######## block 1 ########
Figure 1. M1 wires (block 1).
Scale bar: 10 um. Supply wires on this layer in gray.
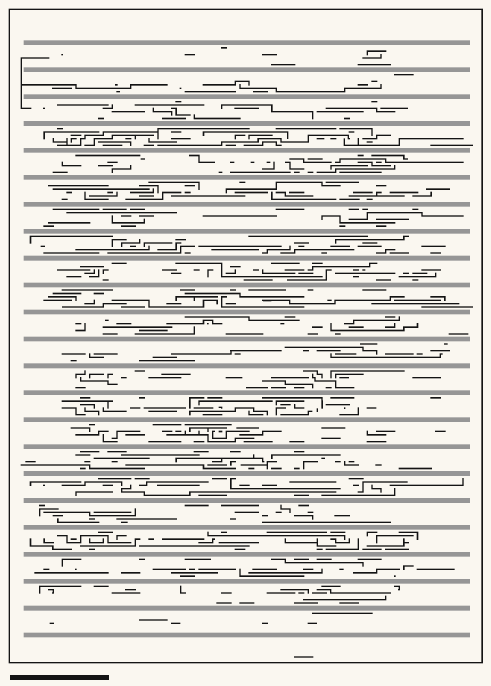

## config.mk

```make
export PLATFORM = sky130hd
export DESIGN_NAME = rps_match_controller
export DESIGN_NICKNAME = d
export VERILOG_FILES = /design/src/rtl/rps_match_controller.sv
export SDC_FILE = /design/constraint.sdc
export NUM_CORES = 1
export LEC_CHECK = 0
export CAP_MARGIN = 5
export CORE_ASPECT_RATIO = 1.4
export CORE_UTILIZATION = 59
export CTS_BUF_LIST = sky130_fd_sc_hd__clkbuf_4 sky130_fd_sc_hd__clkbuf_8
export CTS_CLUSTER_DIAMETER = 120
export DETAILED_ROUTE_END_ITERATION = 12
export GPL_ROUTABILITY_DRIVEN = 0
export PLACE_DENSITY = 0.85
export SYNTH_ARGS = -nofsm -noshare
export SYNTH_HDL_FRONTEND = slang
export SYNTH_SLANG_ARGS = --single-unit
```

## constraint.sdc

```tcl
create_clock -name clk -period 5.2 [get_ports clk]
set_input_delay 0.52 -clock clk [delete_from_list [all_inputs] [get_ports clk]]
set_output_delay 0.52 -clock clk [all_outputs]
set_load 0.005 [all_outputs]
```

## src/rtl/rps_match_controller.sv

```systemverilog
// Best-of-N rock-paper-scissors match sequencer: collects one move per player
// per round over valid/ready, judges the round, keeps scores and picks the winner.
module rps_match_controller #(
  parameter int unsigned WINS_NEEDED = 2,
  parameter int unsigned MAX_ROUNDS  = 9,
  parameter int unsigned SCORE_W     = 4
) (
  input  logic               clk,
  input  logic               rst,
  input  logic               start,
  input  logic               a_valid,
  input  logic [1:0]         a_move,
  output logic               a_ready,
  input  logic               b_valid,
  input  logic [1:0]         b_move,
  output logic               b_ready,
  output logic               round_valid,
  output logic [1:0]         round_result,
  output logic [SCORE_W-1:0] score_a,
  output logic [SCORE_W-1:0] score_b,
  output logic [SCORE_W-1:0] round_cnt,
  output logic               err_invalid,
  output logic               match_done,
  output logic [1:0]         match_winner
);

  typedef enum logic [1:0] {IDLE, COLLECT, RESULT, DONE} state_t;

  localparam logic [SCORE_W-1:0] WINS  = SCORE_W'(WINS_NEEDED);
  localparam logic [SCORE_W-1:0] LIMIT = SCORE_W'(MAX_ROUNDS);

  state_t             state, state_n;
  logic               held_a, held_b, held_a_n, held_b_n;
  logic [1:0]         mv_a, mv_b, mv_a_n, mv_b_n;
  logic               a_ready_n, b_ready_n, round_valid_n, err_invalid_n, match_done_n;
  logic [1:0]         round_result_n, match_winner_n, verdict;
  logic [SCORE_W-1:0] score_a_n, score_b_n, round_cnt_n;

  // 00 tesoura, 01 pedra, 10 papel: each move beats the one encoded just below it (mod 3)
  function automatic logic [1:0] judge(input logic [1:0] a, input logic [1:0] b);
    logic [1:0] r;
    r = 2'b00;
    if (a != b) begin
      case ({a, b})
        4'b01_00, 4'b00_10, 4'b10_01: r = 2'b01;
        default:                      r = 2'b10;
      endcase
    end
    return r;
  endfunction

  always_comb begin
    state_n        = state;
    held_a_n       = held_a;
    held_b_n       = held_b;
    mv_a_n         = mv_a;
    mv_b_n         = mv_b;
    a_ready_n      = a_ready;
    b_ready_n      = b_ready;
    round_valid_n  = 1'b0;
    err_invalid_n  = 1'b0;
    round_result_n = round_result;
    score_a_n      = score_a;
    score_b_n      = score_b;
    round_cnt_n    = round_cnt;
    match_done_n   = match_done;
    match_winner_n = match_winner;
    verdict        = 2'b00;

    case (state)
      IDLE, DONE: begin
        if (start) begin
          state_n        = COLLECT;
          score_a_n      = '0;
          score_b_n      = '0;
          round_cnt_n    = '0;
          match_winner_n = '0;
          match_done_n   = 1'b0;
          held_a_n       = 1'b0;
          held_b_n       = 1'b0;
          a_ready_n      = 1'b1;
          b_ready_n      = 1'b1;
        end
      end
      COLLECT: begin
        if (a_valid && a_ready) begin
          if (a_move == 2'b11) begin
            err_invalid_n = 1'b1;
          end else begin
            mv_a_n    = a_move;
            held_a_n  = 1'b1;
            a_ready_n = 1'b0;
          end
        end
        if (b_valid && b_ready) begin
          if (b_move == 2'b11) begin
            err_invalid_n = 1'b1;
          end else begin
            mv_b_n    = b_move;
            held_b_n  = 1'b1;
            b_ready_n = 1'b0;
          end
        end
        // Judge on the same edge the second move lands, using the freshly latched values
        if (held_a_n && held_b_n) begin
          verdict        = judge(mv_a_n, mv_b_n);
          state_n        = RESULT;
          a_ready_n      = 1'b0;
          b_ready_n      = 1'b0;
          round_result_n = verdict;
          round_valid_n  = 1'b1;
          round_cnt_n    = round_cnt + 1'b1;
          if (verdict == 2'b01) score_a_n = score_a + 1'b1;
          if (verdict == 2'b10) score_b_n = score_b + 1'b1;
        end
      end
      RESULT: begin
        if (score_a == WINS || score_b == WINS || round_cnt == LIMIT) begin
          state_n      = DONE;
          match_done_n = 1'b1;
          if (score_a > score_b)      match_winner_n = 2'b01;
          else if (score_b > score_a) match_winner_n = 2'b10;
          else                        match_winner_n = 2'b00;
        end else begin
          state_n   = COLLECT;
          held_a_n  = 1'b0;
          held_b_n  = 1'b0;
          a_ready_n = 1'b1;
          b_ready_n = 1'b1;
        end
      end
      default: ;
    endcase
  end

  always_ff @(posedge clk) begin
    if (rst) begin
      state        <= IDLE;
      held_a       <= 1'b0;
      held_b       <= 1'b0;
      mv_a         <= '0;
      mv_b         <= '0;
      a_ready      <= 1'b0;
      b_ready      <= 1'b0;
      round_valid  <= 1'b0;
      err_invalid  <= 1'b0;
      round_result <= '0;
      score_a      <= '0;
      score_b      <= '0;
      round_cnt    <= '0;
      match_done   <= 1'b0;
      match_winner <= '0;
    end else begin
      state        <= state_n;
      held_a       <= held_a_n;
      held_b       <= held_b_n;
      mv_a         <= mv_a_n;
      mv_b         <= mv_b_n;
      a_ready      <= a_ready_n;
      b_ready      <= b_ready_n;
      round_valid  <= round_valid_n;
      err_invalid  <= err_invalid_n;
      round_result <= round_result_n;
      score_a      <= score_a_n;
      score_b      <= score_b_n;
      round_cnt    <= round_cnt_n;
      match_done   <= match_done_n;
      match_winner <= match_winner_n;
    end
  end

endmodule

```

######## block 2 ########
`config.mk`:
```
export PLATFORM = sky130hd
export DESIGN_NAME = mem_access_module
export DESIGN_NICKNAME = d
export VERILOG_FILES = /design/src/rtl/lc3b_types.sv /design/src/rtl/mem_access_module_lane_align.sv /design/src/rtl/mem_access_module.sv
export SDC_FILE = /design/constraint.sdc
export NUM_CORES = 1
export LEC_CHECK = 0
export CORE_ASPECT_RATIO = 1.75
export CORE_MARGIN = 2
export CORE_UTILIZATION = 46
export DETAILED_ROUTE_END_ITERATION = 16
export PLACE_DENSITY_LB_ADDON = 0.1
export SLEW_MARGIN = 10
export SYNTH_ARGS = -nofsm -noshare
export SYNTH_HDL_FRONTEND = slang
export SYNTH_SLANG_ARGS = --single-unit
```
`constraint.sdc`:
```
create_clock -name clk -period 6.4 [get_ports clk]
set_input_delay 1.28 -clock clk [delete_from_list [all_inputs] [get_ports clk]]
set_output_delay 1.28 -clock clk [all_outputs]
set_load 0.03 [all_outputs]
```
`src/rtl/lc3b_types.sv`:
```
// Shared LC-3b pipeline types: control word, memory-op and memory-stage state encodings,
// plus small decode helpers used by the memory stage.
package lc3b_types;

    typedef struct packed {
        logic       load_regfile;
        logic       load_cc;
        logic [1:0] regfile_mux_sel;
        logic [3:0] aluop;
    } lc3b_control;

    typedef enum logic [2:0] {
        NONE = 3'd0,
        LDR  = 3'd1,
        STR  = 3'd2,
        LDB  = 3'd3,
        STB  = 3'd4,
        LDI  = 3'd5,
        STI  = 3'd6
    } lc3b_memop;

    typedef enum logic [1:0] {
        IDLE = 2'd0,
        MEM1 = 2'd1,
        MEM2 = 2'd2
    } lc3b_memstate;

    function automatic logic is_mem_op(input lc3b_memop op);
        return op inside {LDR, STR, LDB, STB, LDI, STI};
    endfunction

    function automatic logic is_word_op(input lc3b_memop op);
        return op inside {LDR, STR, LDI, STI};
    endfunction

    // STI reads its pointer first, so it starts as a read like the loads
    function automatic logic is_first_read(input lc3b_memop op);
        return op inside {LDR, LDB, LDI, STI};
    endfunction

    function automatic logic [15:0] word_align(input logic [15:0] addr);
        return addr & 16'hFFFE;
    endfunction

endpackage

```
`src/rtl/mem_access_module_lane_align.sv`:
```
// Byte-lane handling for the memory stage: store byte-enable / write-data replication
// and LDB byte select with sign extension.
module mem_lane_align
    import lc3b_types::*;
(
    input  lc3b_memop   st_op,
    input  logic [15:0] st_addr,
    input  logic [15:0] st_data,
    input  logic [15:0] ld_rdata,
    input  logic        ld_hi,
    output logic [1:0]  byte_enable,
    output logic [15:0] wdata,
    output logic [15:0] ldb_data
);

    logic [7:0] byte_sel_s;

    // Store lanes: STB replicates the byte onto both lanes and enables only the addressed one
    always_comb begin
        byte_enable = 2'b11;
        wdata       = st_data;
        if (st_op == STB) begin
            byte_enable = st_addr[0] ? 2'b10 : 2'b01;
            wdata       = {st_data[7:0], st_data[7:0]};
        end else begin
            byte_enable = 2'b11;
            wdata       = st_data;
        end
    end

    // Load byte select and sign extension
    always_comb begin
        byte_sel_s = ld_hi ? ld_rdata[15:8] : ld_rdata[7:0];
        ldb_data   = {{8{byte_sel_s[7]}}, byte_sel_s};
    end

endmodule

```
`src/rtl/mem_access_module.sv`:
```
// LC-3b memory stage: one data-cache access per instruction (two for LDI/STI), MEM/WB register.
// Optional MEMSTAGE_PERF_EN adds saturating access and stall counters.
module mem_access_module
    import lc3b_types::*;
#(
    parameter int CNT_W = 32
) (
    input  logic        clk,
    input  logic        reset,
    input  logic        in_valid,
    output logic        in_ready,
    input  lc3b_memop   in_memop,
    input  lc3b_control in_ctrl,
    input  logic [15:0] in_alu,
    input  logic [15:0] in_sdata,
    input  logic [15:0] in_ir,
    input  logic [15:0] in_pc,
    output logic [15:0] dmem_address,
    output logic        dmem_read,
    output logic        dmem_write,
    output logic [1:0]  dmem_byte_enable,
    output logic [15:0] dmem_wdata,
    input  logic [15:0] dmem_rdata,
    input  logic        dmem_resp,
    output logic        out_valid,
    output logic [15:0] alu_out,
    output logic [15:0] mdr_out,
    output logic [15:0] ir_out,
    output logic [15:0] pc_out,
    output lc3b_control ctrl_out,
    output logic [15:0] cc_data_out
`ifdef MEMSTAGE_PERF_EN
    ,
    output logic [CNT_W-1:0] perf_accesses,
    output logic [CNT_W-1:0] perf_stall_cycles
`endif
);

    lc3b_memstate state_r;
    lc3b_memop    memop_r;
    lc3b_control  ctrl_r;
    logic [15:0]  alu_r, sdata_r, ir_r, pc_r, mdr_r, cc_r;
    logic [15:0]  addr_r, wdata_r;
    logic [1:0]   be_r;
    logic         read_r, write_r, out_valid_r;
    logic [1:0]   st_be_s;
    logic [15:0]  st_wdata_s, ldb_data_s;

    mem_lane_align u_lane_align (
        .st_op       (in_memop),
        .st_addr     (in_alu),
        .st_data     (in_sdata),
        .ld_rdata    (dmem_rdata),
        .ld_hi       (addr_r[0]),
        .byte_enable (st_be_s),
        .wdata       (st_wdata_s),
        .ldb_data    (ldb_data_s)
    );

    assign in_ready         = (state_r == IDLE) && !reset;
    assign dmem_address     = addr_r;
    assign dmem_read        = read_r;
    assign dmem_write       = write_r;
    assign dmem_byte_enable = be_r;
    assign dmem_wdata       = wdata_r;
    assign out_valid        = out_valid_r;
    assign alu_out          = alu_r;
    assign mdr_out          = mdr_r;
    assign ir_out           = ir_r;
    assign pc_out           = pc_r;
    assign ctrl_out         = ctrl_r;
    assign cc_data_out      = cc_r;

    // Memory-stage FSM; bus strobes are registered so reset drops them asynchronously
    always_ff @(posedge clk or posedge reset) begin
        if (reset) begin
            state_r     <= IDLE;
            memop_r     <= NONE;
            ctrl_r      <= '0;
            alu_r       <= 16'h0000;
            sdata_r     <= 16'h0000;
            ir_r        <= 16'h0000;
            pc_r        <= 16'h0000;
            mdr_r       <= 16'h0000;
            cc_r        <= 16'h0000;
            addr_r      <= 16'h0000;
            wdata_r     <= 16'h0000;
            be_r        <= 2'b00;
            read_r      <= 1'b0;
            write_r     <= 1'b0;
            out_valid_r <= 1'b0;
        end else begin
            out_valid_r <= 1'b0;
            case (state_r)
                IDLE: begin
                    if (in_valid) begin
                        memop_r <= in_memop;
                        ctrl_r  <= in_ctrl;
                        alu_r   <= in_alu;
                        sdata_r <= in_sdata;
                        ir_r    <= in_ir;
                        pc_r    <= in_pc;
                        if (is_mem_op(in_memop)) begin
                            state_r <= MEM1;
                            addr_r  <= is_word_op(in_memop) ? word_align(in_alu) : in_alu;
                            read_r  <= is_first_read(in_memop);
                            write_r <= !is_first_read(in_memop);
                            be_r    <= st_be_s;
                            wdata_r <= st_wdata_s;
                        end else begin
                            out_valid_r <= 1'b1;
                            cc_r        <= in_alu;
                        end
                    end
                end
                MEM1: begin
                    if (dmem_resp) begin
                        case (memop_r)
                            LDI, STI: begin
                                // first access returned the pointer; second access follows
                                state_r <= MEM2;
                                addr_r  <= word_align(dmem_rdata);
                                read_r  <= (memop_r == LDI);
                                write_r <= (memop_r == STI);
                                be_r    <= 2'b11;
                                wdata_r <= sdata_r;
                            end
                            LDR: begin
                                mdr_r <= dmem_rdata;
                                cc_r  <= dmem_rdata;
                            end
                            LDB: begin
                                mdr_r <= ldb_data_s;
                                cc_r  <= ldb_data_s;
                            end
                            default: begin
                                cc_r <= alu_r;
                            end
                        endcase
                        if (memop_r != LDI && memop_r != STI) begin
                            state_r     <= IDLE;
                            read_r      <= 1'b0;
                            write_r     <= 1'b0;
                            out_valid_r <= 1'b1;
                        end
                    end
                end
                MEM2: begin
                    if (dmem_resp) begin
                        if (memop_r == LDI) begin
                            mdr_r <= dmem_rdata;
                            cc_r  <= dmem_rdata;
                        end else begin
                            cc_r <= alu_r;
                        end
                        state_r     <= IDLE;
                        read_r      <= 1'b0;
                        write_r     <= 1'b0;
                        out_valid_r <= 1'b1;
                    end
                end
                default: begin
                    state_r <= IDLE;
                    read_r  <= 1'b0;
                    write_r <= 1'b0;
                end
            endcase
        end
    end

`ifdef MEMSTAGE_PERF_EN
    logic [CNT_W-1:0] perf_acc_r, perf_stall_r;
    localparam logic [CNT_W-1:0] CNT_ONE = {{(CNT_W-1){1'b0}}, 1'b1};

    assign perf_accesses     = perf_acc_r;
    assign perf_stall_cycles = perf_stall_r;

    // Saturating access / stall counters
    always_ff @(posedge clk or posedge reset) begin
        if (reset) begin
            perf_acc_r   <= '0;
            perf_stall_r <= '0;
        end else if (state_r == MEM1 || state_r == MEM2) begin
            if (dmem_resp) begin
                if (perf_acc_r != '1) perf_acc_r <= perf_acc_r + CNT_ONE;
            end else begin
                if (perf_stall_r != '1) perf_stall_r <= perf_stall_r + CNT_ONE;
            end
        end
    end
`else
    // keeps CNT_W referenced when the counters are compiled out
    logic [CNT_W-1:0] perf_unused_s;
    assign perf_unused_s = '0;
`endif

endmodule

```
Figure 2. Clock wiring as the flow saved it (block 1).
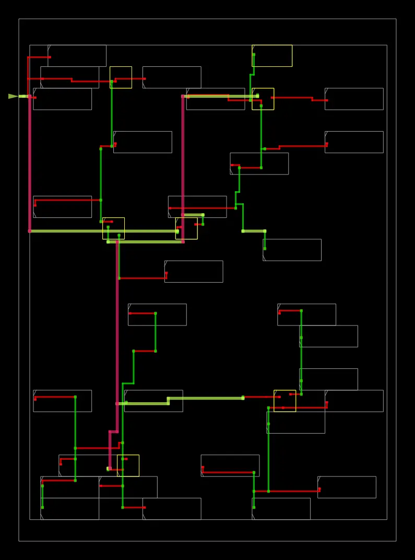
worst clock skew: 0.00537 ns
number of sequential storage elements: 29

## Picture notes: Figure 1
wire length on this layer: 1600 um
share of all routed wire: 41%
drt total wl: 3.94 mm
Vias: 1619
met1 track demand over resource in global routing: 0.317

==> impl_report.txt, block 1 <==
RUN METRICS
----------------------------------------------------
[Logic synthesis]
  Post-synthesis cell count from yosys ........................ between 200 and 250

[Floorplanning]
  Floorplan core density ........................ 0.637
  Total core area ........................ 2700 um2

[Final layout]
  Non-Filler Cell Area, Final ........................ around 2100 um2
  Final net count ........................ 252
  Fraction of area in registers ........................ 0.280

[Drt]
  Wirelength per Cell ........................ 14.8 um
  # DRC ........................ 0
  Wl on met1 ........................ ~1.6 mm

[Global route]
  Met3 track demand over resource ........................ 0.0710

[Timing]
  Slew @ Worst Pin ........................ between 1 and 1.5 ns
  Highest achievable clock rate ........................ around 400 MHz
  Final hold violations ........................ 0

[Job]
  Tool warnings ........................ 31

[Setup path]
  Reg2Reg Setup Slack ........................ 2.69 ns

[CTS]
  PostCTS Resize Cnt ........................ 0

[Outcome]
  Status ........................ complete, no violations

[Min path]
  Hold Path End ........................ match_done

[Power and ir drop]
  Net load switching power ........................ around 0.17 mW

----------------------------------------------------
-- block 1: Yosys cell counts, drive strengths merged, types with 4 or more instances --
library cell | count | area, um2
ha | 13 | 163
and3 | 4 | 25.0
a31oi | 6 | 43.8
a21oi | 15 | 97.6
clkbuf | 6 | 22.5
o21ai | 6 | 41.3
dfxtp | 29 | 581
nand2 | 17 | 63.8
inv | 12 | 45.0
nand3 | 5 | 25.0
nand4 | 6 | 37.5
nand2b | 4 | 25.0
nor3 | 5 | 25.0
nor2 | 19 | 71.3
nor4 | 5 | 37.5
Figure 3. M3 wires (block 2).
Scale bar: 20 um. Cells faint in the background.
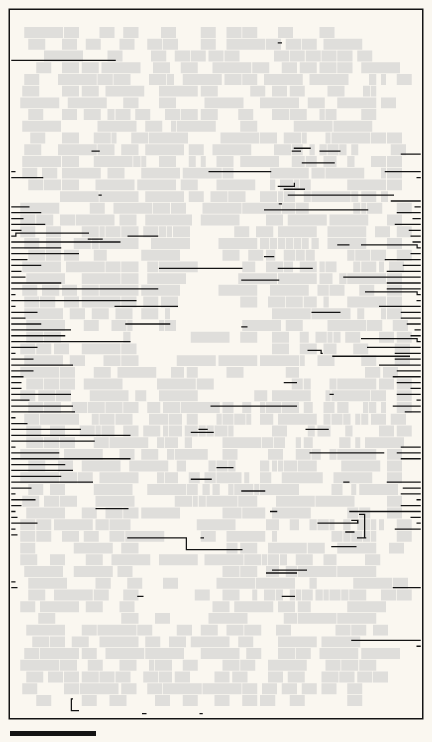
wire length on this layer: 1210 um
longest straight run: 33.8 um
share of all routed wire: 6.6%
nets with wire on the layer: 149
main direction: horizontal
met3 track demand over resource: 0.0638
Vias: 5190
drt total wl: 18.4 mm

==> impl_report.txt, block 2 <==
RUN METRICS
----------------------------------------------------
[Drt]
  Antenna-violating nets left ........................ 0
  # DRC ........................ 0

[Timing]
  RSZ-0062 raised after global routing ........................ no
  Max transition margin ........................ 0.255
  Highest achievable clock rate ........................ between 200 and 300 MHz

[Setup path]
  Worst path max stage delay ........................ between 0.6 and 0.7 ns
  Number of cell instances on the worst register-to-register path ........................ 7
  Library cell appearing most often on the critical path ........................ sky130_fd_sc_hd__clkdlybuf4s50_1

[Global route]
  GR met2 Demand/Resource ........................ 0.424
  Busiest metal layer after global routing ........................ met2
  Initial antenna violation count ........................ 0
  Total track usage ........................ 0.238

[Min path]
  Number of cells on the worst hold path ........................ 2
  Source of the worst hold timing path ........................ mdr_out[2]

[Logic synthesis]
  Post-synthesis register bit count ........................ around 150
  Mapped Avg Cell Area ........................ around 13 um2
  Synth warn ........................ 0
  Area share of the largest cell type after synthesis ........................ 0.541

[CTS]
  Number of CTS-inserted buffers ........................ 17
  Number of buffers on the longest clock path ........................ 2
  Count of hold buffers inserted by post-cts repair ........................ 0

[Floorplanning]
  Inserted tap cell count ........................ approximately 180
  Total core area ........................ approximately 14000 um2

[Power and ir drop]
  Power share of the sequential group ........................ 0.295

[Outcome]
  Status ........................ complete, no violations

[Placed design]
  Placed Area ........................ 9040 um2

[Final layout]
  Number of multi-input logic gates ........................ between 300 and 400

----------------------------------------------------
[block 2: worst max-delay path: cells and delay by family]
family                 cells  cell delay [ns]
buffers and inverters      2             1.18
AND/OR/NAND/NOR            1             0.12
[block 2: cell families after synthesis]
group           Yosys count
fa+ha+maj                 4
buf+inv                  45
xor+xnor                  4
compound gates          107
simple gates             82
mux                     149
flops                   146
[block 2: power by group through the flow]
stage	clock network [mW]	registers, mW	logic (mW)
2_1_floorplan	0	2.41	1.26
3_3_place_gp	0	1.69	3.06
3_5_place_dp	0	1.72	3.12
4_1_cts	0.980	1.70	3.13
5_1_grt	1.01	1.76	3.30
6_report	0.959	1.70	3.11

==> screenshots <==
M4 wires.
Supply wires on this layer in gray.
panel A
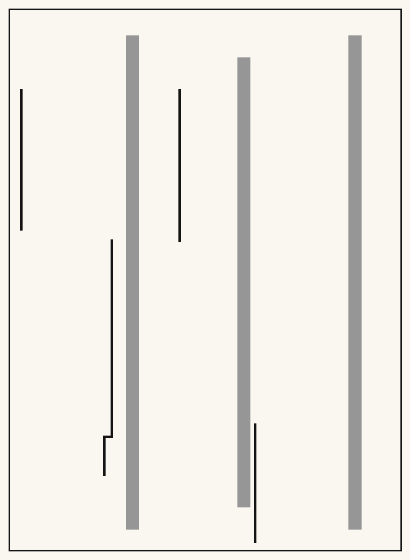
panel B
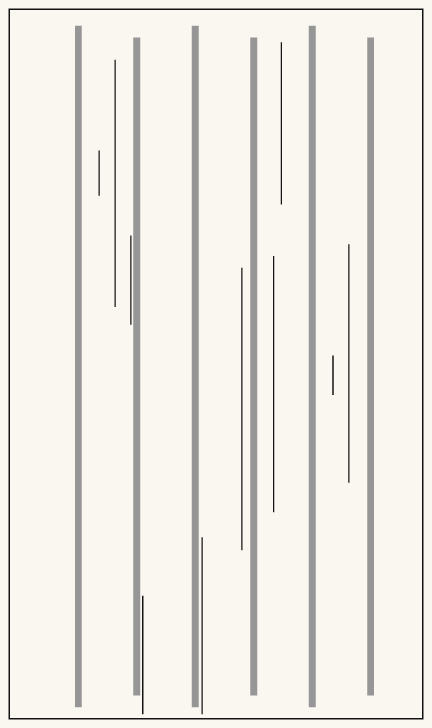
| from | picture |
|---|---|
| block 2 | panel B |
| block 1 | panel A |

Key to panel B:
main direction: vertical
share of all routed wire: 2.1%


######## block 3 ########
Figure 4. Gate families picked out (block 3).
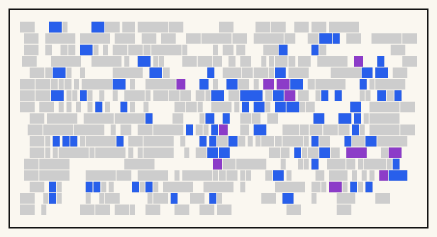

`config.mk`:
```
export PLATFORM = sky130hd
export DESIGN_NAME = i2c_xfer_ctrl_flat
export DESIGN_NICKNAME = d
export VERILOG_FILES = /design/src/rtl/i2c_xfer_ctrl_if.sv /design/src/rtl/i2c_xfer_ctrl.sv /design/src/flat_wrapper.sv
export SDC_FILE = /design/constraint.sdc
export NUM_CORES = 1
export LEC_CHECK = 0
export CAP_MARGIN = 30
export CORE_ASPECT_RATIO = 0.5
export CORE_MARGIN = 2
export CORE_UTILIZATION = 47
export DETAILED_ROUTE_END_ITERATION = 16
export PLACE_DENSITY_LB_ADDON = 0.12
export SLEW_MARGIN = 20
export SYNTH_ARGS = -nofsm -noshare
export SYNTH_HDL_FRONTEND = slang
export SYNTH_SLANG_ARGS = --single-unit
```
`constraint.sdc`:
```
create_clock -name clk_i -period 2.2 [get_ports clk_i]
set_input_delay 0.44 -clock clk_i [delete_from_list [all_inputs] [get_ports clk_i]]
set_output_delay 0.44 -clock clk_i [all_outputs]
set_load 0.01 [all_outputs]
```
`src/rtl/i2c_xfer_ctrl_if.sv`:
```
// i2c_xfer_ctrl_if
//   Bundles the three handshakes of the transaction sequencer:
//     - command channel from the CSR side (cmd_*)
//     - write/read byte streams (wr_*, rd_*) plus completion status
//     - byte-engine op channel (bc_*)
//   Signal names keep their _i/_o suffixes as seen from the sequencer.
//   modport master : the sequencer itself
//   modport slave  : everything around it (CSR logic, data FIFOs, engine)
interface i2c_xfer_ctrl_if #(
  parameter int LEN_W = 5
);
  logic             cmd_valid_i;
  logic             cmd_ready_o;
  logic [6:0]       cmd_dev_addr_i;
  logic             cmd_rw_i;
  logic [LEN_W-1:0] cmd_len_i;
  logic [7:0]       wr_data_i;
  logic             wr_valid_i;
  logic             wr_ready_o;
  logic [7:0]       rd_data_o;
  logic             rd_valid_o;
  logic             busy_o;
  logic             done_o;
  logic             err_nack_o;
  logic [1:0]       bc_op_o;
  logic             bc_valid_o;
  logic             bc_ready_i;
  logic [7:0]       bc_wdata_o;
  logic             bc_last_o;
  logic             bc_done_i;
  logic             bc_ack_i;
  logic [7:0]       bc_rdata_i;

  modport master (
    input  cmd_valid_i, cmd_dev_addr_i, cmd_rw_i, cmd_len_i,
    input  wr_data_i, wr_valid_i,
    input  bc_ready_i, bc_done_i, bc_ack_i, bc_rdata_i,
    output cmd_ready_o, wr_ready_o, rd_data_o, rd_valid_o,
    output busy_o, done_o, err_nack_o,
    output bc_op_o, bc_valid_o, bc_wdata_o, bc_last_o
  );

  modport slave (
    output cmd_valid_i, cmd_dev_addr_i, cmd_rw_i, cmd_len_i,
    output wr_data_i, wr_valid_i,
    output bc_ready_i, bc_done_i, bc_ack_i, bc_rdata_i,
    input  cmd_ready_o, wr_ready_o, rd_data_o, rd_valid_o,
    input  busy_o, done_o, err_nack_o,
    input  bc_op_o, bc_valid_o, bc_wdata_o, bc_last_o
  );
endinterface

```
`src/rtl/i2c_xfer_ctrl.sv`:
```
// i2c_xfer_ctrl
//   I2C transaction sequencer. Turns one command (7-bit address, rw, byte
//   count) into the byte-engine op sequence START, address, N data, STOP,
//   streams write bytes in / read bytes out and reports done + NACK status.
// Ports:
//   clk_i  - single clock
//   rst_i  - synchronous active-high reset
//   bus    - i2c_xfer_ctrl_if.master: cmd_*, wr_*, rd_*, status, bc_*
module i2c_xfer_ctrl #(
  parameter int LEN_W = 5
) (
  input  logic            clk_i,
  input  logic            rst_i,
  i2c_xfer_ctrl_if.master bus
);

  typedef enum logic [2:0] {
    S_IDLE, S_START, S_ADDR, S_WLOAD, S_WDATA, S_RDATA, S_STOP, S_DONE
  } state_t;

  localparam logic [1:0] OP_START = 2'b00;
  localparam logic [1:0] OP_WRITE = 2'b01;
  localparam logic [1:0] OP_READ  = 2'b10;
  localparam logic [1:0] OP_STOP  = 2'b11;

  state_t           r_state;
  logic [6:0]       r_addr;
  logic             r_rw;
  logic [LEN_W-1:0] r_rem;
  logic             r_err;
  logic             r_bc_valid;
  logic [1:0]       r_bc_op;
  logic [7:0]       r_bc_wdata;
  logic             r_bc_last;
  logic             r_wr_ready;
  logic             r_rd_valid;
  logic [7:0]       r_rd_data;
  logic             r_done;
  logic             r_err_nack;

  // Every engine-op state enters with r_bc_valid set, so "valid low" inside
  // one of those states is exactly its wait phase; bc_done_i elsewhere is
  // ignored.
  logic             w_op_done;
  logic [LEN_W-1:0] w_rem_dec;

  assign w_op_done = !r_bc_valid && bus.bc_done_i;
  assign w_rem_dec = r_rem - LEN_W'(1);

  always_ff @(posedge clk_i) begin
    if (rst_i) begin
      r_state    <= S_IDLE;
      r_addr     <= '0;
      r_rw       <= 1'b0;
      r_rem      <= '0;
      r_err      <= 1'b0;
      r_bc_valid <= 1'b0;
      r_bc_op    <= OP_START;
      r_bc_wdata <= '0;
      r_bc_last  <= 1'b0;
      r_wr_ready <= 1'b0;
      r_rd_valid <= 1'b0;
      r_rd_data  <= '0;
      r_done     <= 1'b0;
      r_err_nack <= 1'b0;
    end else begin
      r_rd_valid <= 1'b0;
      r_done     <= 1'b0;
      r_err_nack <= 1'b0;
      // Drop the request the cycle after the engine takes it.
      if (r_bc_valid && bus.bc_ready_i) r_bc_valid <= 1'b0;

      case (r_state)
        S_IDLE: begin
          if (bus.cmd_valid_i) begin
            r_addr     <= bus.cmd_dev_addr_i;
            r_rw       <= bus.cmd_rw_i;
            r_rem      <= bus.cmd_len_i;
            r_err      <= 1'b0;
            r_state    <= S_START;
            r_bc_valid <= 1'b1;
            r_bc_op    <= OP_START;
            r_bc_last  <= 1'b0;
          end
        end
        S_START: begin
          if (w_op_done) begin
            r_state    <= S_ADDR;
            r_bc_valid <= 1'b1;
            r_bc_op    <= OP_WRITE;
            r_bc_wdata <= {r_addr, r_rw};
          end
        end
        S_ADDR: begin
          if (w_op_done) begin
            if (!bus.bc_ack_i || r_rem == '0) begin
              r_err      <= !bus.bc_ack_i;
              r_state    <= S_STOP;
              r_bc_valid <= 1'b1;
              r_bc_op    <= OP_STOP;
            end else if (r_rw) begin
              r_state    <= S_RDATA;
              r_bc_valid <= 1'b1;
              r_bc_op    <= OP_READ;
              r_bc_last  <= (r_rem == LEN_W'(1));
            end else begin
              r_state    <= S_WLOAD;
              r_wr_ready <= 1'b1;
            end
          end
        end
        S_WLOAD: begin
          // wr_ready is already high on the first WLOAD cycle, so a byte
          // that is waiting is taken immediately.
          if (bus.wr_valid_i) begin
            r_wr_ready <= 1'b0;
            r_state    <= S_WDATA;
            r_bc_valid <= 1'b1;
            r_bc_op    <= OP_WRITE;
            r_bc_wdata <= bus.wr_data_i;
          end
        end
        S_WDATA: begin
          if (w_op_done) begin
            r_rem <= w_rem_dec;
            if (!bus.bc_ack_i || w_rem_dec == '0) begin
              // On NACK the unsent bytes stay in the source.
              r_err      <= !bus.bc_ack_i;
              r_state    <= S_STOP;
              r_bc_valid <= 1'b1;
              r_bc_op    <= OP_STOP;
            end else begin
              r_state    <= S_WLOAD;
              r_wr_ready <= 1'b1;
            end
          end
        end
        S_RDATA: begin
          if (w_op_done) begin
            r_rd_data  <= bus.bc_rdata_i;
            r_rd_valid <= 1'b1;
            r_rem      <= w_rem_dec;
            r_bc_valid <= 1'b1;
            if (w_rem_dec == '0) begin
              r_state   <= S_STOP;
              r_bc_op   <= OP_STOP;
              r_bc_last <= 1'b0;
            end else begin
              r_bc_op   <= OP_READ;
              r_bc_last <= (w_rem_dec == LEN_W'(1));
            end
          end
        end
        S_STOP: begin
          if (w_op_done) begin
            r_state    <= S_DONE;
            r_done     <= 1'b1;
            r_err_nack <= r_err;
          end
        end
        S_DONE: r_state <= S_IDLE;
        default: r_state <= S_IDLE;
      endcase
    end
  end

  assign bus.cmd_ready_o = (r_state == S_IDLE);
  assign bus.busy_o      = (r_state != S_IDLE);
  assign bus.wr_ready_o  = r_wr_ready;
  assign bus.rd_data_o   = r_rd_data;
  assign bus.rd_valid_o  = r_rd_valid;
  assign bus.done_o      = r_done;
  assign bus.err_nack_o  = r_err_nack;
  assign bus.bc_op_o     = r_bc_op;
  assign bus.bc_valid_o  = r_bc_valid;
  assign bus.bc_wdata_o  = r_bc_wdata;
  assign bus.bc_last_o   = r_bc_last;

endmodule

```
`src/flat_wrapper.sv`:
```
// flat-port wrapper written by rule: the top's interface ports become plain ports
module i2c_xfer_ctrl_flat 
#(
  parameter int LEN_W = 5
)
  (clk_i, rst_i, bus_cmd_valid_i, bus_cmd_dev_addr_i, bus_cmd_rw_i, bus_cmd_len_i, bus_wr_data_i, bus_wr_valid_i, bus_bc_ready_i, bus_bc_done_i, bus_bc_ack_i, bus_bc_rdata_i, bus_cmd_ready_o, bus_wr_ready_o, bus_rd_data_o, bus_rd_valid_o, bus_busy_o, bus_done_o, bus_err_nack_o, bus_bc_op_o, bus_bc_valid_o, bus_bc_wdata_o, bus_bc_last_o);
  i2c_xfer_ctrl_if #(.LEN_W(LEN_W)) bus_i ();
  input  logic clk_i;
  input  logic rst_i;
  input wire logic [$bits(bus_i.cmd_valid_i)-1:0] bus_cmd_valid_i;
  input wire logic [$bits(bus_i.cmd_dev_addr_i)-1:0] bus_cmd_dev_addr_i;
  input wire logic [$bits(bus_i.cmd_rw_i)-1:0] bus_cmd_rw_i;
  input wire logic [$bits(bus_i.cmd_len_i)-1:0] bus_cmd_len_i;
  input wire logic [$bits(bus_i.wr_data_i)-1:0] bus_wr_data_i;
  input wire logic [$bits(bus_i.wr_valid_i)-1:0] bus_wr_valid_i;
  input wire logic [$bits(bus_i.bc_ready_i)-1:0] bus_bc_ready_i;
  input wire logic [$bits(bus_i.bc_done_i)-1:0] bus_bc_done_i;
  input wire logic [$bits(bus_i.bc_ack_i)-1:0] bus_bc_ack_i;
  input wire logic [$bits(bus_i.bc_rdata_i)-1:0] bus_bc_rdata_i;
  output wire logic [$bits(bus_i.cmd_ready_o)-1:0] bus_cmd_ready_o;
  output wire logic [$bits(bus_i.wr_ready_o)-1:0] bus_wr_ready_o;
  output wire logic [$bits(bus_i.rd_data_o)-1:0] bus_rd_data_o;
  output wire logic [$bits(bus_i.rd_valid_o)-1:0] bus_rd_valid_o;
  output wire logic [$bits(bus_i.busy_o)-1:0] bus_busy_o;
  output wire logic [$bits(bus_i.done_o)-1:0] bus_done_o;
  output wire logic [$bits(bus_i.err_nack_o)-1:0] bus_err_nack_o;
  output wire logic [$bits(bus_i.bc_op_o)-1:0] bus_bc_op_o;
  output wire logic [$bits(bus_i.bc_valid_o)-1:0] bus_bc_valid_o;
  output wire logic [$bits(bus_i.bc_wdata_o)-1:0] bus_bc_wdata_o;
  output wire logic [$bits(bus_i.bc_last_o)-1:0] bus_bc_last_o;
  assign bus_i.cmd_valid_i = bus_cmd_valid_i;
  assign bus_i.cmd_dev_addr_i = bus_cmd_dev_addr_i;
  assign bus_i.cmd_rw_i = bus_cmd_rw_i;
  assign bus_i.cmd_len_i = bus_cmd_len_i;
  assign bus_i.wr_data_i = bus_wr_data_i;
  assign bus_i.wr_valid_i = bus_wr_valid_i;
  assign bus_i.bc_ready_i = bus_bc_ready_i;
  assign bus_i.bc_done_i = bus_bc_done_i;
  assign bus_i.bc_ack_i = bus_bc_ack_i;
  assign bus_i.bc_rdata_i = bus_bc_rdata_i;
  assign bus_cmd_ready_o = bus_i.cmd_ready_o;
  assign bus_wr_ready_o = bus_i.wr_ready_o;
  assign bus_rd_data_o = bus_i.rd_data_o;
  assign bus_rd_valid_o = bus_i.rd_valid_o;
  assign bus_busy_o = bus_i.busy_o;
  assign bus_done_o = bus_i.done_o;
  assign bus_err_nack_o = bus_i.err_nack_o;
  assign bus_bc_op_o = bus_i.bc_op_o;
  assign bus_bc_valid_o = bus_i.bc_valid_o;
  assign bus_bc_wdata_o = bus_i.bc_wdata_o;
  assign bus_bc_last_o = bus_i.bc_last_o;
  i2c_xfer_ctrl #(.LEN_W(LEN_W)) u_core (.clk_i(clk_i), .rst_i(rst_i), .bus(bus_i));
endmodule
```
######## block 4 ########
## src/rtl/counter_pkg.sv

```systemverilog
// Shared definitions for the modulo counter: mode encodings and the
// elaboration-time parameter legality check.
package counter_pkg;

    localparam logic MODE_WRAP = 1'b0;
    localparam logic MODE_SAT  = 1'b1;

    // Widths are capped so the 2**n terms stay inside a 32-bit int.
    function automatic bit params_legal(
        input int width,
        input int max_val,
        input int step_w,
        input int reset_value
    );
        return (width >= 1) && (width <= 30) &&
               (step_w >= 1) && (step_w <= 30) &&
               (max_val >= 0) && (max_val <= (2 ** width) - 1) &&
               ((2 ** step_w) - 1 <= max_val + 1) &&
               (reset_value >= 0) && (reset_value <= max_val);
    endfunction

endpackage

```

## src/rtl/mod_counter_next.sv

```systemverilog
// Combinational next-value logic for mod_counter: raw signed sum, wrap or
// saturate correction, reinit override and boundary-crossing flags.
module mod_counter_next
    import counter_pkg::*;
#(
    parameter int WIDTH   = 4,
    parameter int MAX_VAL = 10,
    parameter int STEP_W  = 2
) (
    input  logic [WIDTH-1:0]  value,
    input  logic [STEP_W-1:0] incr,
    input  logic              incr_valid,
    input  logic [STEP_W-1:0] decr,
    input  logic              decr_valid,
    input  logic              reinit,
    input  logic [WIDTH-1:0]  initial_value,
    input  logic              mode,
    output logic [WIDTH-1:0]  value_next,
    output logic              ovf_d,
    output logic              unf_d
);

    // Two guard bits: one for the carry above 2^WIDTH-1, one for the sign.
    localparam int SW = WIDTH + 2;
    localparam logic signed [SW-1:0] MAX_S  = SW'(MAX_VAL);
    localparam logic signed [SW-1:0] SPAN_S = SW'(MAX_VAL + 1);
    localparam logic [WIDTH-1:0]     MAX_W  = WIDTH'(MAX_VAL);

    logic signed [SW-1:0] inc_s;
    logic signed [SW-1:0] dec_s;
    logic signed [SW-1:0] sum_s;
    logic signed [SW-1:0] fix_s;

    always_comb begin
        inc_s      = '0;
        dec_s      = '0;
        ovf_d      = 1'b0;
        unf_d      = 1'b0;
        value_next = '0;
        if (incr_valid) inc_s = $signed({{(SW-STEP_W){1'b0}}, incr});
        if (decr_valid) dec_s = $signed({{(SW-STEP_W){1'b0}}, decr});
        sum_s = $signed({2'b00, value}) + inc_s - dec_s;
        fix_s = sum_s;

        if (reinit) begin
            // Silent clamp: an out-of-range load never raises a pulse.
            value_next = (initial_value > MAX_W) ? MAX_W : initial_value;
        end else begin
            if (sum_s > MAX_S) begin
                ovf_d = 1'b1;
                fix_s = (mode == MODE_SAT) ? MAX_S : sum_s - SPAN_S;
            end else if (sum_s < 0) begin
                unf_d = 1'b1;
                fix_s = (mode == MODE_SAT) ? '0 : sum_s + SPAN_S;
            end
            value_next = fix_s[WIDTH-1:0];
        end
    end

endmodule

```

## src/rtl/mod_counter.sv

```systemverilog
// Modulo up/down counter with wrap or saturate behaviour: value and
// boundary-pulse registers around the combinational next-value block.
module mod_counter
    import counter_pkg::*;
#(
    parameter int WIDTH       = 4,
    parameter int MAX_VAL     = 10,
    parameter int STEP_W      = 2,
    parameter int RESET_VALUE = 0
) (
    input  logic              clk,
    input  logic              rst,
    input  logic [STEP_W-1:0] incr,
    input  logic              incr_valid,
    input  logic [STEP_W-1:0] decr,
    input  logic              decr_valid,
    input  logic              reinit,
    input  logic [WIDTH-1:0]  initial_value,
    input  logic              mode,
    output logic [WIDTH-1:0]  value,
    output logic [WIDTH-1:0]  value_next,
    output logic              at_max,
    output logic              at_zero,
    output logic              ovf,
    output logic              unf
);

    if (!params_legal(WIDTH, MAX_VAL, STEP_W, RESET_VALUE)) begin : g_bad_params
        $error("mod_counter: illegal WIDTH/MAX_VAL/STEP_W/RESET_VALUE combination");
    end

    localparam logic [WIDTH-1:0] RESET_W = WIDTH'(RESET_VALUE);
    localparam logic [WIDTH-1:0] MAX_W   = WIDTH'(MAX_VAL);

    logic [WIDTH-1:0] nxt_value;
    logic             ovf_d;
    logic             unf_d;

    mod_counter_next #(
        .WIDTH   (WIDTH),
        .MAX_VAL (MAX_VAL),
        .STEP_W  (STEP_W)
    ) u_next (
        .value         (value),
        .incr          (incr),
        .incr_valid    (incr_valid),
        .decr          (decr),
        .decr_valid    (decr_valid),
        .reinit        (reinit),
        .initial_value (initial_value),
        .mode          (mode),
        .value_next    (nxt_value),
        .ovf_d         (ovf_d),
        .unf_d         (unf_d)
    );

    always_ff @(posedge clk or negedge rst) begin
        if (!rst) begin
            value <= RESET_W;
            ovf   <= 1'b0;
            unf   <= 1'b0;
        end else begin
            value <= nxt_value;
            ovf   <= ovf_d;
            unf   <= unf_d;
        end
    end

    // During reset the exported next value mirrors the held reset value.
    assign value_next = rst ? nxt_value : RESET_W;
    assign at_max     = (value == MAX_W);
    assign at_zero    = (value == '0);

endmodule

```

## config.mk

```make
export PLATFORM = sky130hd
export DESIGN_NAME = mod_counter
export DESIGN_NICKNAME = d
export VERILOG_FILES = /design/src/rtl/counter_pkg.sv /design/src/rtl/mod_counter_next.sv /design/src/rtl/mod_counter.sv
export SDC_FILE = /design/constraint.sdc
export NUM_CORES = 1
export LEC_CHECK = 0
export ABC_AREA = 1
export CAP_MARGIN = 5
export CORE_MARGIN = 2
export CORE_UTILIZATION = 47
export CTS_CLUSTER_SIZE = 28
export DETAILED_ROUTE_END_ITERATION = 6
export GPL_ROUTABILITY_DRIVEN = 0
export HOLD_SLACK_MARGIN = 0.12
export PLACE_DENSITY_LB_ADDON = 0.2
export SLEW_MARGIN = 20
export SYNTH_ARGS = -nofsm -noshare
export SYNTH_HDL_FRONTEND = slang
export SYNTH_SLANG_ARGS = --single-unit
```

## constraint.sdc

```tcl
create_clock -name clk -period 6.2 [get_ports clk]
set_input_delay 1.86 -clock clk [delete_from_list [all_inputs] [get_ports clk]]
set_output_delay 1.86 -clock clk [all_outputs]
set_load 0.005 [all_outputs]
```


==> gallery <==
Metal 2.
shot_01.png
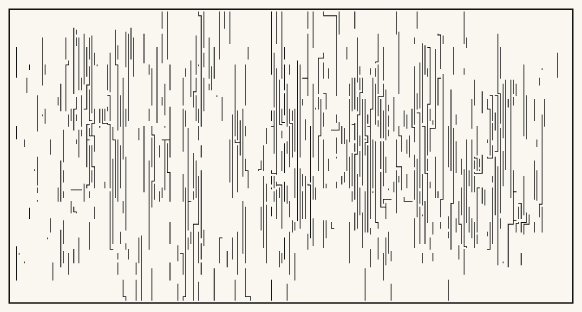
shot_02.png
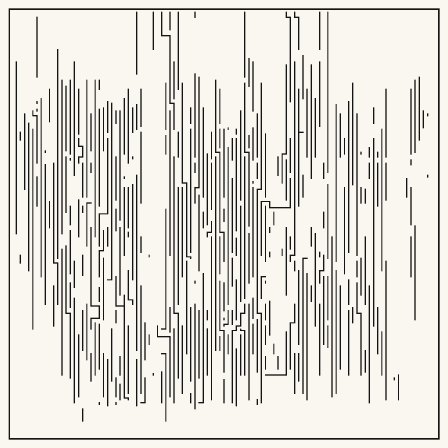
| picture | from |
|---|---|
| shot_01.png | block 3 |
| shot_02.png | block 4 |

Figure 5. M4 wires (block 4).
Supply wires on this layer in gray.
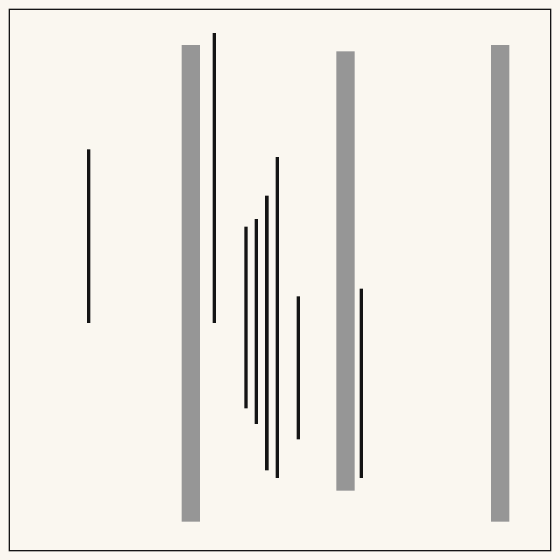
share of all routed wire: 4.2%
longest straight run: 27.9 um
nets with wire on the layer: 8
drt total wl: 3.63 mm
Vias: 1179

==> impl_report.txt, block 4 <==
RUN METRICS
----------------------------------------------------
[CTS]
  CTS root buffer ........................ sky130_fd_sc_hd__clkbuf_4
  Number of CTS-inserted buffers ........................ 3
  Sinks on the clock net ........................ 6
  Late-Pin Clk Latency ........................ 0.26 ns
  Number of setup buffers added after CTS ........................ 25

[Global route]
  Wire length of the first global-routing pass ........................ just under 5 mm

[Drt]
  # DRC ........................ 0
  Drt initial violations ........................ 40

[Timing]
  Setup-violating endpoint count in the final report ........................ 0
  Worst clock skew ........................ 0.000355 ns

[Setup path]
  Crit. path cell count ........................ 18
  Setup crit start kind ........................ input pin
  Number of cell instances on the worst register-to-register path ........................ 33
  Worst R2R Start ........................ value[1]
  CP Data Required Time ........................ around 4.3 ns
  Library cell appearing most often on the critical path ........................ sky130_fd_sc_hd__nand2_1

[Logic synthesis]
  Xor/xnor share ........................ 0
  Share of synthesized cell area in and-or and or-and compound cells ........................ 0.0750
  Mapped Avg Cell Area ........................ 7.02 um2
  Distinct cell type count after synthesis ........................ 22
  Dominant cell by count in the synthesized netlist ........................ sky130_fd_sc_hd__nand2_1
  Post-synth ARST share ........................ 1.00
  Prevailing post-synth register cell ........................ sky130_fd_sc_hd__dfrtp_1
  Main logic family after synthesis ........................ simple AND/OR/NAND/NOR gates

[Floorplanning]
  Total core area ........................ 1750 um2
  Floorplan core density ........................ 0.507
  Horizontal die dimension ........................ between 40 and 50 um

[Final layout]
  Cell Count, Final, Fillers Out ........................ around 220
  Diode count ........................ 0
  Most common cell after layout, fill and taps aside ........................ sky130_fd_sc_hd__buf_4
  Clock network contribution to total cell area ........................ 0.0143
  Non-Filler Cell Area, Final ........................ about 1600 um2
  Share of the core filled with cells ........................ 0.905
  Share of cell area taken by multi-input logic gates ........................ 0.471

[Placed design]
  Pre-CTS worst setup slack ........................ -0.628 ns
  Number of placed instances with taps included ........................ 189

[Outcome]
  Status ........................ complete, no violations

[Min path]
  Hold Path End ........................ value[0]

----------------------------------------------------
block 4: layer usage:
layer  vias up  GRT usage  share of wire
met5         -          0              0
met4         0      0.172          0.042
met3        16     0.0808          0.057
met2        65      0.630           0.52
met1       570      0.317           0.38
li1        528          -              -
block 4: sequential cells by signal, summed over array words and instances (netlist names):
signal / cells
ovf: 1
unf: 1
value: 4
Figure 6. M3 wires (block 3).
Scale bar: 20 um. Cells faint in the background.
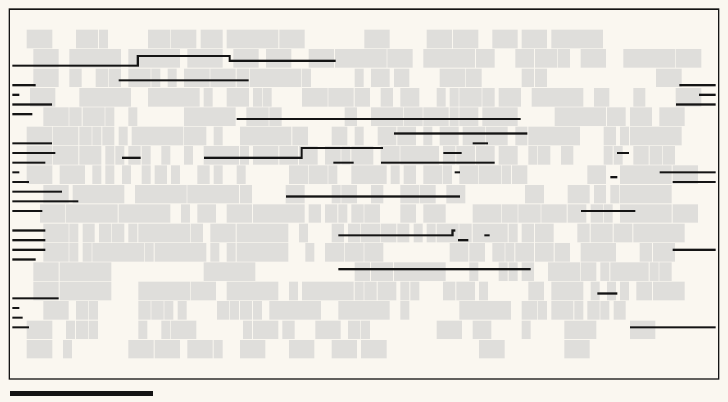
wire length on this layer: 374 um
share of all routed wire: 6.4%
nets with wire on the layer: 41
met3 track demand over resource: 0.0672
Vias: 2261

Figure 7. Clock wiring as the flow saved it (block 3).
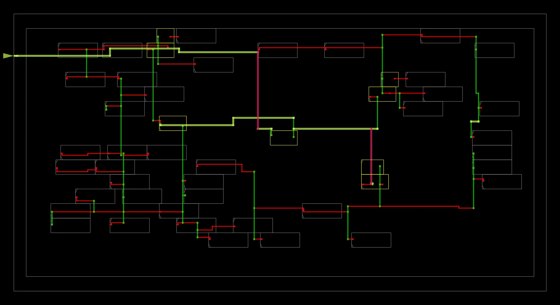
Late-Pin Clk Latency: 0.31 ns
number of CTS-inserted buffers: 5
sinks on the clock net: 41

## Picture notes: Figure 4
| family | color | cells |
|---|---|---|
| and/or cells | purple | 11 |
| aoi and oai cells | blue | 75 |
most common cell after layout, fill and taps aside: sky130_fd_sc_hd__clkdlybuf4s50_1
share of cell area taken by multi-input logic gates: 0.408

==> impl_report.txt, block 3 <==
RUN METRICS
----------------------------------------------------
[CTS]
  Clock edge transition at the registers on the reported setup and hold paths ........................ ~0.10 ns
  Clock tree from TritonCTS ........................ done
  Count of hold buffers inserted by post-cts repair ........................ 0

[Final layout]
  Fraction of layout instances using a drive strength above 1 ........................ 0.113
  Fillcell total ........................ about 370
  P&R area growth vs syn ........................ 40.7%
  Largest contributor to cell area by class ........................ logic gates
  Fraction of area in registers ........................ 0.273

[Job]
  Tool warnings ........................ 29

[Placed design]
  Placed Area ........................ 2900 um2

[Setup path]
  Crit. path cell count ........................ 7
  Data arrival time of the critical path ........................ between 2 and 2.5 ns

[Global route]
  Total track usage ........................ 0.240
  Via count of the first global-routing pass ........................ around 2.2k

[Timing]
  Worst clock skew ........................ between 0.008 and 0.009 ns

[Outcome]
  Status ........................ complete, no violations

----------------------------------------------------
## block 3: logic make-up after synthesis
group                    count (synthesis)  share of synthesized area
AND-OR/OR-AND                           82                      0.255
XOR/XNOR                                 1                    0.00410
adder cells (fa/ha/maj)                  4                     0.0234
buffers and inverters                   23                     0.0463
flip-flops                              41                      0.384
AND/OR/NAND/NOR                        130                      0.287
## block 3: metal layers
layer / vias up / global-route usage
met5: - / 0
met4: 0 / 0.0731
met3: 9 / 0.0672
met2: 61 / 0.404
met1: 1046 / 0.303
li1: 1145 / -

######## block 5 ########
===== config.mk =====
export PLATFORM = sky130hd
export DESIGN_NAME = nist_pattern_gen
export DESIGN_NICKNAME = d
export VERILOG_FILES = /design/src/rtl/nist_pattern_pkg.sv /design/src/rtl/nist_pattern_lfsr16.sv /design/src/rtl/nist_pattern_gen.sv
export SDC_FILE = /design/constraint.sdc
export NUM_CORES = 1
export LEC_CHECK = 0
export ABC_AREA = 1
export CORE_MARGIN = 2
export CORE_UTILIZATION = 59
export DETAILED_ROUTE_END_ITERATION = 16
export PLACE_DENSITY = 0.95
export SETUP_SLACK_MARGIN = 0.3
export SLEW_MARGIN = 40
export SYNTH_ARGS = -nofsm -noshare
export SYNTH_HDL_FRONTEND = slang
export SYNTH_SLANG_ARGS = --single-unit

===== constraint.sdc =====
create_clock -name clk -period 2.96 [get_ports clk]
set_input_delay 0.444 -clock clk [delete_from_list [all_inputs] [get_ports clk]]
set_output_delay 0.444 -clock clk [all_outputs]
set_load 0.01 [all_outputs]

===== src/rtl/nist_pattern_pkg.sv =====
// nist_pattern_pkg
// Shared definitions for the NIST test-pattern generator: FSM state encoding,
// pattern mode codes, LFSR tap mask, the nonzero default seed, and small
// helper functions used by both the top level and the LFSR sub-module.
// Ports: none (package only).
package nist_pattern_pkg;

  typedef enum logic [1:0] {
    ST_IDLE = 2'd0,
    ST_LOAD = 2'd1,
    ST_RUN  = 2'd2,
    ST_DONE = 2'd3
  } state_t;

  typedef enum logic [2:0] {
    MODE_ZEROS  = 3'd0,
    MODE_ONES   = 3'd1,
    MODE_ALT    = 3'd2,
    MODE_LFSR   = 3'd3,
    MODE_BIASED = 3'd4,
    MODE_RUNS   = 3'd5,
    MODE_RSVD6  = 3'd6,
    MODE_RSVD7  = 3'd7
  } mode_t;

  // Feedback taps b0, b2, b3, b5 of the right-shifting Fibonacci LFSR.
  localparam logic [15:0] LFSR_TAPS         = 16'h002D;
  localparam logic [15:0] LFSR_DEFAULT_SEED = 16'h0001;

  // An all-zero LFSR would lock up, so a zero seed is swapped for the default.
  function automatic logic [15:0] lfsr_fix_seed(input logic [15:0] seed);
    return (seed == 16'h0000) ? LFSR_DEFAULT_SEED : seed;
  endfunction

  function automatic logic [15:0] lfsr_next(input logic [15:0] s);
    return {^(s & LFSR_TAPS), s[15:1]};
  endfunction

  // Output bit for a given mode. idx_b0 and idx_b3 are bits 0 and 3 of the
  // bit index, which is all the counter-based patterns need.
  function automatic logic pattern_bit(input mode_t mode, input logic [15:0] lfsr,
                                       input logic idx_b0, input logic idx_b3);
    logic b;
    case (mode)
      MODE_ONES:   b = 1'b1;
      MODE_ALT:    b = idx_b0;
      MODE_LFSR:   b = lfsr[0];
      MODE_BIASED: b = lfsr[0] | lfsr[1];
      MODE_RUNS:   b = ~idx_b3;
      default:     b = 1'b0;
    endcase
    return b;
  endfunction

endpackage


===== src/rtl/nist_pattern_lfsr16.sv =====
// nist_pattern_lfsr16
// 16-bit Fibonacci right-shift LFSR. Output bit is state[0]; feedback is
// b0^b2^b3^b5 shifted into bit 15. A zero seed is replaced by 16'h0001.
// Ports:
//   clk, rst_n  - clock, asynchronous active-low reset (state -> 16'h0001)
//   load, seed  - load the (zero-corrected) seed; load wins over step
//   step        - advance one position
//   state       - current 16-bit register contents
module nist_pattern_lfsr16
  import nist_pattern_pkg::*;
(
  input  logic        clk,
  input  logic        rst_n,
  input  logic        load,
  input  logic [15:0] seed,
  input  logic        step,
  output logic [15:0] state
);

  logic [15:0] state_q;
  logic [15:0] state_d;

  always_comb begin
    state_d = state_q;
    if (load) begin
      state_d = lfsr_fix_seed(seed);
    end else if (step) begin
      state_d = lfsr_next(state_q);
    end
  end

  always_ff @(posedge clk or negedge rst_n) begin
    if (!rst_n) begin
      state_q <= LFSR_DEFAULT_SEED;
    end else begin
      state_q <= state_d;
    end
  end

  assign state = state_q;

endmodule


===== src/rtl/nist_pattern_gen.sv =====
// nist_pattern_gen
// Serial test-pattern source for a NIST randomness tester. A one-cycle start
// captures mode/seq_len/seed; the block then emits seq_len bits on rnd_out
// with a valid/accept handshake (rnd_valid/bit_en), pulses done, and returns
// to IDLE. abort terminates a sequence without a done pulse.
// Ports:
//   clk, rst_n          - clock, asynchronous active-low reset
//   start, abort        - begin / terminate a sequence
//   mode, seq_len, seed - sequence configuration, sampled with start
//   bit_en              - consumer accept; a bit moves on rnd_valid & bit_en
//   rnd_out, rnd_valid  - serial bit and its qualifier (rnd_out=0 when idle)
//   busy, done          - busy in LOAD/RUN, done one cycle at completion
//   err_in              - tester error flags error1..error4
//   err_latched         - sticky OR of err_in seen during RUN
//   first_err_idx       - bit index when err_latched first became nonzero
// Optional feature: define NIST_PATTERN_ERR_CAPTURE_EN to enable error capture;
// otherwise err_latched and first_err_idx read as 0 and err_in is ignored.
module nist_pattern_gen
  import nist_pattern_pkg::*;
#(
  parameter int SEQ_LEN_W = 16
) (
  input  logic                 clk,
  input  logic                 rst_n,
  input  logic                 start,
  input  logic                 abort,
  input  logic [2:0]           mode,
  input  logic [SEQ_LEN_W-1:0] seq_len,
  input  logic [15:0]          seed,
  input  logic                 bit_en,
  output logic                 rnd_out,
  output logic                 rnd_valid,
  output logic                 busy,
  output logic                 done,
  input  logic [3:0]           err_in,
  output logic [3:0]           err_latched,
  output logic [SEQ_LEN_W-1:0] first_err_idx
);

  state_t               state_q, state_d;
  mode_t                mode_q, mode_d;
  logic [SEQ_LEN_W-1:0] seq_len_q, seq_len_d;
  logic [15:0]          seed_q, seed_d;
  logic [SEQ_LEN_W-1:0] cnt_q, cnt_d;
  logic                 rnd_out_q, rnd_out_d;
  logic                 rnd_valid_q, rnd_valid_d;
  logic                 busy_q, busy_d;
  logic                 done_q, done_d;

  logic                 lfsr_load;
  logic                 lfsr_step;
  logic [15:0]          lfsr_state;
  logic                 transfer;
  logic                 last_bit;
  logic [SEQ_LEN_W-1:0] cnt_inc;
  logic [15:0]          lfsr_after_step;

  nist_pattern_lfsr16 u_lfsr (
    .clk   (clk),
    .rst_n (rst_n),
    .load  (lfsr_load),
    .seed  (seed_q),
    .step  (lfsr_step),
    .state (lfsr_state)
  );

  assign transfer        = (state_q == ST_RUN) && rnd_valid_q && bit_en;
  assign last_bit        = (cnt_q == seq_len_q - SEQ_LEN_W'(1));
  assign cnt_inc         = cnt_q + SEQ_LEN_W'(1);
  assign lfsr_after_step = lfsr_next(lfsr_state);

  // Next-state logic. Outputs are registered, so rnd_out_d is the bit for the
  // index that will be presented after this edge, computed from the LFSR
  // value the sub-module is about to hold.
  always_comb begin
    state_d     = state_q;
    mode_d      = mode_q;
    seq_len_d   = seq_len_q;
    seed_d      = seed_q;
    cnt_d       = cnt_q;
    rnd_out_d   = rnd_out_q;
    rnd_valid_d = rnd_valid_q;
    busy_d      = busy_q;
    done_d      = 1'b0;
    lfsr_load   = 1'b0;
    lfsr_step   = 1'b0;

    case (state_q)
      ST_IDLE: begin
        rnd_out_d   = 1'b0;
        rnd_valid_d = 1'b0;
        busy_d      = 1'b0;
        if (start) begin
          mode_d    = mode_t'(mode);
          seq_len_d = seq_len;
          seed_d    = seed;
          state_d   = ST_LOAD;
          busy_d    = 1'b1;
        end
      end

      ST_LOAD: begin
        if (abort) begin
          state_d = ST_IDLE;
          busy_d  = 1'b0;
        end else begin
          lfsr_load = 1'b1;
          cnt_d     = '0;
          if (seq_len_q == '0) begin
            state_d = ST_DONE;
            busy_d  = 1'b0;
            done_d  = 1'b1;
          end else begin
            state_d     = ST_RUN;
            rnd_valid_d = 1'b1;
            rnd_out_d   = pattern_bit(mode_q, lfsr_fix_seed(seed_q), 1'b0, 1'b0);
          end
        end
      end

      ST_RUN: begin
        // abort beats a simultaneous final transfer.
        if (abort) begin
          state_d     = ST_IDLE;
          busy_d      = 1'b0;
          rnd_valid_d = 1'b0;
          rnd_out_d   = 1'b0;
        end else if (transfer) begin
          lfsr_step = 1'b1;
          if (last_bit) begin
            state_d     = ST_DONE;
            busy_d      = 1'b0;
            done_d      = 1'b1;
            rnd_valid_d = 1'b0;
            rnd_out_d   = 1'b0;
          end else begin
            cnt_d     = cnt_inc;
            rnd_out_d = pattern_bit(mode_q, lfsr_after_step, cnt_inc[0], cnt_inc[3]);
          end
        end
      end

      ST_DONE: begin
        state_d     = ST_IDLE;
        rnd_valid_d = 1'b0;
        rnd_out_d   = 1'b0;
        busy_d      = 1'b0;
      end

      default: begin
        state_d = ST_IDLE;
      end
    endcase
  end

  always_ff @(posedge clk or negedge rst_n) begin
    if (!rst_n) begin
      state_q     <= ST_IDLE;
      mode_q      <= MODE_ZEROS;
      seq_len_q   <= '0;
      seed_q      <= LFSR_DEFAULT_SEED;
      cnt_q       <= '0;
      rnd_out_q   <= 1'b0;
      rnd_valid_q <= 1'b0;
      busy_q      <= 1'b0;
      done_q      <= 1'b0;
    end else begin
      state_q     <= state_d;
      mode_q      <= mode_d;
      seq_len_q   <= seq_len_d;
      seed_q      <= seed_d;
      cnt_q       <= cnt_d;
      rnd_out_q   <= rnd_out_d;
      rnd_valid_q <= rnd_valid_d;
      busy_q      <= busy_d;
      done_q      <= done_d;
    end
  end

  assign rnd_out   = rnd_out_q;
  assign rnd_valid = rnd_valid_q;
  assign busy      = busy_q;
  assign done      = done_q;

`ifdef NIST_PATTERN_ERR_CAPTURE_EN
  logic [3:0]           err_latched_q, err_latched_d;
  logic [SEQ_LEN_W-1:0] first_err_idx_q, first_err_idx_d;

  // Errors accumulate only while bits are being emitted; the index snapshot
  // is taken on the cycle the sticky flags first become nonzero.
  always_comb begin
    err_latched_d   = err_latched_q;
    first_err_idx_d = first_err_idx_q;
    if (state_q == ST_LOAD) begin
      err_latched_d   = '0;
      first_err_idx_d = '0;
    end else if (state_q == ST_RUN) begin
      err_latched_d = err_latched_q | err_in;
      if ((err_latched_q == 4'b0000) && (err_in != 4'b0000)) begin
        first_err_idx_d = cnt_q;
      end
    end
  end

  always_ff @(posedge clk or negedge rst_n) begin
    if (!rst_n) begin
      err_latched_q   <= '0;
      first_err_idx_q <= '0;
    end else begin
      err_latched_q   <= err_latched_d;
      first_err_idx_q <= first_err_idx_d;
    end
  end

  assign err_latched   = err_latched_q;
  assign first_err_idx = first_err_idx_q;
`else
  logic unused_err_in;
  assign unused_err_in = ^err_in;
  assign err_latched   = '0;
  assign first_err_idx = '0;
`endif

endmodule


######## block 6 ########
--- config.mk ---
export PLATFORM = sky130hd
export DESIGN_NAME = mem_bus_decoder
export DESIGN_NICKNAME = d
export VERILOG_FILES = /design/src/rtl/mem_bus_decoder.sv
export SDC_FILE = /design/constraint.sdc
export NUM_CORES = 1
export LEC_CHECK = 0
export CORE_AREA = 4 4 133 135
export DETAILED_ROUTE_END_ITERATION = 12
export DIE_AREA = 0 0 137 139
export GPL_ROUTABILITY_DRIVEN = 0
export PLACE_DENSITY = 0.92
export SETUP_SLACK_MARGIN = 0.2
export SLEW_MARGIN = 20
export SYNTH_ARGS = -nofsm -noshare
export SYNTH_HDL_FRONTEND = slang
export SYNTH_SLANG_ARGS = --single-unit
--- constraint.sdc ---
create_clock -name clk -period 4.2 [get_ports clk]
set_input_delay 0.63 -clock clk [delete_from_list [all_inputs] [get_ports clk]]
set_output_delay 0.63 -clock clk [all_outputs]
set_load 0.05 [all_outputs]
--- src/rtl/mem_bus_decoder.sv ---
// Routes PicoRV32 native memory requests to the SRAM controller or the IO port.
// Unmapped addresses and timed-out slaves complete with zero data and set sticky error flags.
module mem_bus_decoder #(
  parameter logic [7:0]  TIMEOUT    = 8'd64,
  parameter logic [15:0] IO_BASE_HI = 16'h1000
) (
  input  logic        clk,
  input  logic        reset,

  input  logic        cpu_mem_valid,
  input  logic [31:0] cpu_mem_addr,
  input  logic [31:0] cpu_mem_wdata,
  input  logic [3:0]  cpu_mem_wstrb,
  output logic        cpu_mem_ready,
  output logic [31:0] cpu_mem_rdata,

  output logic        sram_mem_valid,
  output logic [31:0] sram_mem_addr,
  output logic [31:0] sram_mem_wdata,
  output logic [3:0]  sram_mem_wstrb,
  input  logic        sram_mem_ready,
  input  logic [31:0] sram_mem_rdata,

  output logic        io_mem_valid,
  output logic [31:0] io_mem_addr,
  output logic [31:0] io_mem_wdata,
  output logic [3:0]  io_mem_wstrb,
  input  logic        io_mem_ready,
  input  logic [31:0] io_mem_rdata,

  output logic [1:0]  err_status,
  output logic [31:0] err_addr,
  input  logic        err_clear
);

  localparam logic [7:0] TimeoutLast = TIMEOUT - 8'd1;

  typedef enum logic [1:0] {
    StIdle     = 2'd0,
    StSramWait = 2'd1,
    StIoWait   = 2'd2,
    StResp     = 2'd3
  } state_e;

  state_e      state_q, state_d;
  logic [31:0] req_addr_q, req_addr_d;
  logic [31:0] req_wdata_q, req_wdata_d;
  logic [3:0]  req_wstrb_q, req_wstrb_d;
  logic        sram_valid_q, sram_valid_d;
  logic        io_valid_q, io_valid_d;
  logic [31:0] rdata_q, rdata_d;
  logic [7:0]  cnt_q, cnt_d;
  logic [1:0]  err_status_q, err_status_d;
  logic [31:0] err_addr_q, err_addr_d;

  logic        sel_sram, sel_io;
  logic        new_unmapped, new_timeout;
  logic        is_read;
  logic [1:0]  err_base_status;
  logic [31:0] err_base_addr;

  assign sel_sram = (cpu_mem_addr[31:19] == 13'd0);
  assign sel_io   = (cpu_mem_addr[31:16] == IO_BASE_HI);
  assign is_read  = (req_wstrb_q == 4'd0);

  always_comb begin
    state_d      = state_q;
    req_addr_d   = req_addr_q;
    req_wdata_d  = req_wdata_q;
    req_wstrb_d  = req_wstrb_q;
    sram_valid_d = sram_valid_q;
    io_valid_d   = io_valid_q;
    rdata_d      = rdata_q;
    cnt_d        = cnt_q;
    new_unmapped = 1'b0;
    new_timeout  = 1'b0;

    unique case (state_q)
      StIdle: begin
        if (cpu_mem_valid) begin
          req_addr_d  = cpu_mem_addr;
          req_wdata_d = cpu_mem_wdata;
          req_wstrb_d = cpu_mem_wstrb;
          rdata_d     = 32'd0;
          cnt_d       = 8'd0;
          if (sel_sram) begin
            sram_valid_d = 1'b1;
            state_d      = StSramWait;
          end else if (sel_io) begin
            io_valid_d = 1'b1;
            state_d    = StIoWait;
          end else begin
            new_unmapped = 1'b1;
            state_d      = StResp;
          end
        end
      end
      StSramWait: begin
        // Ready beats timeout when both land in the same cycle.
        if (sram_mem_ready) begin
          sram_valid_d = 1'b0;
          rdata_d      = is_read ? sram_mem_rdata : 32'd0;
          state_d      = StResp;
        end else if (cnt_q == TimeoutLast) begin
          sram_valid_d = 1'b0;
          rdata_d      = 32'd0;
          new_timeout  = 1'b1;
          state_d      = StResp;
        end else begin
          cnt_d = cnt_q + 8'd1;
        end
      end
      StIoWait: begin
        if (io_mem_ready) begin
          io_valid_d = 1'b0;
          rdata_d    = is_read ? io_mem_rdata : 32'd0;
          state_d    = StResp;
        end else if (cnt_q == TimeoutLast) begin
          io_valid_d  = 1'b0;
          rdata_d     = 32'd0;
          new_timeout = 1'b1;
          state_d     = StResp;
        end else begin
          cnt_d = cnt_q + 8'd1;
        end
      end
      StResp: begin
        state_d = StIdle;
      end
      default: begin
        state_d      = StIdle;
        sram_valid_d = 1'b0;
        io_valid_d   = 1'b0;
      end
    endcase
  end

  // A clear in the same cycle as a new error behaves as if the flags were already empty.
  always_comb begin
    err_base_status = err_clear ? 2'b00 : err_status_q;
    err_base_addr   = err_clear ? 32'd0 : err_addr_q;
    err_status_d    = err_base_status | {new_timeout, new_unmapped};
    err_addr_d      = err_base_addr;
    if ((new_unmapped || new_timeout) && (err_base_status == 2'b00)) begin
      err_addr_d = new_unmapped ? cpu_mem_addr : req_addr_q;
    end
  end

  always_ff @(posedge clk) begin
    if (reset) begin
      state_q      <= StIdle;
      req_addr_q   <= 32'd0;
      req_wdata_q  <= 32'd0;
      req_wstrb_q  <= 4'd0;
      sram_valid_q <= 1'b0;
      io_valid_q   <= 1'b0;
      rdata_q      <= 32'd0;
      cnt_q        <= 8'd0;
      err_status_q <= 2'b00;
      err_addr_q   <= 32'd0;
    end else begin
      state_q      <= state_d;
      req_addr_q   <= req_addr_d;
      req_wdata_q  <= req_wdata_d;
      req_wstrb_q  <= req_wstrb_d;
      sram_valid_q <= sram_valid_d;
      io_valid_q   <= io_valid_d;
      rdata_q      <= rdata_d;
      cnt_q        <= cnt_d;
      err_status_q <= err_status_d;
      err_addr_q   <= err_addr_d;
    end
  end

  assign cpu_mem_ready  = (state_q == StResp);
  assign cpu_mem_rdata  = rdata_q;

  assign sram_mem_valid = sram_valid_q;
  assign sram_mem_addr  = req_addr_q;
  assign sram_mem_wdata = req_wdata_q;
  assign sram_mem_wstrb = req_wstrb_q;

  assign io_mem_valid   = io_valid_q;
  assign io_mem_addr    = req_addr_q;
  assign io_mem_wdata   = req_wdata_q;
  assign io_mem_wstrb   = req_wstrb_q;

  assign err_status     = err_status_q;
  assign err_addr       = err_addr_q;

endmodule


## Gallery

M1 wires.
picture 1
Scale bar: 20 um. Supply wires on this layer in gray.
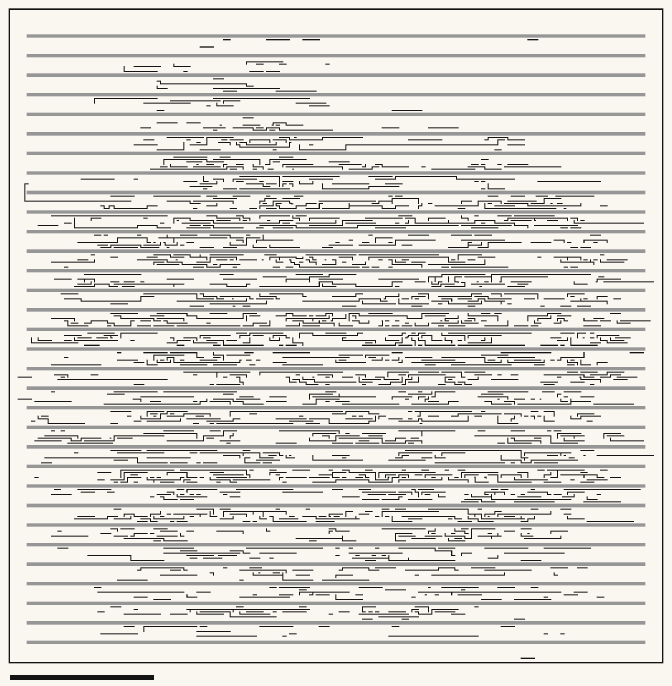
picture 2
Scale bar: 50 um. Supply wires on this layer in gray.
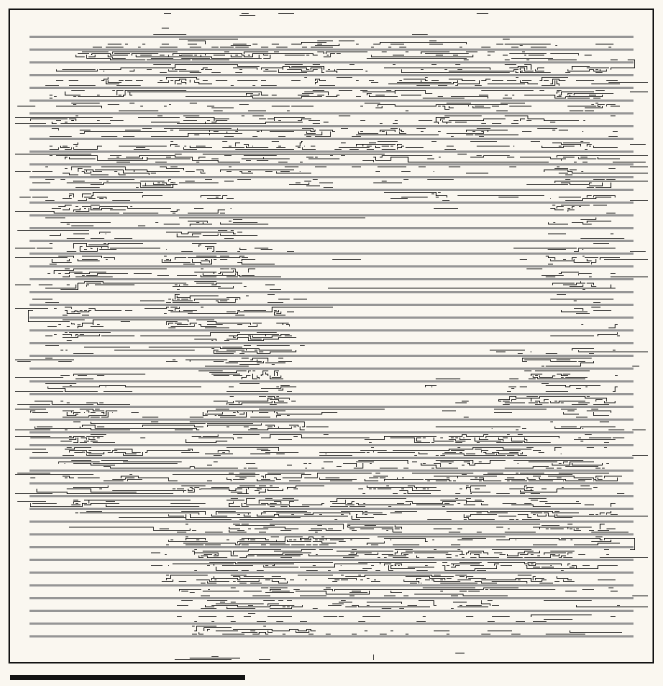
block 6: picture 2
block 5: picture 1

Figure 8. M3 wires (block 5).
Scale bar: 20 um. Cells faint in the background.
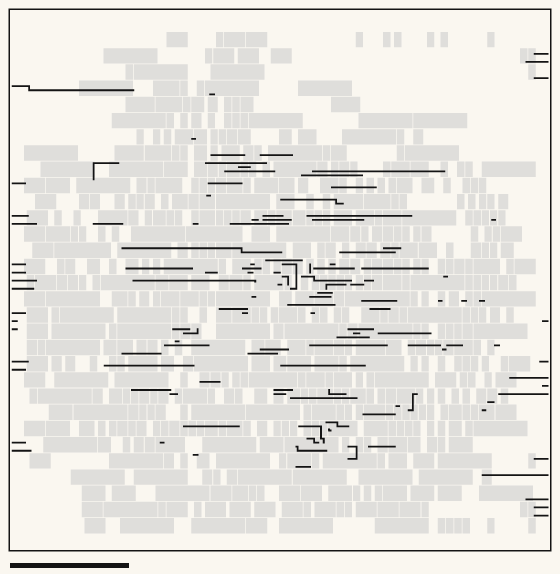
wire length on this layer: 586 um
main direction: horizontal
share of all routed wire: 5.5%
longest straight run: 22.1 um
nets with wire on the layer: 91
Vias: 4079
met3 track demand over resource: 0.0518
drt total wl: 10.6 mm

==> impl_report.txt, block 5 <==
RUN METRICS
----------------------------------------------------
[Floorplanning]
  Num rows ........................ 31
  Inserted tap cell count ........................ approximately 100

[Logic synthesis]
  Chip area line of the yosys report ........................ between 4000 and 5000 um2
  Post-synth ARST share ........................ 1.00
  Dominant cell by count in the synthesized netlist ........................ sky130_fd_sc_hd__nand2_1
  Share of synthesized cell area in and-or and or-and compound cells ........................ 0.0923
  Syn Std Cell Area ........................ approximately 4400 um2
  Register area share after synthesis ........................ 0.413
  Distinct cell type count after synthesis ........................ 40
  Area share of the largest cell type after synthesis ........................ 0.401

[Power and ir drop]
  Net load switching power ........................ 1.84 mW
  Power share of the sequential group ........................ 0.392
  Largest Pwr Group ........................ combinational cells
  Power after layout ........................ approximately 4.4 mW
  Pwr/cell area ........................ between 800 and 900 nW/um2

[Setup path]
  Launch point of the worst path ........................ state_q[0]
  Endpoint of the most critical setup path ........................ u_lfsr.state[7]
  Library cell appearing most often on the critical path ........................ sky130_fd_sc_hd__inv_1
  Worst path max stage delay ........................ 0.43 ns
  Crit. path cell count ........................ 9

[Global route]
  Busiest metal layer after global routing ........................ met2
  GR met2 Demand/Resource ........................ 0.495
  Initial antenna violation count ........................ 0

[Final layout]
  Fraction of layout instances using a drive strength above 1 ........................ 0.110
  Bufs w/o clock ........................ 50
  Combinational gate area ........................ around 2200 um2

[Timing]
  RSZ-0062 raised after global routing ........................ yes
  Worst hold margin ........................ -0.00319 ns
  Share of the clock period used by the worst path ........................ 0.822
  Final hold violations ........................ 9
  Max-slew violation total from the final report ........................ 0

[CTS]
  Late-Pin Clk Latency ........................ 0.36 ns
  Sinks on the clock net ........................ 73
  Clock edge transition at the registers on the reported setup and hold paths ........................ 0.08 ns
  Clock tree from TritonCTS ........................ done

[Outcome]
  Status ........................ finished, violations left
  Violations in the final reports ........................ hold timing

[Drt]
  # DRC ........................ 0
  Vias per std cell ........................ approximately 5.6

----------------------------------------------------
==> block 5: per-stage QoR <==
step	hold WS, ns	worst slack (ns)	cell area [um2]	utilization	cells
floorplan	0.148	0.951	4500	-	598
global placement	0.381	0.568	4880	0.672	712
detailed placement	0.389	0.351	4880	0.672	712
CTS	0.00434	0.463	5080	0.700	727
global route	0.0272	0.271	5110	0.705	729
finish	-0.00319	0.528	5110	0.705	729
==> block 5: metal layers <==
metal	up-vias	wire length, um	part of all wire
met3	50	586	0.055
met2	184	5520	0.52
met5	-	0	0
li1	1916	-	-
met4	0	376	0.036
met1	1929	4090	0.39
Figure 9. M4 wires (block 6).
Supply wires on this layer in gray.
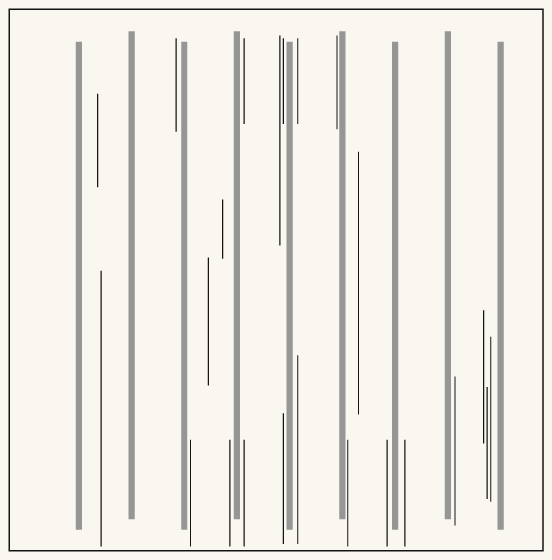
main direction: vertical
share of all routed wire: 3.4%
longest straight run: 70.7 um
drt total wl: 22.4 mm
Vias: 6632

==> impl_report.txt, block 6 <==
RUN METRICS
----------------------------------------------------
[Outcome]
  Status ........................ complete, no violations

[Final layout]
  Fraction of area in registers ........................ 0.285
  P&R area growth vs syn ........................ 56.3%
  Non-Filler Cell Area, Final ........................ 10300 um2
  Fillcell total ........................ ~1.3k
  Cell Count, Final, Fillers Out ........................ ~1.3k
  Share of the core filled with cells ........................ 0.624
  Final net count ........................ between 1k and 1.5k

[Power and ir drop]
  Power in combinational cells ........................ ~3 mW
  Net load switching power ........................ around 2.9 mW
  Power in the clock group ........................ about 1.6 mW

[Floorplanning]
  Floorplan core density ........................ 0.399

[Setup path]
  Endpoint of the most critical setup path ........................ err_addr[10]
  Launch point of the worst path ........................ cpu_mem_addr[17]
  Worst R2R Start ........................ state_q[0]
  Worst path max stage delay ........................ roughly 0.57 ns
  Worst-path cell chain ........................ clkdlybuf4s50_1 -> nor3_1 -> o2111ai_2 -> buf_4 -> and2_2 -> o41ai_4 -> buf_12 -> o2bb2ai_1
  Kind of end point of the critical path ........................ flop
  Reg2Reg Setup Slack ........................ 1.42 ns

[Min path]
  Number of cells on the worst hold path ........................ 1
  Source of the worst hold timing path ........................ err_addr[25]

[Logic synthesis]
  Synthesized netlist net count ........................ a little over 900
  Leading post-synthesis cells by cell area ........................ sky130_fd_sc_hd__dfxtp_1, sky130_fd_sc_hd__buf_4, sky130_fd_sc_hd__nand2_1
  Syn Std Cell Area ........................ 6570 um2
  Area share of the largest cell type after synthesis ........................ 0.445
  Register area share after synthesis ........................ 0.445

[Drt]
  # DRC ........................ 0
  Wirelength per Cell ........................ 17.9 um
  Routed length on met3 ........................ 1.91 mm
  Amount of wire on met2 after detailed routing ........................ ~11 mm

[Timing]
  Max-slew violation total from the final report ........................ 0
  Smallest setup slack after layout ........................ ~1.3 ns
  Worst hold margin ........................ 0.463 ns

[Global route]
  Total track usage ........................ 0.224

[CTS]
  PostCTS Resize Cnt ........................ 0

----------------------------------------------------
block 6: logic make-up (layout without fill, tap and decap cells):
logic type                 after synthesis  after routing  synth area share
xor gates and xnor gates                 5              5           0.00666
buffers and inverters                  156            413             0.133
AOI/OAI and AO/OA                      246            246             0.264
adders and majority gates                6              6            0.0114
muxes                                    1              1           0.00171
DFF                                    146            146             0.445
and+or+nand+nor                        216            216             0.139
other                                    0              1                 0
block 6: worst reg2reg max path: cells and delay by family (launching register included):
family,cells,cell delay [ns]
buffers and inverters,2,0.57
AOI/OAI and AO/OA,2,0.42
adders and majority gates,1,0.49
DFF,1,0.36
and+or+nand+nor,2,0.84

######## block 7 ########
Figure 10. M1 wires (block 7).
Scale bar: 50 um. Supply wires on this layer in gray.
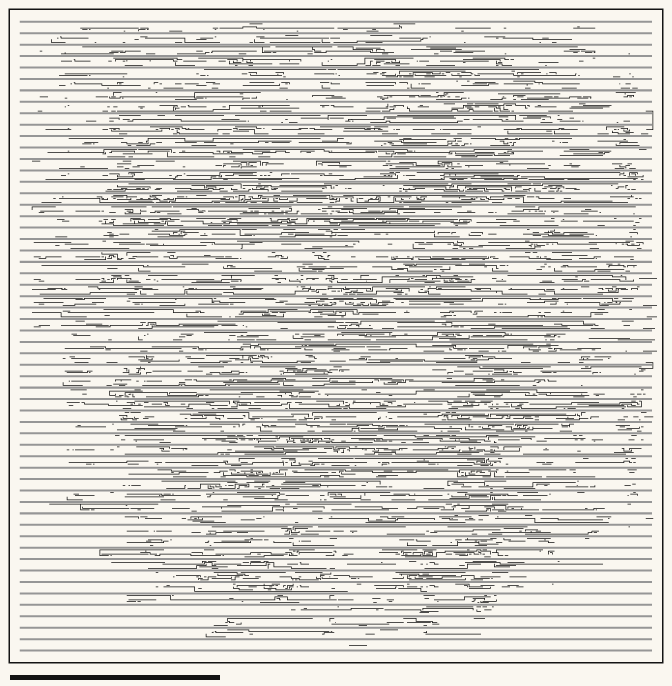

===== config.mk =====
export PLATFORM = sky130hd
export DESIGN_NAME = inv_shiftrows_flat
export DESIGN_NICKNAME = d
export VERILOG_FILES = /design/src/rtl/inv_shiftrows_if.sv /design/src/rtl/inv_shiftrows.sv /design/src/flat_wrapper.sv
export SDC_FILE = /design/constraint.sdc
export NUM_CORES = 1
export LEC_CHECK = 0
export ABC_AREA = 1
export CORE_MARGIN = 2
export CORE_UTILIZATION = 50
export DETAILED_ROUTE_END_ITERATION = 6
export PLACE_DENSITY = 0.65
export SYNTH_ARGS = -nofsm -noshare
export SYNTH_HDL_FRONTEND = slang
export SYNTH_SLANG_ARGS = --single-unit

===== constraint.sdc =====
create_clock -name clk -period 2.5 [get_ports clk]
set_clock_uncertainty 0.15 [all_clocks]
set_input_delay 0.625 -clock clk [delete_from_list [all_inputs] [get_ports clk]]
set_output_delay 0.625 -clock clk [all_outputs]
set_load 0.02 [all_outputs]

===== src/rtl/inv_shiftrows_if.sv =====
// Byte-stream bus for the AES InvShiftRows block. There is no backpressure.
// inValid qualifies inBits on a rising edge, and ready qualifies outBits in the same cycle.
interface inv_shiftrows_if;
  logic       inValid;
  logic [7:0] inBits;
  logic [7:0] outBits;
  logic       ready;

  modport master (output inValid, output inBits, input outBits, input ready);
  modport slave  (input inValid, input inBits, output outBits, output ready);
endinterface


===== src/rtl/inv_shiftrows.sv =====
// AES InvShiftRows on a byte stream. Two 16-byte banks work in ping-pong:
// one bank fills while the other is read out in permuted order.
module inv_shiftrows (
  input  logic            clk,
  input  logic            rst,
  inv_shiftrows_if.slave  bus,
  output logic            dbg_state
);

  typedef enum logic {IDLE = 1'b0, EMIT = 1'b1} state_t;

  state_t     state;
  state_t     state_nxt;
  logic [3:0] wcnt;
  logic [3:0] rcnt;
  logic       wsel;
  logic [7:0] mem [32];
  logic       last_in;
  logic [1:0] row;
  logic [1:0] col;
  logic [1:0] src_col;
  logic [3:0] src;
  logic [7:0] out_d;
  logic       rdy_d;

  assign last_in = bus.inValid && (wcnt == 4'd15);

  // Output index r + 4c takes its byte from column (c - r) mod 4 of the same row.
  assign row     = rcnt[1:0];
  assign col     = rcnt[3:2];
  assign src_col = col - row;
  assign src     = {src_col, row};

  assign dbg_state = state;

  // Write side. The edge that stores byte 15 also hands the bank over to the reader.
  always_ff @(posedge clk) begin
    if (rst) begin
      wcnt <= 4'd0;
      wsel <= 1'b0;
    end else if (bus.inValid) begin
      wcnt <= wcnt + 4'd1;
      if (last_in) wsel <= ~wsel;
    end
  end

  // Bank storage is never cleared. A partial block is orphaned because wcnt resets.
  always_ff @(posedge clk) begin
    if (!rst && bus.inValid) mem[{wsel, wcnt}] <= bus.inBits;
  end

  always_ff @(posedge clk) begin
    if (rst) begin
      state <= IDLE;
      rcnt  <= 4'd0;
    end else begin
      state <= state_nxt;
      if (last_in)           rcnt <= 4'd0;
      else if (state == EMIT) rcnt <= rcnt + 4'd1;
    end
  end

  always_comb begin
    state_nxt = state;
    case (state)
      IDLE:    if (last_in) state_nxt = EMIT;
      EMIT:    if ((rcnt == 4'd15) && !last_in) state_nxt = IDLE;
      default: state_nxt = IDLE;
    endcase
  end

  // The read bank is the one that is not being written.
  always_comb begin
    out_d = 8'h00;
    rdy_d = 1'b0;
    if (state == EMIT) begin
      out_d = mem[{~wsel, src}];
      rdy_d = 1'b1;
    end
  end

  always_ff @(posedge clk) begin
    if (rst) begin
      bus.outBits <= 8'h00;
      bus.ready   <= 1'b0;
    end else begin
      bus.outBits <= out_d;
      bus.ready   <= rdy_d;
    end
  end

endmodule


===== src/flat_wrapper.sv =====
// flat-port wrapper written by rule: the top's interface ports become plain ports
module inv_shiftrows_flat 
  (clk, rst, dbg_state, bus_inValid, bus_inBits, bus_outBits, bus_ready);
  inv_shiftrows_if bus_i ();
  input  logic clk;
  input  logic rst;
  output logic dbg_state;
  input wire logic [$bits(bus_i.inValid)-1:0] bus_inValid;
  input wire logic [$bits(bus_i.inBits)-1:0] bus_inBits;
  output wire logic [$bits(bus_i.outBits)-1:0] bus_outBits;
  output wire logic [$bits(bus_i.ready)-1:0] bus_ready;
  assign bus_i.inValid = bus_inValid;
  assign bus_i.inBits = bus_inBits;
  assign bus_outBits = bus_i.outBits;
  assign bus_ready = bus_i.ready;
  inv_shiftrows u_core (.clk(clk), .rst(rst), .bus(bus_i), .dbg_state(dbg_state));
endmodule

######## block 8 ########
## src/rtl/bus_drvr_fifo.sv

```systemverilog
// Per-driver FIFO pair between a PE and one bus-arbiter driver port:
// TX carries PE words to the arbiter, RX carries arbiter deliveries to the PE.

module bus_drvr_fifo_q #(
  parameter int bits  = 32,
  parameter int depth = 16,
  localparam int aw   = $clog2(depth)
) (
  input  logic            clk,
  input  logic            reset,
  input  logic            wr,
  input  logic [bits-1:0] wdata,
  input  logic            rd,
  output logic [bits-1:0] rdata,
  output logic [aw:0]     count,
  output logic            ovf
);
  localparam logic [aw:0] full_count = (aw+1)'(depth);

  logic [bits-1:0] mem [depth];
  logic [aw-1:0]   wr_ptr;
  logic [aw-1:0]   rd_ptr;
  logic            full;
  logic            nempty;
  logic            rd_eff;
  logic            wr_acc;

  assign full   = (count == full_count);
  assign nempty = (count != '0);
  assign rd_eff = rd & nempty;
  // A read in the same cycle frees the slot, so a full queue still accepts.
  assign wr_acc = wr & (~full | rd_eff);
  assign rdata  = nempty ? mem[rd_ptr] : '0;

  always_ff @(posedge clk or negedge reset) begin
    if (!reset) begin
      wr_ptr <= '0;
      rd_ptr <= '0;
      count  <= '0;
      ovf    <= 1'b0;
    end else begin
      if (wr_acc) wr_ptr <= wr_ptr + 1'b1;
      if (rd_eff) rd_ptr <= rd_ptr + 1'b1;
      case ({wr_acc, rd_eff})
        2'b10:   count <= count + 1'b1;
        2'b01:   count <= count - 1'b1;
        default: count <= count;
      endcase
      if (wr & ~wr_acc) ovf <= 1'b1;
    end
  end

  // NOTE: storage has no reset; the count gates what the read port exposes,
  // so stale contents are never visible and the array maps onto plain RAM.
  always_ff @(posedge clk) begin
    if (wr_acc) mem[wr_ptr] <= wdata;
  end
endmodule

module bus_drvr_fifo #(
  parameter int bits  = 32,
  parameter int depth = 16,
  localparam int aw   = $clog2(depth)
) (
  input  logic            clk,
  input  logic            reset,
  output logic            pndng,
  input  logic            pop,
  output logic [bits-1:0] D_pop,
  input  logic            push,
  input  logic [bits-1:0] D_push,
  input  logic            pe_wr,
  input  logic [bits-1:0] pe_wdata,
  output logic            pe_full,
  input  logic            pe_rd,
  output logic [bits-1:0] pe_rdata,
  output logic            pe_valid,
  output logic [aw:0]     tx_count,
  output logic [aw:0]     rx_count,
  output logic            tx_ovf,
  output logic            rx_ovf
);
  localparam logic [aw:0] full_count = (aw+1)'(depth);

  bus_drvr_fifo_q #(.bits(bits), .depth(depth)) u_tx (
    .clk   (clk),
    .reset (reset),
    .wr    (pe_wr),
    .wdata (pe_wdata),
    .rd    (pop),
    .rdata (D_pop),
    .count (tx_count),
    .ovf   (tx_ovf)
  );

  // The arbiter cannot be stalled, so RX push is always offered.
  bus_drvr_fifo_q #(.bits(bits), .depth(depth)) u_rx (
    .clk   (clk),
    .reset (reset),
    .wr    (push),
    .wdata (D_push),
    .rd    (pe_rd),
    .rdata (pe_rdata),
    .count (rx_count),
    .ovf   (rx_ovf)
  );

  assign pndng    = (tx_count != '0);
  assign pe_full  = (tx_count == full_count);
  assign pe_valid = (rx_count != '0);
endmodule

```

## config.mk

```make
export PLATFORM = sky130hd
export DESIGN_NAME = bus_drvr_fifo
export DESIGN_NICKNAME = d
export VERILOG_FILES = /design/src/rtl/bus_drvr_fifo.sv
export SDC_FILE = /design/constraint.sdc
export NUM_CORES = 1
export LEC_CHECK = 0
export CORE_ASPECT_RATIO = 2
export CORE_MARGIN = 2
export CORE_UTILIZATION = 30
export CTS_CLUSTER_DIAMETER = 150
export DETAILED_ROUTE_END_ITERATION = 12
export SYNTH_ARGS = -nofsm -noshare
export SYNTH_HDL_FRONTEND = slang
export SYNTH_HIERARCHICAL = 1
export SYNTH_SLANG_ARGS = --single-unit
```

## constraint.sdc

```tcl
create_clock -name clk -period 3.9 [get_ports clk]
set_input_delay 0.39 -clock clk [delete_from_list [all_inputs] [get_ports clk]]
set_output_delay 0.39 -clock clk [all_outputs]
set_load 0.01 [all_outputs]
```

######## block 9 ########
**config.mk**
```make
export PLATFORM = sky130hd
export DESIGN_NAME = load_store_unit_flat
export DESIGN_NICKNAME = d
export VERILOG_FILES = /design/src/rtl/load_store_unit_if.sv /design/src/rtl/load_store_unit.sv /design/src/flat_wrapper.sv
export SDC_FILE = /design/constraint.sdc
export NUM_CORES = 1
export LEC_CHECK = 0
export CELL_PAD_IN_SITES_DETAIL_PLACEMENT = 0
export CELL_PAD_IN_SITES_GLOBAL_PLACEMENT = 1
export CORE_ASPECT_RATIO = 1.1
export CORE_MARGIN = 8
export CORE_UTILIZATION = 38
export CTS_BUF_LIST = sky130_fd_sc_hd__clkbuf_8
export CTS_CLUSTER_SIZE = 25
export DETAILED_ROUTE_END_ITERATION = 6
export PLACE_DENSITY = 0.88
export SYNTH_ARGS = -nofsm -noshare
export SYNTH_HDL_FRONTEND = slang
export SYNTH_SLANG_ARGS = --single-unit
```
**constraint.sdc**
```tcl
create_clock -name clk -period 3.3 [get_ports clk]
set_input_delay 0.99 -clock clk [delete_from_list [all_inputs] [get_ports clk]]
set_output_delay 0.99 -clock clk [all_outputs]
set_load 0.03 [all_outputs]
```
**src/rtl/load_store_unit_if.sv**
```systemverilog
// load_store_unit_if: bundles the upstream request port, the data-memory
// request/grant/response port and the writeback/fault outputs of the
// load/store unit.
//   slave  : the load/store unit itself.
//   master : the surroundings (EX/MEM stage plus data memory), which drive
//            requests and the memory grant/response.
interface load_store_unit_if #(
   parameter int XLEN = 32
);
   // upstream request
   logic            req_valid;
   logic            req_ready;
   logic            mem_read;
   logic            mem_write;
   logic [2:0]      funct3;
   logic [XLEN-1:0] addr;
   logic [XLEN-1:0] wdata;
   logic [4:0]      rd_in;
   // data memory port
   logic            dmem_req;
   logic            dmem_we;
   logic [XLEN-1:0] dmem_addr;
   logic [3:0]      dmem_be;
   logic [XLEN-1:0] dmem_wdata;
   logic            dmem_gnt;
   logic            dmem_rvalid;
   logic [XLEN-1:0] dmem_rdata;
   // writeback / status
   logic            wb_valid;
   logic [4:0]      wb_rd;
   logic [XLEN-1:0] wb_data;
   logic            store_done;
   logic            fault;
   logic [XLEN-1:0] fault_addr;

   modport slave (
      input  req_valid, mem_read, mem_write, funct3, addr, wdata, rd_in,
      input  dmem_gnt, dmem_rvalid, dmem_rdata,
      output req_ready,
      output dmem_req, dmem_we, dmem_addr, dmem_be, dmem_wdata,
      output wb_valid, wb_rd, wb_data, store_done, fault, fault_addr
   );

   modport master (
      output req_valid, mem_read, mem_write, funct3, addr, wdata, rd_in,
      output dmem_gnt, dmem_rvalid, dmem_rdata,
      input  req_ready,
      input  dmem_req, dmem_we, dmem_addr, dmem_be, dmem_wdata,
      input  wb_valid, wb_rd, wb_data, store_done, fault, fault_addr
   );
endinterface

```
**src/rtl/load_store_unit.sv**
```systemverilog
// load_store_unit: RV32I memory-stage load/store unit.
// Takes the ALU result as effective address, rs2 as store data and funct3 as
// access size/signedness. Legal accesses go out on a request/grant/response
// data-memory port with byte enables and lane-replicated store data; loads
// come back sign/zero-extended on wb_*. Misaligned or illegal accesses never
// reach memory and pulse fault for one cycle instead.
// Ports:
//   clk, rst_n : clock, asynchronous active-low reset.
//   bus        : load_store_unit_if.slave (request, dmem port, writeback,
//                store_done, fault/fault_addr). All outputs are registered
//                except req_ready, which is decoded from the state.
module load_store_unit #(
   parameter int XLEN = 32
) (
   input  logic               clk,
   input  logic               rst_n,
   load_store_unit_if.slave   bus
);

   typedef enum logic [1:0] {S_IDLE, S_REQ, S_WAIT} state_t;

   state_t          state_reg, state_next;
   logic            dmem_req_reg,   dmem_req_next;
   logic            dmem_we_reg,    dmem_we_next;
   logic [XLEN-1:0] dmem_addr_reg,  dmem_addr_next;
   logic [3:0]      dmem_be_reg,    dmem_be_next;
   logic [XLEN-1:0] dmem_wdata_reg, dmem_wdata_next;
   logic            wb_valid_reg,   wb_valid_next;
   logic [4:0]      wb_rd_reg,      wb_rd_next;
   logic [XLEN-1:0] wb_data_reg,    wb_data_next;
   logic            store_done_reg, store_done_next;
   logic            fault_reg,      fault_next;
   logic [XLEN-1:0] fault_addr_reg, fault_addr_next;
   // captured op context needed once the response arrives
   logic [2:0]      op_funct3_reg,  op_funct3_next;
   logic [1:0]      op_off_reg,     op_off_next;
   logic [4:0]      op_rd_reg,      op_rd_next;

   logic [1:0]      off;
   logic [1:0]      size;
   logic            accept;
   logic            illegal;
   logic [3:0]      req_be;
   logic [XLEN-1:0] store_wdata;
   logic [7:0]      ld_byte;
   logic [15:0]     ld_half;
   logic [XLEN-1:0] load_data;

   assign off    = bus.addr[1:0];
   assign size   = bus.funct3[1:0];
   // ops with neither read nor write are simply not accepted
   assign accept = bus.req_valid && (state_reg == S_IDLE) && (bus.mem_read || bus.mem_write);

   always_comb begin
      illegal = 1'b0;
      if (bus.mem_read && bus.mem_write)
         illegal = 1'b1;
      else if (bus.mem_read)
         illegal = (bus.funct3 == 3'b011) || (bus.funct3[2:1] == 2'b11);
      else
         illegal = bus.funct3[2] || (size == 2'b11);
      if ((size == 2'b01) && off[0])
         illegal = 1'b1;
      if ((size == 2'b10) && (off != 2'b00))
         illegal = 1'b1;
   end

   always_comb begin
      case (size)
         2'b00:   req_be = 4'b0001 << off;
         2'b01:   req_be = off[1] ? 4'b1100 : 4'b0011;
         default: req_be = 4'b1111;
      endcase
   end

   // Replicate store data across lanes so memory can pick any lane by be.
   for (genvar gi = 0; gi < 4; gi++) begin : g_lane
      assign store_wdata[8*gi +: 8] = (size == 2'b00) ? bus.wdata[7:0] :
                                      (size == 2'b01) ? bus.wdata[8*(gi%2) +: 8] :
                                                        bus.wdata[8*gi +: 8];
   end

   always_comb begin
      case (op_off_reg)
         2'd0:    ld_byte = bus.dmem_rdata[7:0];
         2'd1:    ld_byte = bus.dmem_rdata[15:8];
         2'd2:    ld_byte = bus.dmem_rdata[23:16];
         default: ld_byte = bus.dmem_rdata[31:24];
      endcase
      ld_half = op_off_reg[1] ? bus.dmem_rdata[31:16] : bus.dmem_rdata[15:0];
      case (op_funct3_reg)
         3'b000:  load_data = {{24{ld_byte[7]}}, ld_byte};
         3'b001:  load_data = {{16{ld_half[15]}}, ld_half};
         3'b100:  load_data = {24'd0, ld_byte};
         3'b101:  load_data = {16'd0, ld_half};
         default: load_data = bus.dmem_rdata;
      endcase
   end

   always_comb begin
      state_next      = state_reg;
      dmem_req_next   = dmem_req_reg;
      dmem_we_next    = dmem_we_reg;
      dmem_addr_next  = dmem_addr_reg;
      dmem_be_next    = dmem_be_reg;
      dmem_wdata_next = dmem_wdata_reg;
      wb_valid_next   = 1'b0;
      wb_rd_next      = wb_rd_reg;
      wb_data_next    = wb_data_reg;
      store_done_next = 1'b0;
      fault_next      = 1'b0;
      fault_addr_next = fault_addr_reg;
      op_funct3_next  = op_funct3_reg;
      op_off_next     = op_off_reg;
      op_rd_next      = op_rd_reg;
      case (state_reg)
         S_IDLE: begin
            if (accept) begin
               if (illegal) begin
                  fault_next      = 1'b1;
                  fault_addr_next = bus.addr;
               end else begin
                  state_next      = S_REQ;
                  dmem_req_next   = 1'b1;
                  dmem_we_next    = bus.mem_write;
                  dmem_addr_next  = {bus.addr[XLEN-1:2], 2'b00};
                  dmem_be_next    = req_be;
                  dmem_wdata_next = store_wdata;
                  op_funct3_next  = bus.funct3;
                  op_off_next     = off;
                  op_rd_next      = bus.rd_in;
               end
            end
         end
         S_REQ: begin
            // dmem_* registers are untouched here, so they stay stable until gnt
            if (bus.dmem_gnt) begin
               dmem_req_next = 1'b0;
               if (dmem_we_reg) begin
                  store_done_next = 1'b1;
                  state_next      = S_IDLE;
               end else begin
                  state_next = S_WAIT;
               end
            end
         end
         S_WAIT: begin
            if (bus.dmem_rvalid) begin
               wb_valid_next = 1'b1;
               wb_rd_next    = op_rd_reg;
               wb_data_next  = load_data;
               state_next    = S_IDLE;
            end
         end
         default: state_next = S_IDLE;
      endcase
   end

   always_ff @(posedge clk or negedge rst_n) begin
      if (!rst_n)
         state_reg <= S_IDLE;
      else
         state_reg <= state_next;
   end

   always_ff @(posedge clk or negedge rst_n) begin
      if (!rst_n) begin
         dmem_req_reg   <= 1'b0;
         dmem_we_reg    <= 1'b0;
         dmem_addr_reg  <= '0;
         dmem_be_reg    <= '0;
         dmem_wdata_reg <= '0;
         wb_valid_reg   <= 1'b0;
         wb_rd_reg      <= '0;
         wb_data_reg    <= '0;
         store_done_reg <= 1'b0;
         fault_reg      <= 1'b0;
         fault_addr_reg <= '0;
         op_funct3_reg  <= '0;
         op_off_reg     <= '0;
         op_rd_reg      <= '0;
      end else begin
         dmem_req_reg   <= dmem_req_next;
         dmem_we_reg    <= dmem_we_next;
         dmem_addr_reg  <= dmem_addr_next;
         dmem_be_reg    <= dmem_be_next;
         dmem_wdata_reg <= dmem_wdata_next;
         wb_valid_reg   <= wb_valid_next;
         wb_rd_reg      <= wb_rd_next;
         wb_data_reg    <= wb_data_next;
         store_done_reg <= store_done_next;
         fault_reg      <= fault_next;
         fault_addr_reg <= fault_addr_next;
         op_funct3_reg  <= op_funct3_next;
         op_off_reg     <= op_off_next;
         op_rd_reg      <= op_rd_next;
      end
   end

   assign bus.req_ready  = (state_reg == S_IDLE);
   assign bus.dmem_req   = dmem_req_reg;
   assign bus.dmem_we    = dmem_we_reg;
   assign bus.dmem_addr  = dmem_addr_reg;
   assign bus.dmem_be    = dmem_be_reg;
   assign bus.dmem_wdata = dmem_wdata_reg;
   assign bus.wb_valid   = wb_valid_reg;
   assign bus.wb_rd      = wb_rd_reg;
   assign bus.wb_data    = wb_data_reg;
   assign bus.store_done = store_done_reg;
   assign bus.fault      = fault_reg;
   assign bus.fault_addr = fault_addr_reg;

endmodule

```
**src/flat_wrapper.sv**
```systemverilog
// flat-port wrapper written by rule: the top's interface ports become plain ports
module load_store_unit_flat 
#(
   parameter int XLEN = 32
)
  (clk, rst_n, bus_req_valid, bus_mem_read, bus_mem_write, bus_funct3, bus_addr, bus_wdata, bus_rd_in, bus_dmem_gnt, bus_dmem_rvalid, bus_dmem_rdata, bus_req_ready, bus_dmem_req, bus_dmem_we, bus_dmem_addr, bus_dmem_be, bus_dmem_wdata, bus_wb_valid, bus_wb_rd, bus_wb_data, bus_store_done, bus_fault, bus_fault_addr);
  load_store_unit_if #(.XLEN(XLEN)) bus_i ();
  input  logic clk;
  input  logic rst_n;
  input wire logic [$bits(bus_i.req_valid)-1:0] bus_req_valid;
  input wire logic [$bits(bus_i.mem_read)-1:0] bus_mem_read;
  input wire logic [$bits(bus_i.mem_write)-1:0] bus_mem_write;
  input wire logic [$bits(bus_i.funct3)-1:0] bus_funct3;
  input wire logic [$bits(bus_i.addr)-1:0] bus_addr;
  input wire logic [$bits(bus_i.wdata)-1:0] bus_wdata;
  input wire logic [$bits(bus_i.rd_in)-1:0] bus_rd_in;
  input wire logic [$bits(bus_i.dmem_gnt)-1:0] bus_dmem_gnt;
  input wire logic [$bits(bus_i.dmem_rvalid)-1:0] bus_dmem_rvalid;
  input wire logic [$bits(bus_i.dmem_rdata)-1:0] bus_dmem_rdata;
  output wire logic [$bits(bus_i.req_ready)-1:0] bus_req_ready;
  output wire logic [$bits(bus_i.dmem_req)-1:0] bus_dmem_req;
  output wire logic [$bits(bus_i.dmem_we)-1:0] bus_dmem_we;
  output wire logic [$bits(bus_i.dmem_addr)-1:0] bus_dmem_addr;
  output wire logic [$bits(bus_i.dmem_be)-1:0] bus_dmem_be;
  output wire logic [$bits(bus_i.dmem_wdata)-1:0] bus_dmem_wdata;
  output wire logic [$bits(bus_i.wb_valid)-1:0] bus_wb_valid;
  output wire logic [$bits(bus_i.wb_rd)-1:0] bus_wb_rd;
  output wire logic [$bits(bus_i.wb_data)-1:0] bus_wb_data;
  output wire logic [$bits(bus_i.store_done)-1:0] bus_store_done;
  output wire logic [$bits(bus_i.fault)-1:0] bus_fault;
  output wire logic [$bits(bus_i.fault_addr)-1:0] bus_fault_addr;
  assign bus_i.req_valid = bus_req_valid;
  assign bus_i.mem_read = bus_mem_read;
  assign bus_i.mem_write = bus_mem_write;
  assign bus_i.funct3 = bus_funct3;
  assign bus_i.addr = bus_addr;
  assign bus_i.wdata = bus_wdata;
  assign bus_i.rd_in = bus_rd_in;
  assign bus_i.dmem_gnt = bus_dmem_gnt;
  assign bus_i.dmem_rvalid = bus_dmem_rvalid;
  assign bus_i.dmem_rdata = bus_dmem_rdata;
  assign bus_req_ready = bus_i.req_ready;
  assign bus_dmem_req = bus_i.dmem_req;
  assign bus_dmem_we = bus_i.dmem_we;
  assign bus_dmem_addr = bus_i.dmem_addr;
  assign bus_dmem_be = bus_i.dmem_be;
  assign bus_dmem_wdata = bus_i.dmem_wdata;
  assign bus_wb_valid = bus_i.wb_valid;
  assign bus_wb_rd = bus_i.wb_rd;
  assign bus_wb_data = bus_i.wb_data;
  assign bus_store_done = bus_i.store_done;
  assign bus_fault = bus_i.fault;
  assign bus_fault_addr = bus_i.fault_addr;
  load_store_unit #(.XLEN(XLEN)) u_core (.clk(clk), .rst_n(rst_n), .bus(bus_i));
endmodule
```
######## block 10 ########
--- config.mk ---
export PLATFORM = sky130hd
export DESIGN_NAME = icache
export DESIGN_NICKNAME = d
export VERILOG_FILES = /design/src/rtl/icache_pkg.sv /design/src/rtl/icache_ctrl.sv /design/src/rtl/icache.sv
export SDC_FILE = /design/constraint.sdc
export NUM_CORES = 2
export LEC_CHECK = 0
export ABC_AREA = 1
export CAP_MARGIN = 20
export CORE_UTILIZATION = 45
export DETAILED_ROUTE_END_ITERATION = 8
export SLEW_MARGIN = 0
export SYNTH_ARGS = -nofsm -noshare
export SYNTH_HDL_FRONTEND = slang
export SYNTH_SLANG_ARGS = --single-unit
--- constraint.sdc ---
create_clock -name CLK -period 4.5 [get_ports CLK]
set_input_delay 0.9 -clock CLK [delete_from_list [all_inputs] [get_ports CLK]]
set_output_delay 0.9 -clock CLK [all_outputs]
set_load 0.005 [all_outputs]
--- src/rtl/icache_pkg.sv ---
// icache_pkg: shared state type and default geometry for the instruction cache
package icache_pkg;
  typedef enum logic {IDLE, REFILL} state_t;
  localparam int DEF_LINES = 16;
  localparam int DEF_WORDS = 4;
  localparam int DEF_IW = $clog2(DEF_LINES);
  localparam int DEF_OW = $clog2(DEF_WORDS);
  localparam int DEF_TW = 30 - DEF_IW - DEF_OW;
endpackage

--- src/rtl/icache_ctrl.sv ---
// icache_ctrl: miss FSM, beat counter and miss-address latch driving the refill burst
module icache_ctrl import icache_pkg::*; #(
  parameter int IW = DEF_IW,
  parameter int OW = DEF_OW,
  parameter int TW = DEF_TW
) (
  input  logic          clk,
  input  logic          rst,
  input  logic          i_hit,
  input  logic [TW-1:0] i_tag,
  input  logic [IW-1:0] i_idx,
  input  logic          i_ready,
  output logic          o_stall,
  output logic          o_req,
  output logic [31:0]   o_addr,
  output logic          o_clr,
  output logic          o_we,
  output logic          o_fill,
  output logic [IW-1:0] o_idx,
  output logic [TW-1:0] o_tag,
  output logic [OW-1:0] o_beat
);
  state_t        r_state, w_state_n;
  logic [TW-1:0] r_mtag;
  logic [IW-1:0] r_midx;
  logic [OW-1:0] r_beat;
  // state register, beat counter and miss latch; latch fields are not reset
  always_ff @(posedge clk) begin
    if (rst) begin
      r_state <= IDLE;
      r_beat  <= '0;
    end else begin
      r_state <= w_state_n;
      r_beat  <= o_clr ? '0 : o_we ? r_beat + 1'b1 : r_beat;
      if (o_clr) {r_mtag, r_midx} <= {i_tag, i_idx};
    end
  end
  // next state and outputs; everything is gated by reset so abandoned beats do nothing
  always_comb begin
    o_clr     = !rst && r_state == IDLE && !i_hit;
    o_req     = !rst && r_state == REFILL;
    o_we      = o_req && i_ready;
    o_fill    = o_we && r_beat == OW'((1 << OW) - 1);
    o_stall   = !rst && (r_state == REFILL || !i_hit);
    o_addr    = o_req ? {r_mtag, r_midx, r_beat, 2'b00} : 32'd0;
    o_idx     = r_state == IDLE ? i_idx : r_midx;
    o_tag     = r_mtag;
    o_beat    = r_beat;
    w_state_n = o_clr ? REFILL : o_fill ? IDLE : r_state;
  end
endmodule

--- src/rtl/icache.sv ---
// icache: direct-mapped read-only instruction cache with burst line refill
module icache import icache_pkg::*; #(
  parameter int LINES = DEF_LINES,
  parameter int WORDS = DEF_WORDS
) (
  input  logic        CLK,
  input  logic        Reset,
  input  logic [31:0] PCF,
  output logic [31:0] InstrF,
  output logic        ICacheStall,
  output logic        MemReq,
  output logic [31:0] MemAddr,
  input  logic        MemReady,
  input  logic [31:0] MemRData
);
  localparam int IW = $clog2(LINES);
  localparam int OW = $clog2(WORDS);
  localparam int TW = 30 - IW - OW;
  logic [LINES-1:0] r_valid;
  logic [TW-1:0]    r_tag [LINES];
  logic [31:0]      r_data [LINES*WORDS];
  logic [TW-1:0]    w_tag, w_ftag;
  logic [IW-1:0]    w_idx, w_lidx;
  logic [OW-1:0]    w_off, w_beat;
  logic             w_hit, w_clr, w_we, w_fill;
  assign w_tag = PCF[31:2+IW+OW];
  assign w_idx = PCF[2+IW+OW-1:2+OW];
  assign w_off = PCF[2+OW-1:2];
  assign w_hit = r_valid[w_idx] && r_tag[w_idx] == w_tag;
  assign InstrF = (!Reset && !ICacheStall) ? r_data[{w_idx, w_off}] : 32'd0;
  icache_ctrl #(.IW(IW), .OW(OW), .TW(TW)) u_ctrl (
    .clk(CLK), .rst(Reset), .i_hit(w_hit), .i_tag(w_tag), .i_idx(w_idx),
    .i_ready(MemReady), .o_stall(ICacheStall), .o_req(MemReq), .o_addr(MemAddr),
    .o_clr(w_clr), .o_we(w_we), .o_fill(w_fill), .o_idx(w_lidx), .o_tag(w_ftag),
    .o_beat(w_beat)
  );
  // valid bits: cleared when a refill starts, set when its last beat lands
  always_ff @(posedge CLK) begin
    if (Reset) r_valid <= '0;
    else if (w_clr) r_valid[w_lidx] <= 1'b0;
    else if (w_fill) r_valid[w_lidx] <= 1'b1;
  end
  // tag and data arrays carry no reset
  always_ff @(posedge CLK) begin
    if (w_fill) r_tag[w_lidx] <= w_ftag;
    if (w_we) r_data[{w_lidx, w_beat}] <= MemRData;
  end
endmodule

==> gallery <==
Clock wiring as the flow saved it.
image #1
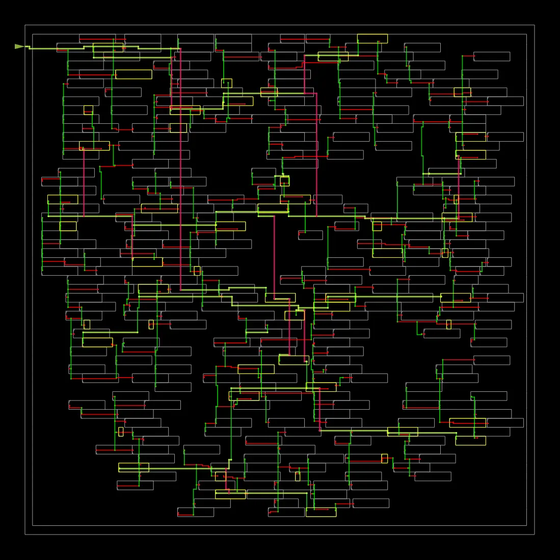
image #2
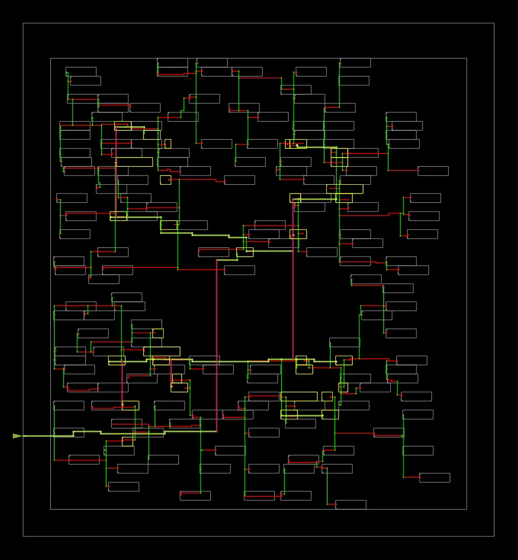
image #3
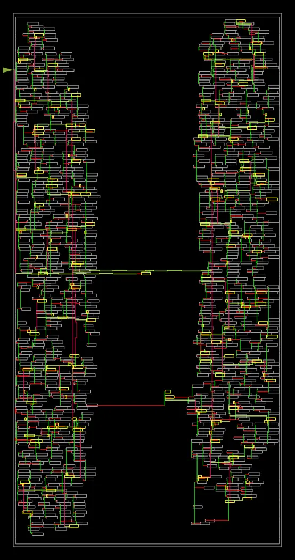
image #4
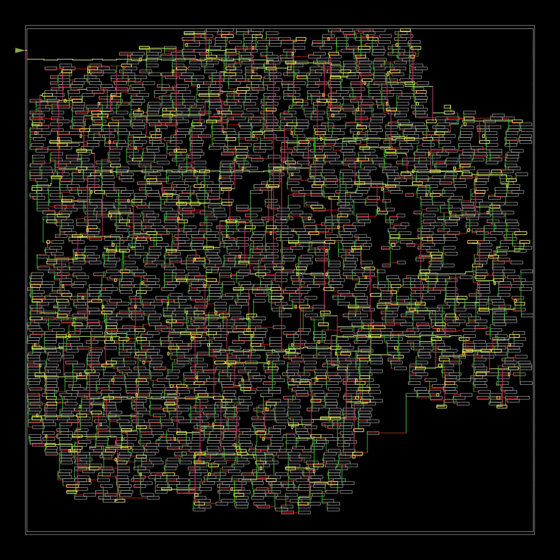
Block 8 is image #3.
Block 7 is image #1.
Block 10 is image #4.
Block 9 is image #2.
The one with the fewest clock buffers is image #2.

Figure 11. Metal 2 (block 8).
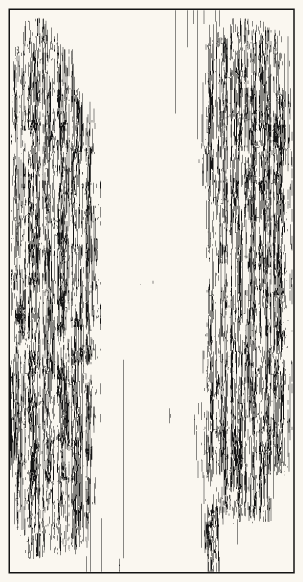
longest straight run: 186 um
nets with wire on the layer: 2067
wire length on this layer: 55.3 mm
Vias: 19.9k
drt total wl: 94.9 mm
GR met2 Demand/Resource: 0.268

Figure 12. M4 wires (block 8).
Supply wires on this layer in gray.
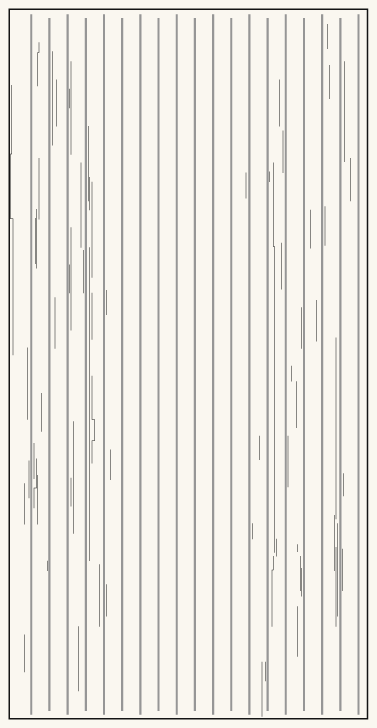
nets with wire on the layer: 40
wire length on this layer: 3180 um
longest straight run: 234 um
main direction: vertical

==> impl_report.txt, block 8 <==
RUN METRICS
----------------------------------------------------
[Final layout]
  P&R area growth vs syn ........................ 18.0%
  Fraction of layout instances using a drive strength above 1 ........................ 0.277
  Non-Filler Cell Area, Final ........................ slightly below 50000 um2
  Largest registers in the final layout ........................ u_rx/mem: 512 flops, u_tx/mem: 512 flops

[Timing]
  Worst hold margin ........................ approximately 0.37 ns
  Max-slew violation total from the final report ........................ 0
  Highest achievable clock rate ........................ roughly 270 MHz

[Drt]
  Wl on met1 ........................ 32.5 mm
  # DRC ........................ 0

[Placed design]
  HPWL after DPL ........................ 60.1 mm

[Logic synthesis]
  Main logic family after synthesis ........................ multiplexers
  Largest area contributor in the synthesized netlist ........................ sky130_fd_sc_hd__edfxtp_1
  Dominant cell by count in the synthesized netlist ........................ sky130_fd_sc_hd__edfxtp_1

[Outcome]
  Status ........................ complete, no violations

[CTS]
  Number of CTS-inserted buffers ........................ about 93

[Power and ir drop]
  Comb pwr share ........................ 0.335
  Power after layout ........................ ~36 mW
  Power share of the sequential group ........................ 0.405
  Cell internal pwr ........................ approximately 25 mW
  Leakage dissipation ........................ 15.1 nW

[Setup path]
  Launch point of the worst path ........................ u_rx/rd_ptr[3]

[Global route]
  Met3 track demand over resource ........................ 0.0177

[Floorplanning]
  Horizontal die dimension ........................ ~270 um

----------------------------------------------------
-- block 8: cell type report --
class,count,area [um2],area share
Sequential cell,1052,31500,0.646
Antenna cell,1,2.50,0.0000514
Clock buffer,113,2440,0.0502
Clock inverter,58,618,0.0127
Timing Repair Buffer,246,2510,0.0516
Multi-Input combinational cell,730,9390,0.193
Tap cell,1746,2180,0.0449
Inverter,18,67.6,0.00139
-- block 8: timing repair --
item,CTS,global route
hold buffers,1,0
hold endpoints to repair,28,0
gates resized,0,0
endpoints found under the setup margin,4,0
buffers inserted,1,0
Figure 13. M3 wires (block 7).
Scale bar: 50 um. Cells faint in the background.
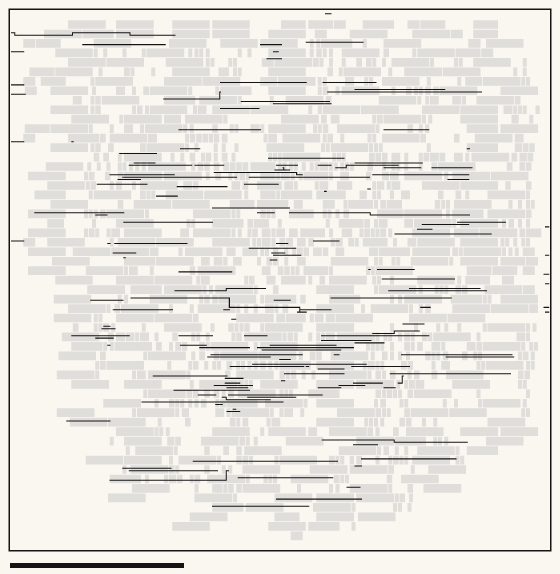
main direction: horizontal
wire length on this layer: 2130 um
share of all routed wire: 7.6%
longest straight run: 44.2 um
Vias: 7748
met3 track demand over resource: 0.0323
drt total wl: 27.9 mm

About Figure 10:
main direction: horizontal
wire length on this layer: 12100 um
longest straight run: 48.3 um
met1 track demand over resource in global routing: 0.343

==> impl_report.txt, block 7 <==
RUN METRICS
----------------------------------------------------
[Logic synthesis]
  Dominant cell by count in the synthesized netlist ........................ sky130_fd_sc_hd__nand2_1
  Syn Std Cell Area ........................ between 10000 and 15000 um2
  Main logic family after synthesis ........................ simple AND/OR/NAND/NOR gates
  Share of synthesized cell area in and-or and or-and compound cells ........................ 0.0242
  Post-synthesis register bit count ........................ ~280

[Min path]
  Number of cells on the worst hold path ........................ 2
  Source of the worst hold timing path ........................ u_core.rcnt[2]
  Worst min-delay path category ........................ flop to flop

[Setup path]
  CP Data Required Time ........................ approximately 1.7 ns
  Peak fanout along the critical path ........................ 1
  Data arrival time of the critical path ........................ ~1.5 ns
  Category of the most critical setup path ........................ flop to output pin
  Kind of end point of the critical path ........................ output pin
  Delay-heaviest family, CP ........................ buffers and inverters

[CTS]
  H-Tree Level Count ........................ 1
  Count of hold buffers inserted by post-cts repair ........................ 0
  Clock tree from TritonCTS ........................ done
  Number of CTS-inserted buffers ........................ 28

[Power and ir drop]
  Cell internal pwr ........................ around 8 mW
  Power in the clock group ........................ approximately 4.5 mW
  Power after layout ........................ roughly 9.7 mW
  Switching fraction of total power ........................ 0.197

[Timing]
  Worst hold margin ........................ about 0.33 ns
  Max transition margin ........................ 0.579
  Share of the clock period used by the worst path ........................ 0.909
  Setup-violating endpoint count in the final report ........................ 0

[Final layout]
  Share of cell area taken by multi-input logic gates ........................ 0.210
  Fillcell total ........................ 1867
  Diode count ........................ 0
  Storage element area ........................ just over 8000 um2
  Non-clock inverter count ........................ 72
  Share of the core filled with cells ........................ 0.591

[Drt]
  Amount of wire on met2 after detailed routing ........................ ~13 mm
  Routed length on met3 ........................ around 2.1 mm
  Drt initial violations ........................ between 600 and 700

[Global route]
  Busiest metal layer after global routing ........................ met2
  Wire length of the first global-routing pass ........................ about 43 mm
  Maximum number of pins on one net before global-route repair ........................ between 60 and 70

[Outcome]
  Status ........................ complete, no violations

[Placed design]
  Global placer's final weighted congestion ........................ ~0.85
  Buffers added on ports ........................ 20
  Pre-CTS worst setup slack ........................ 0.0327 ns

[Job]
  Max_cap viols ........................ 0
  Tool warnings ........................ 29

[Floorplanning]
  Inserted tap cell count ........................ 285

----------------------------------------------------
==> block 7: worst paths after layout <==
| kind | to | slack, ns |
|---|---|---|
| worst max-delay path | bus_outBits[2] | 0.23 |
| worst max register to register | u_core.bus.outBits[5] | 0.35 |
| worst min register to register | u_core.rcnt[2] | 0.33 |
| worst min-delay path | u_core.rcnt[2] | 0.33 |
==> block 7: state kept, by name (all words and copies together), names as in the netlist <==
signal / cells
u_core.dbg_state: 1
u_core.mem: 256
u_core.rcnt: 4
u_core.wsel: 1
u_core.bus.outBits: 8
u_core.wcnt: 4
u_core.bus.ready: 1
Figure 14. Metal 2 (block 10).
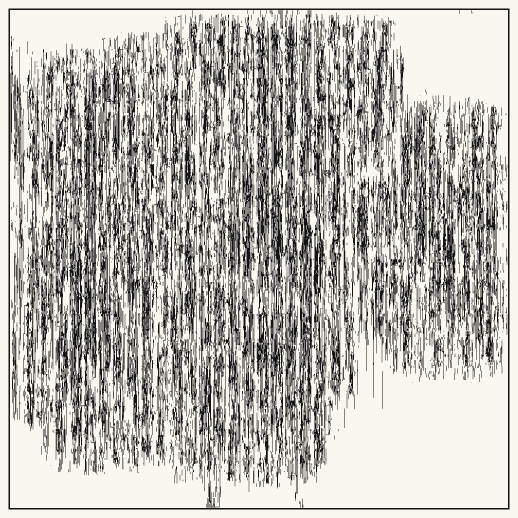
main direction: vertical
longest straight run: 120 um
nets with wire on the layer: 6302
Vias: 66.9k
GR met2 Demand/Resource: 0.415
drt total wl: 299 mm

==> impl_report.txt, block 10 <==
RUN METRICS
----------------------------------------------------
[Outcome]
  Status ........................ finished, violations left
  Violations in the final reports ........................ setup timing

[Logic synthesis]
  Main logic family after synthesis ........................ AND-OR/OR-AND gates
  Gate count after technology mapping ........................ about 7.5k
  Area fraction in and, or, nand and nor cells ........................ 0.104
  Count of flip-flops with a built-in enable after synthesis ........................ between 2k and 2.5k
  Post-synthesis cell count from yosys ........................ approximately 7.5k
  Area fraction in mux cells ........................ 0
  Post-synthesis register bit count ........................ 2479

[Timing]
  Share of the clock period used by the worst path ........................ 1.02
  Setup-violating endpoint count in the final report ........................ 32
  Smallest setup slack after layout ........................ -0.109 ns

[Setup path]
  Library cell contributing the largest single delay on the critical path ........................ sky130_fd_sc_hd__clkdlybuf4s50_1

[Final layout]
  Share of cell area taken by multi-input logic gates ........................ 0.186

[Placed design]
  HPWL after DPL ........................ about 180 mm

----------------------------------------------------
==> block 10: per-stage QoR <==
step | TNS [ns] | hold slack (ns)
2_1_floorplan | 0 | 0.513
3_3_place_gp | -3.68 | 0.532
3_5_place_dp | -3.31 | 0.532
4_1_cts | -0.0640 | 0.199
5_1_grt | -5.73 | 0.230
6_report | -1.55 | 0.255
==> block 10: where the power goes <==
group | switching, mW | internal [mW] | total, mW
sequential | 0.0851 | 25.5 | 25.6
clock | 8.84 | 12.5 | 21.4
combinational | 2.33 | 1.18 | 3.51
Figure 15. M1 wires (block 9).
Scale bar: 50 um. Supply wires on this layer in gray.
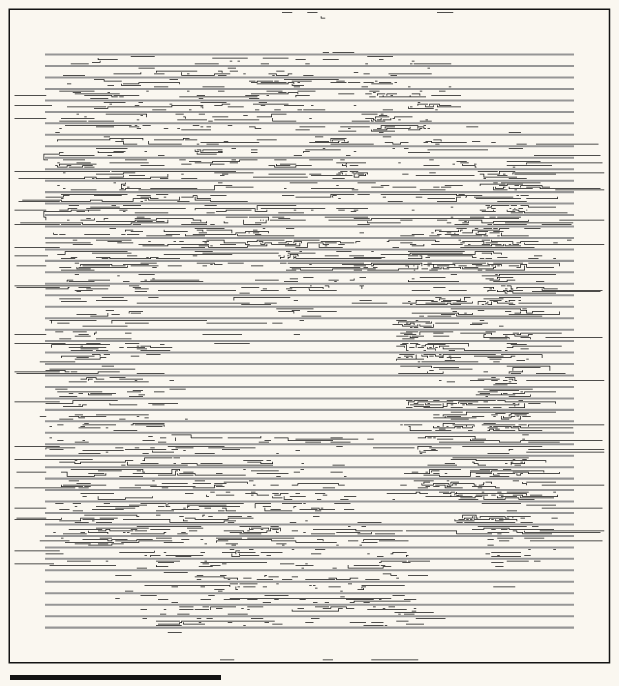
nets with wire on the layer: 773
longest straight run: 38.2 um
met1 track demand over resource in global routing: 0.200
drt total wl: 20.7 mm

==> impl_report.txt, block 9 <==
RUN METRICS
----------------------------------------------------
[Global route]
  GR met2 Demand/Resource ........................ 0.322
  Initial antenna violation count ........................ 1

[Final layout]
  Share of the core filled with cells ........................ 0.581
  Clock network contribution to total cell area ........................ 0.0447
  P&R area growth vs syn ........................ 49.3%

[Timing]
  Final-layout setup total negative slack ........................ 0 ns
  Share of the clock period used by the worst path ........................ 0.838

[Logic synthesis]
  Most instantiated cells after synthesis ........................ sky130_fd_sc_hd__dfrtp_1, sky130_fd_sc_hd__mux2_2, sky130_fd_sc_hd__o21ai_0
  Syn Std Cell Area ........................ 6650 um2
  Area share of the largest cell type after synthesis ........................ 0.572
  Dominant cell by count in the synthesized netlist ........................ sky130_fd_sc_hd__dfrtp_1
  Synth Area in Adders ........................ 0
  Mapped Avg Cell Area ........................ 12.6 um2
  Share of synthesized cell area in and-or and or-and compound cells ........................ 0.0992

[CTS]
  PostCTS Resize Cnt ........................ 0
  Number of CTS-inserted buffers ........................ 17
  CTS root buffer ........................ sky130_fd_sc_hd__clkbuf_8

[Power and ir drop]
  Largest Pwr Group ........................ combinational cells
  Power after layout ........................ 8.56 mW
  Comb pwr share ........................ 0.463
  Power in combinational cells ........................ ~4.0 mW

[Setup path]
  Crit. path cell count ........................ 6
  Critical path buffers and inverters ........................ 2

[Drt]
  Wl on met1 ........................ ~7.7 mm

[Outcome]
  Status ........................ complete, no violations

[Placed design]
  Global placer's final weighted congestion ........................ slightly below 0.9

----------------------------------------------------
block 9: final timing paths:
kind | start | to | slack (ns)
min in group clk | u_core.op_rd_reg[0] | u_core.bus.wb_rd[0] | 0.48
worst max-delay path | bus_funct3[0] | u_core.op_rd_reg[1] | 0.54
worst min-delay path | rst_n | u_core.bus.wb_data[6] | 0.48
worst max register to register | u_core.op_off_reg[1] | u_core.bus.wb_data[5] | 1.18
worst min register to register | u_core.op_rd_reg[0] | u_core.bus.wb_rd[0] | 0.48
max in group asynchronous | rst_n | u_core.bus.wb_data[7] | 2.11


==> notes/layouts.md <==
Pictures saved along the way, in no particular order.

M3 wires.
Plate I
Scale bar: 100 um. Cells faint in the background.
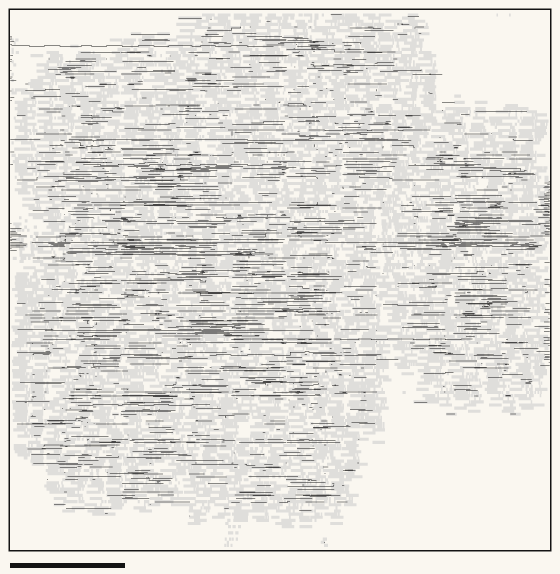
Plate II
Scale bar: 50 um. Cells faint in the background.
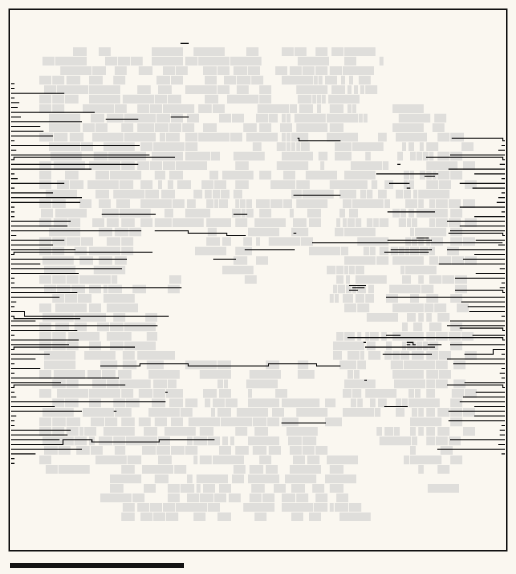
Plate III
Scale bar: 10 um. Cells faint in the background.
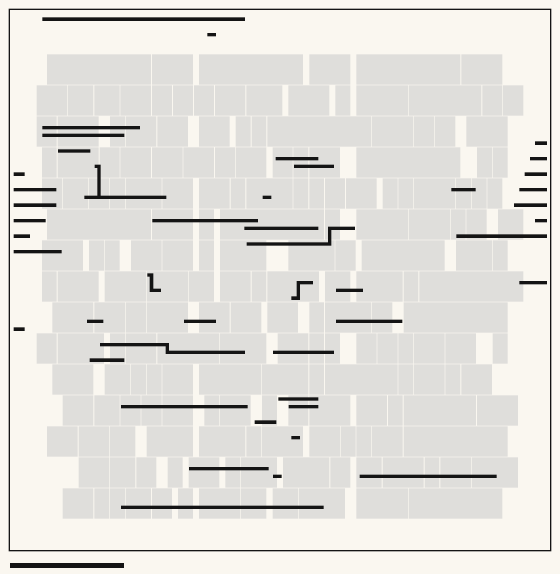
Plate IV
Scale bar: 50 um. Cells faint in the background.
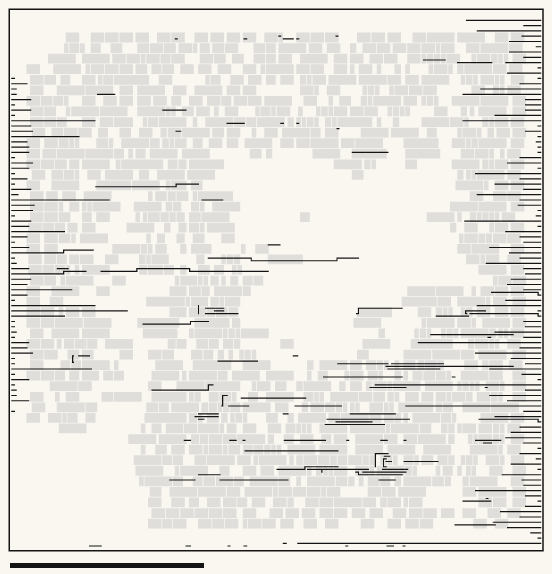
Plate V
Scale bar: 100 um. Cells faint in the background.
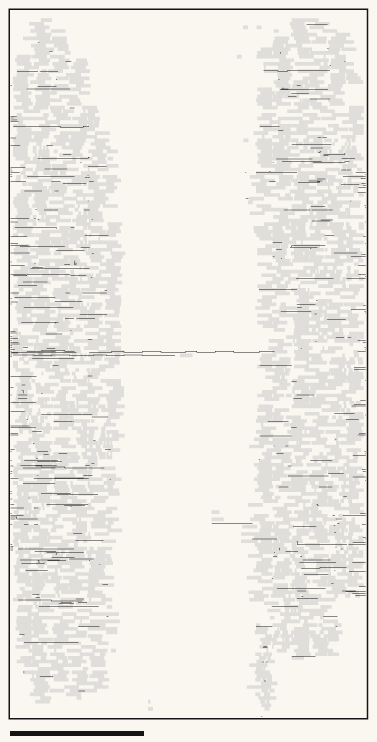
Plate VI
Scale bar: 10 um. Cells faint in the background.
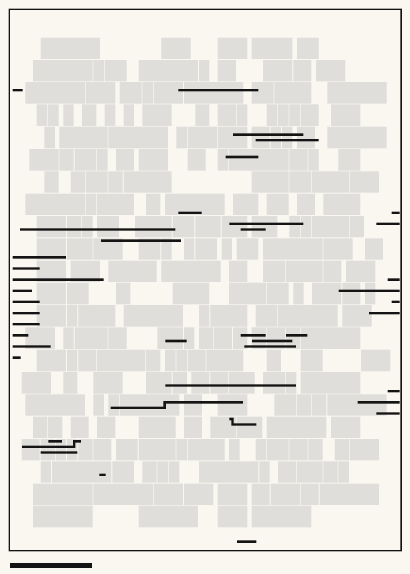
For block 9, see Plate II.
For block 8, see Plate V.
For block 4, see Plate III.
For block 10, see Plate I.
For block 1, see Plate VI.
For block 6, see Plate IV.
The one with the smallest die is Plate III.
The one with the largest die is Plate I.

Key to Plate V:
longest straight run: 48.3 um
main direction: horizontal
share of all routed wire: 4.2%
nets with wire on the layer: 240
wire length on this layer: 4010 um


## Gallery

M1 wires.
(a)
Scale bar: 20 um. Supply wires on this layer in gray.
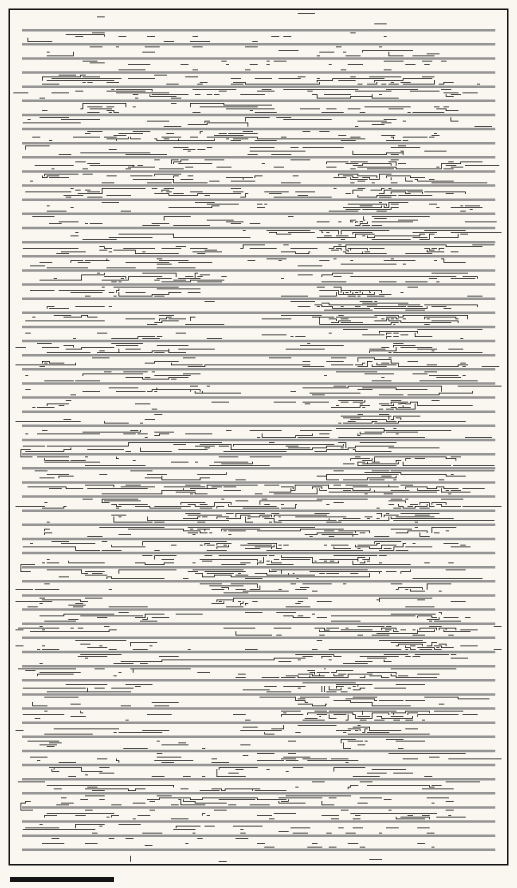
(b)
Scale bar: 10 um. Supply wires on this layer in gray.
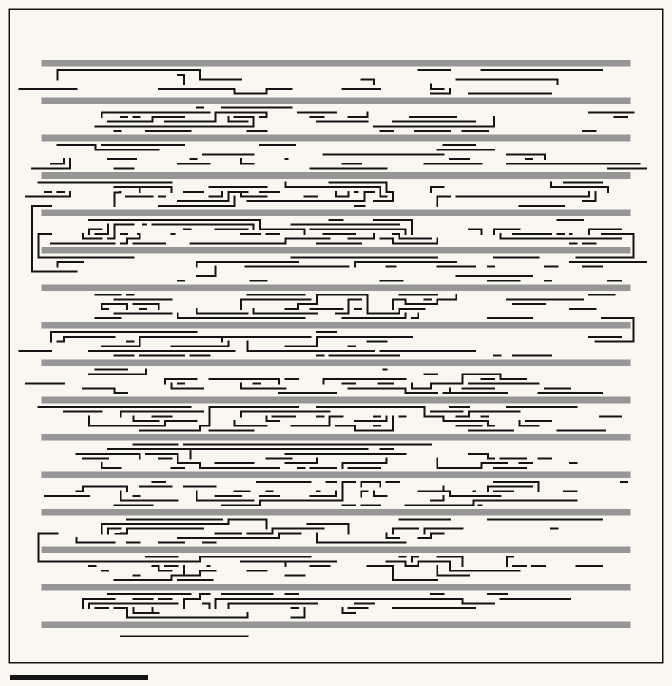
(c)
Scale bar: 100 um. Supply wires on this layer in gray.
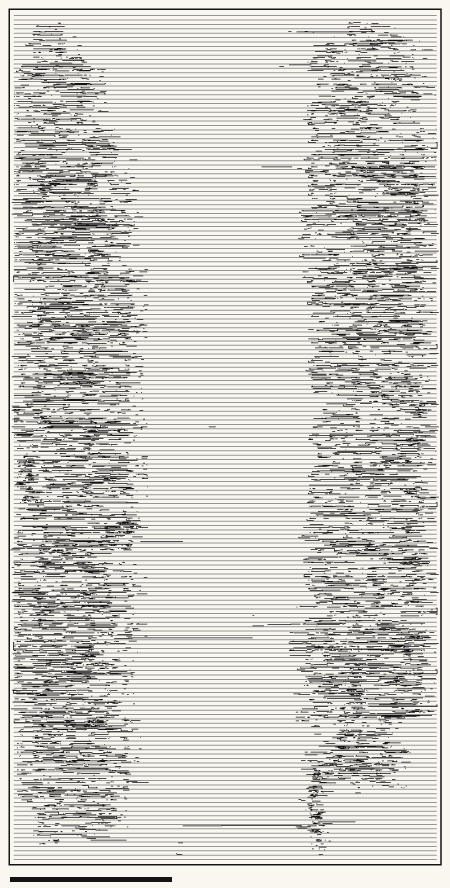
Block 2 is (a).
Block 4 is (b).
Block 8 is (c).

Key to (c):
nets with wire on the layer: 2087
wire length on this layer: 32.5 mm
share of all routed wire: 34%
longest straight run: 77.3 um
main direction: horizontal

Power and IR drop assume default switching activity.
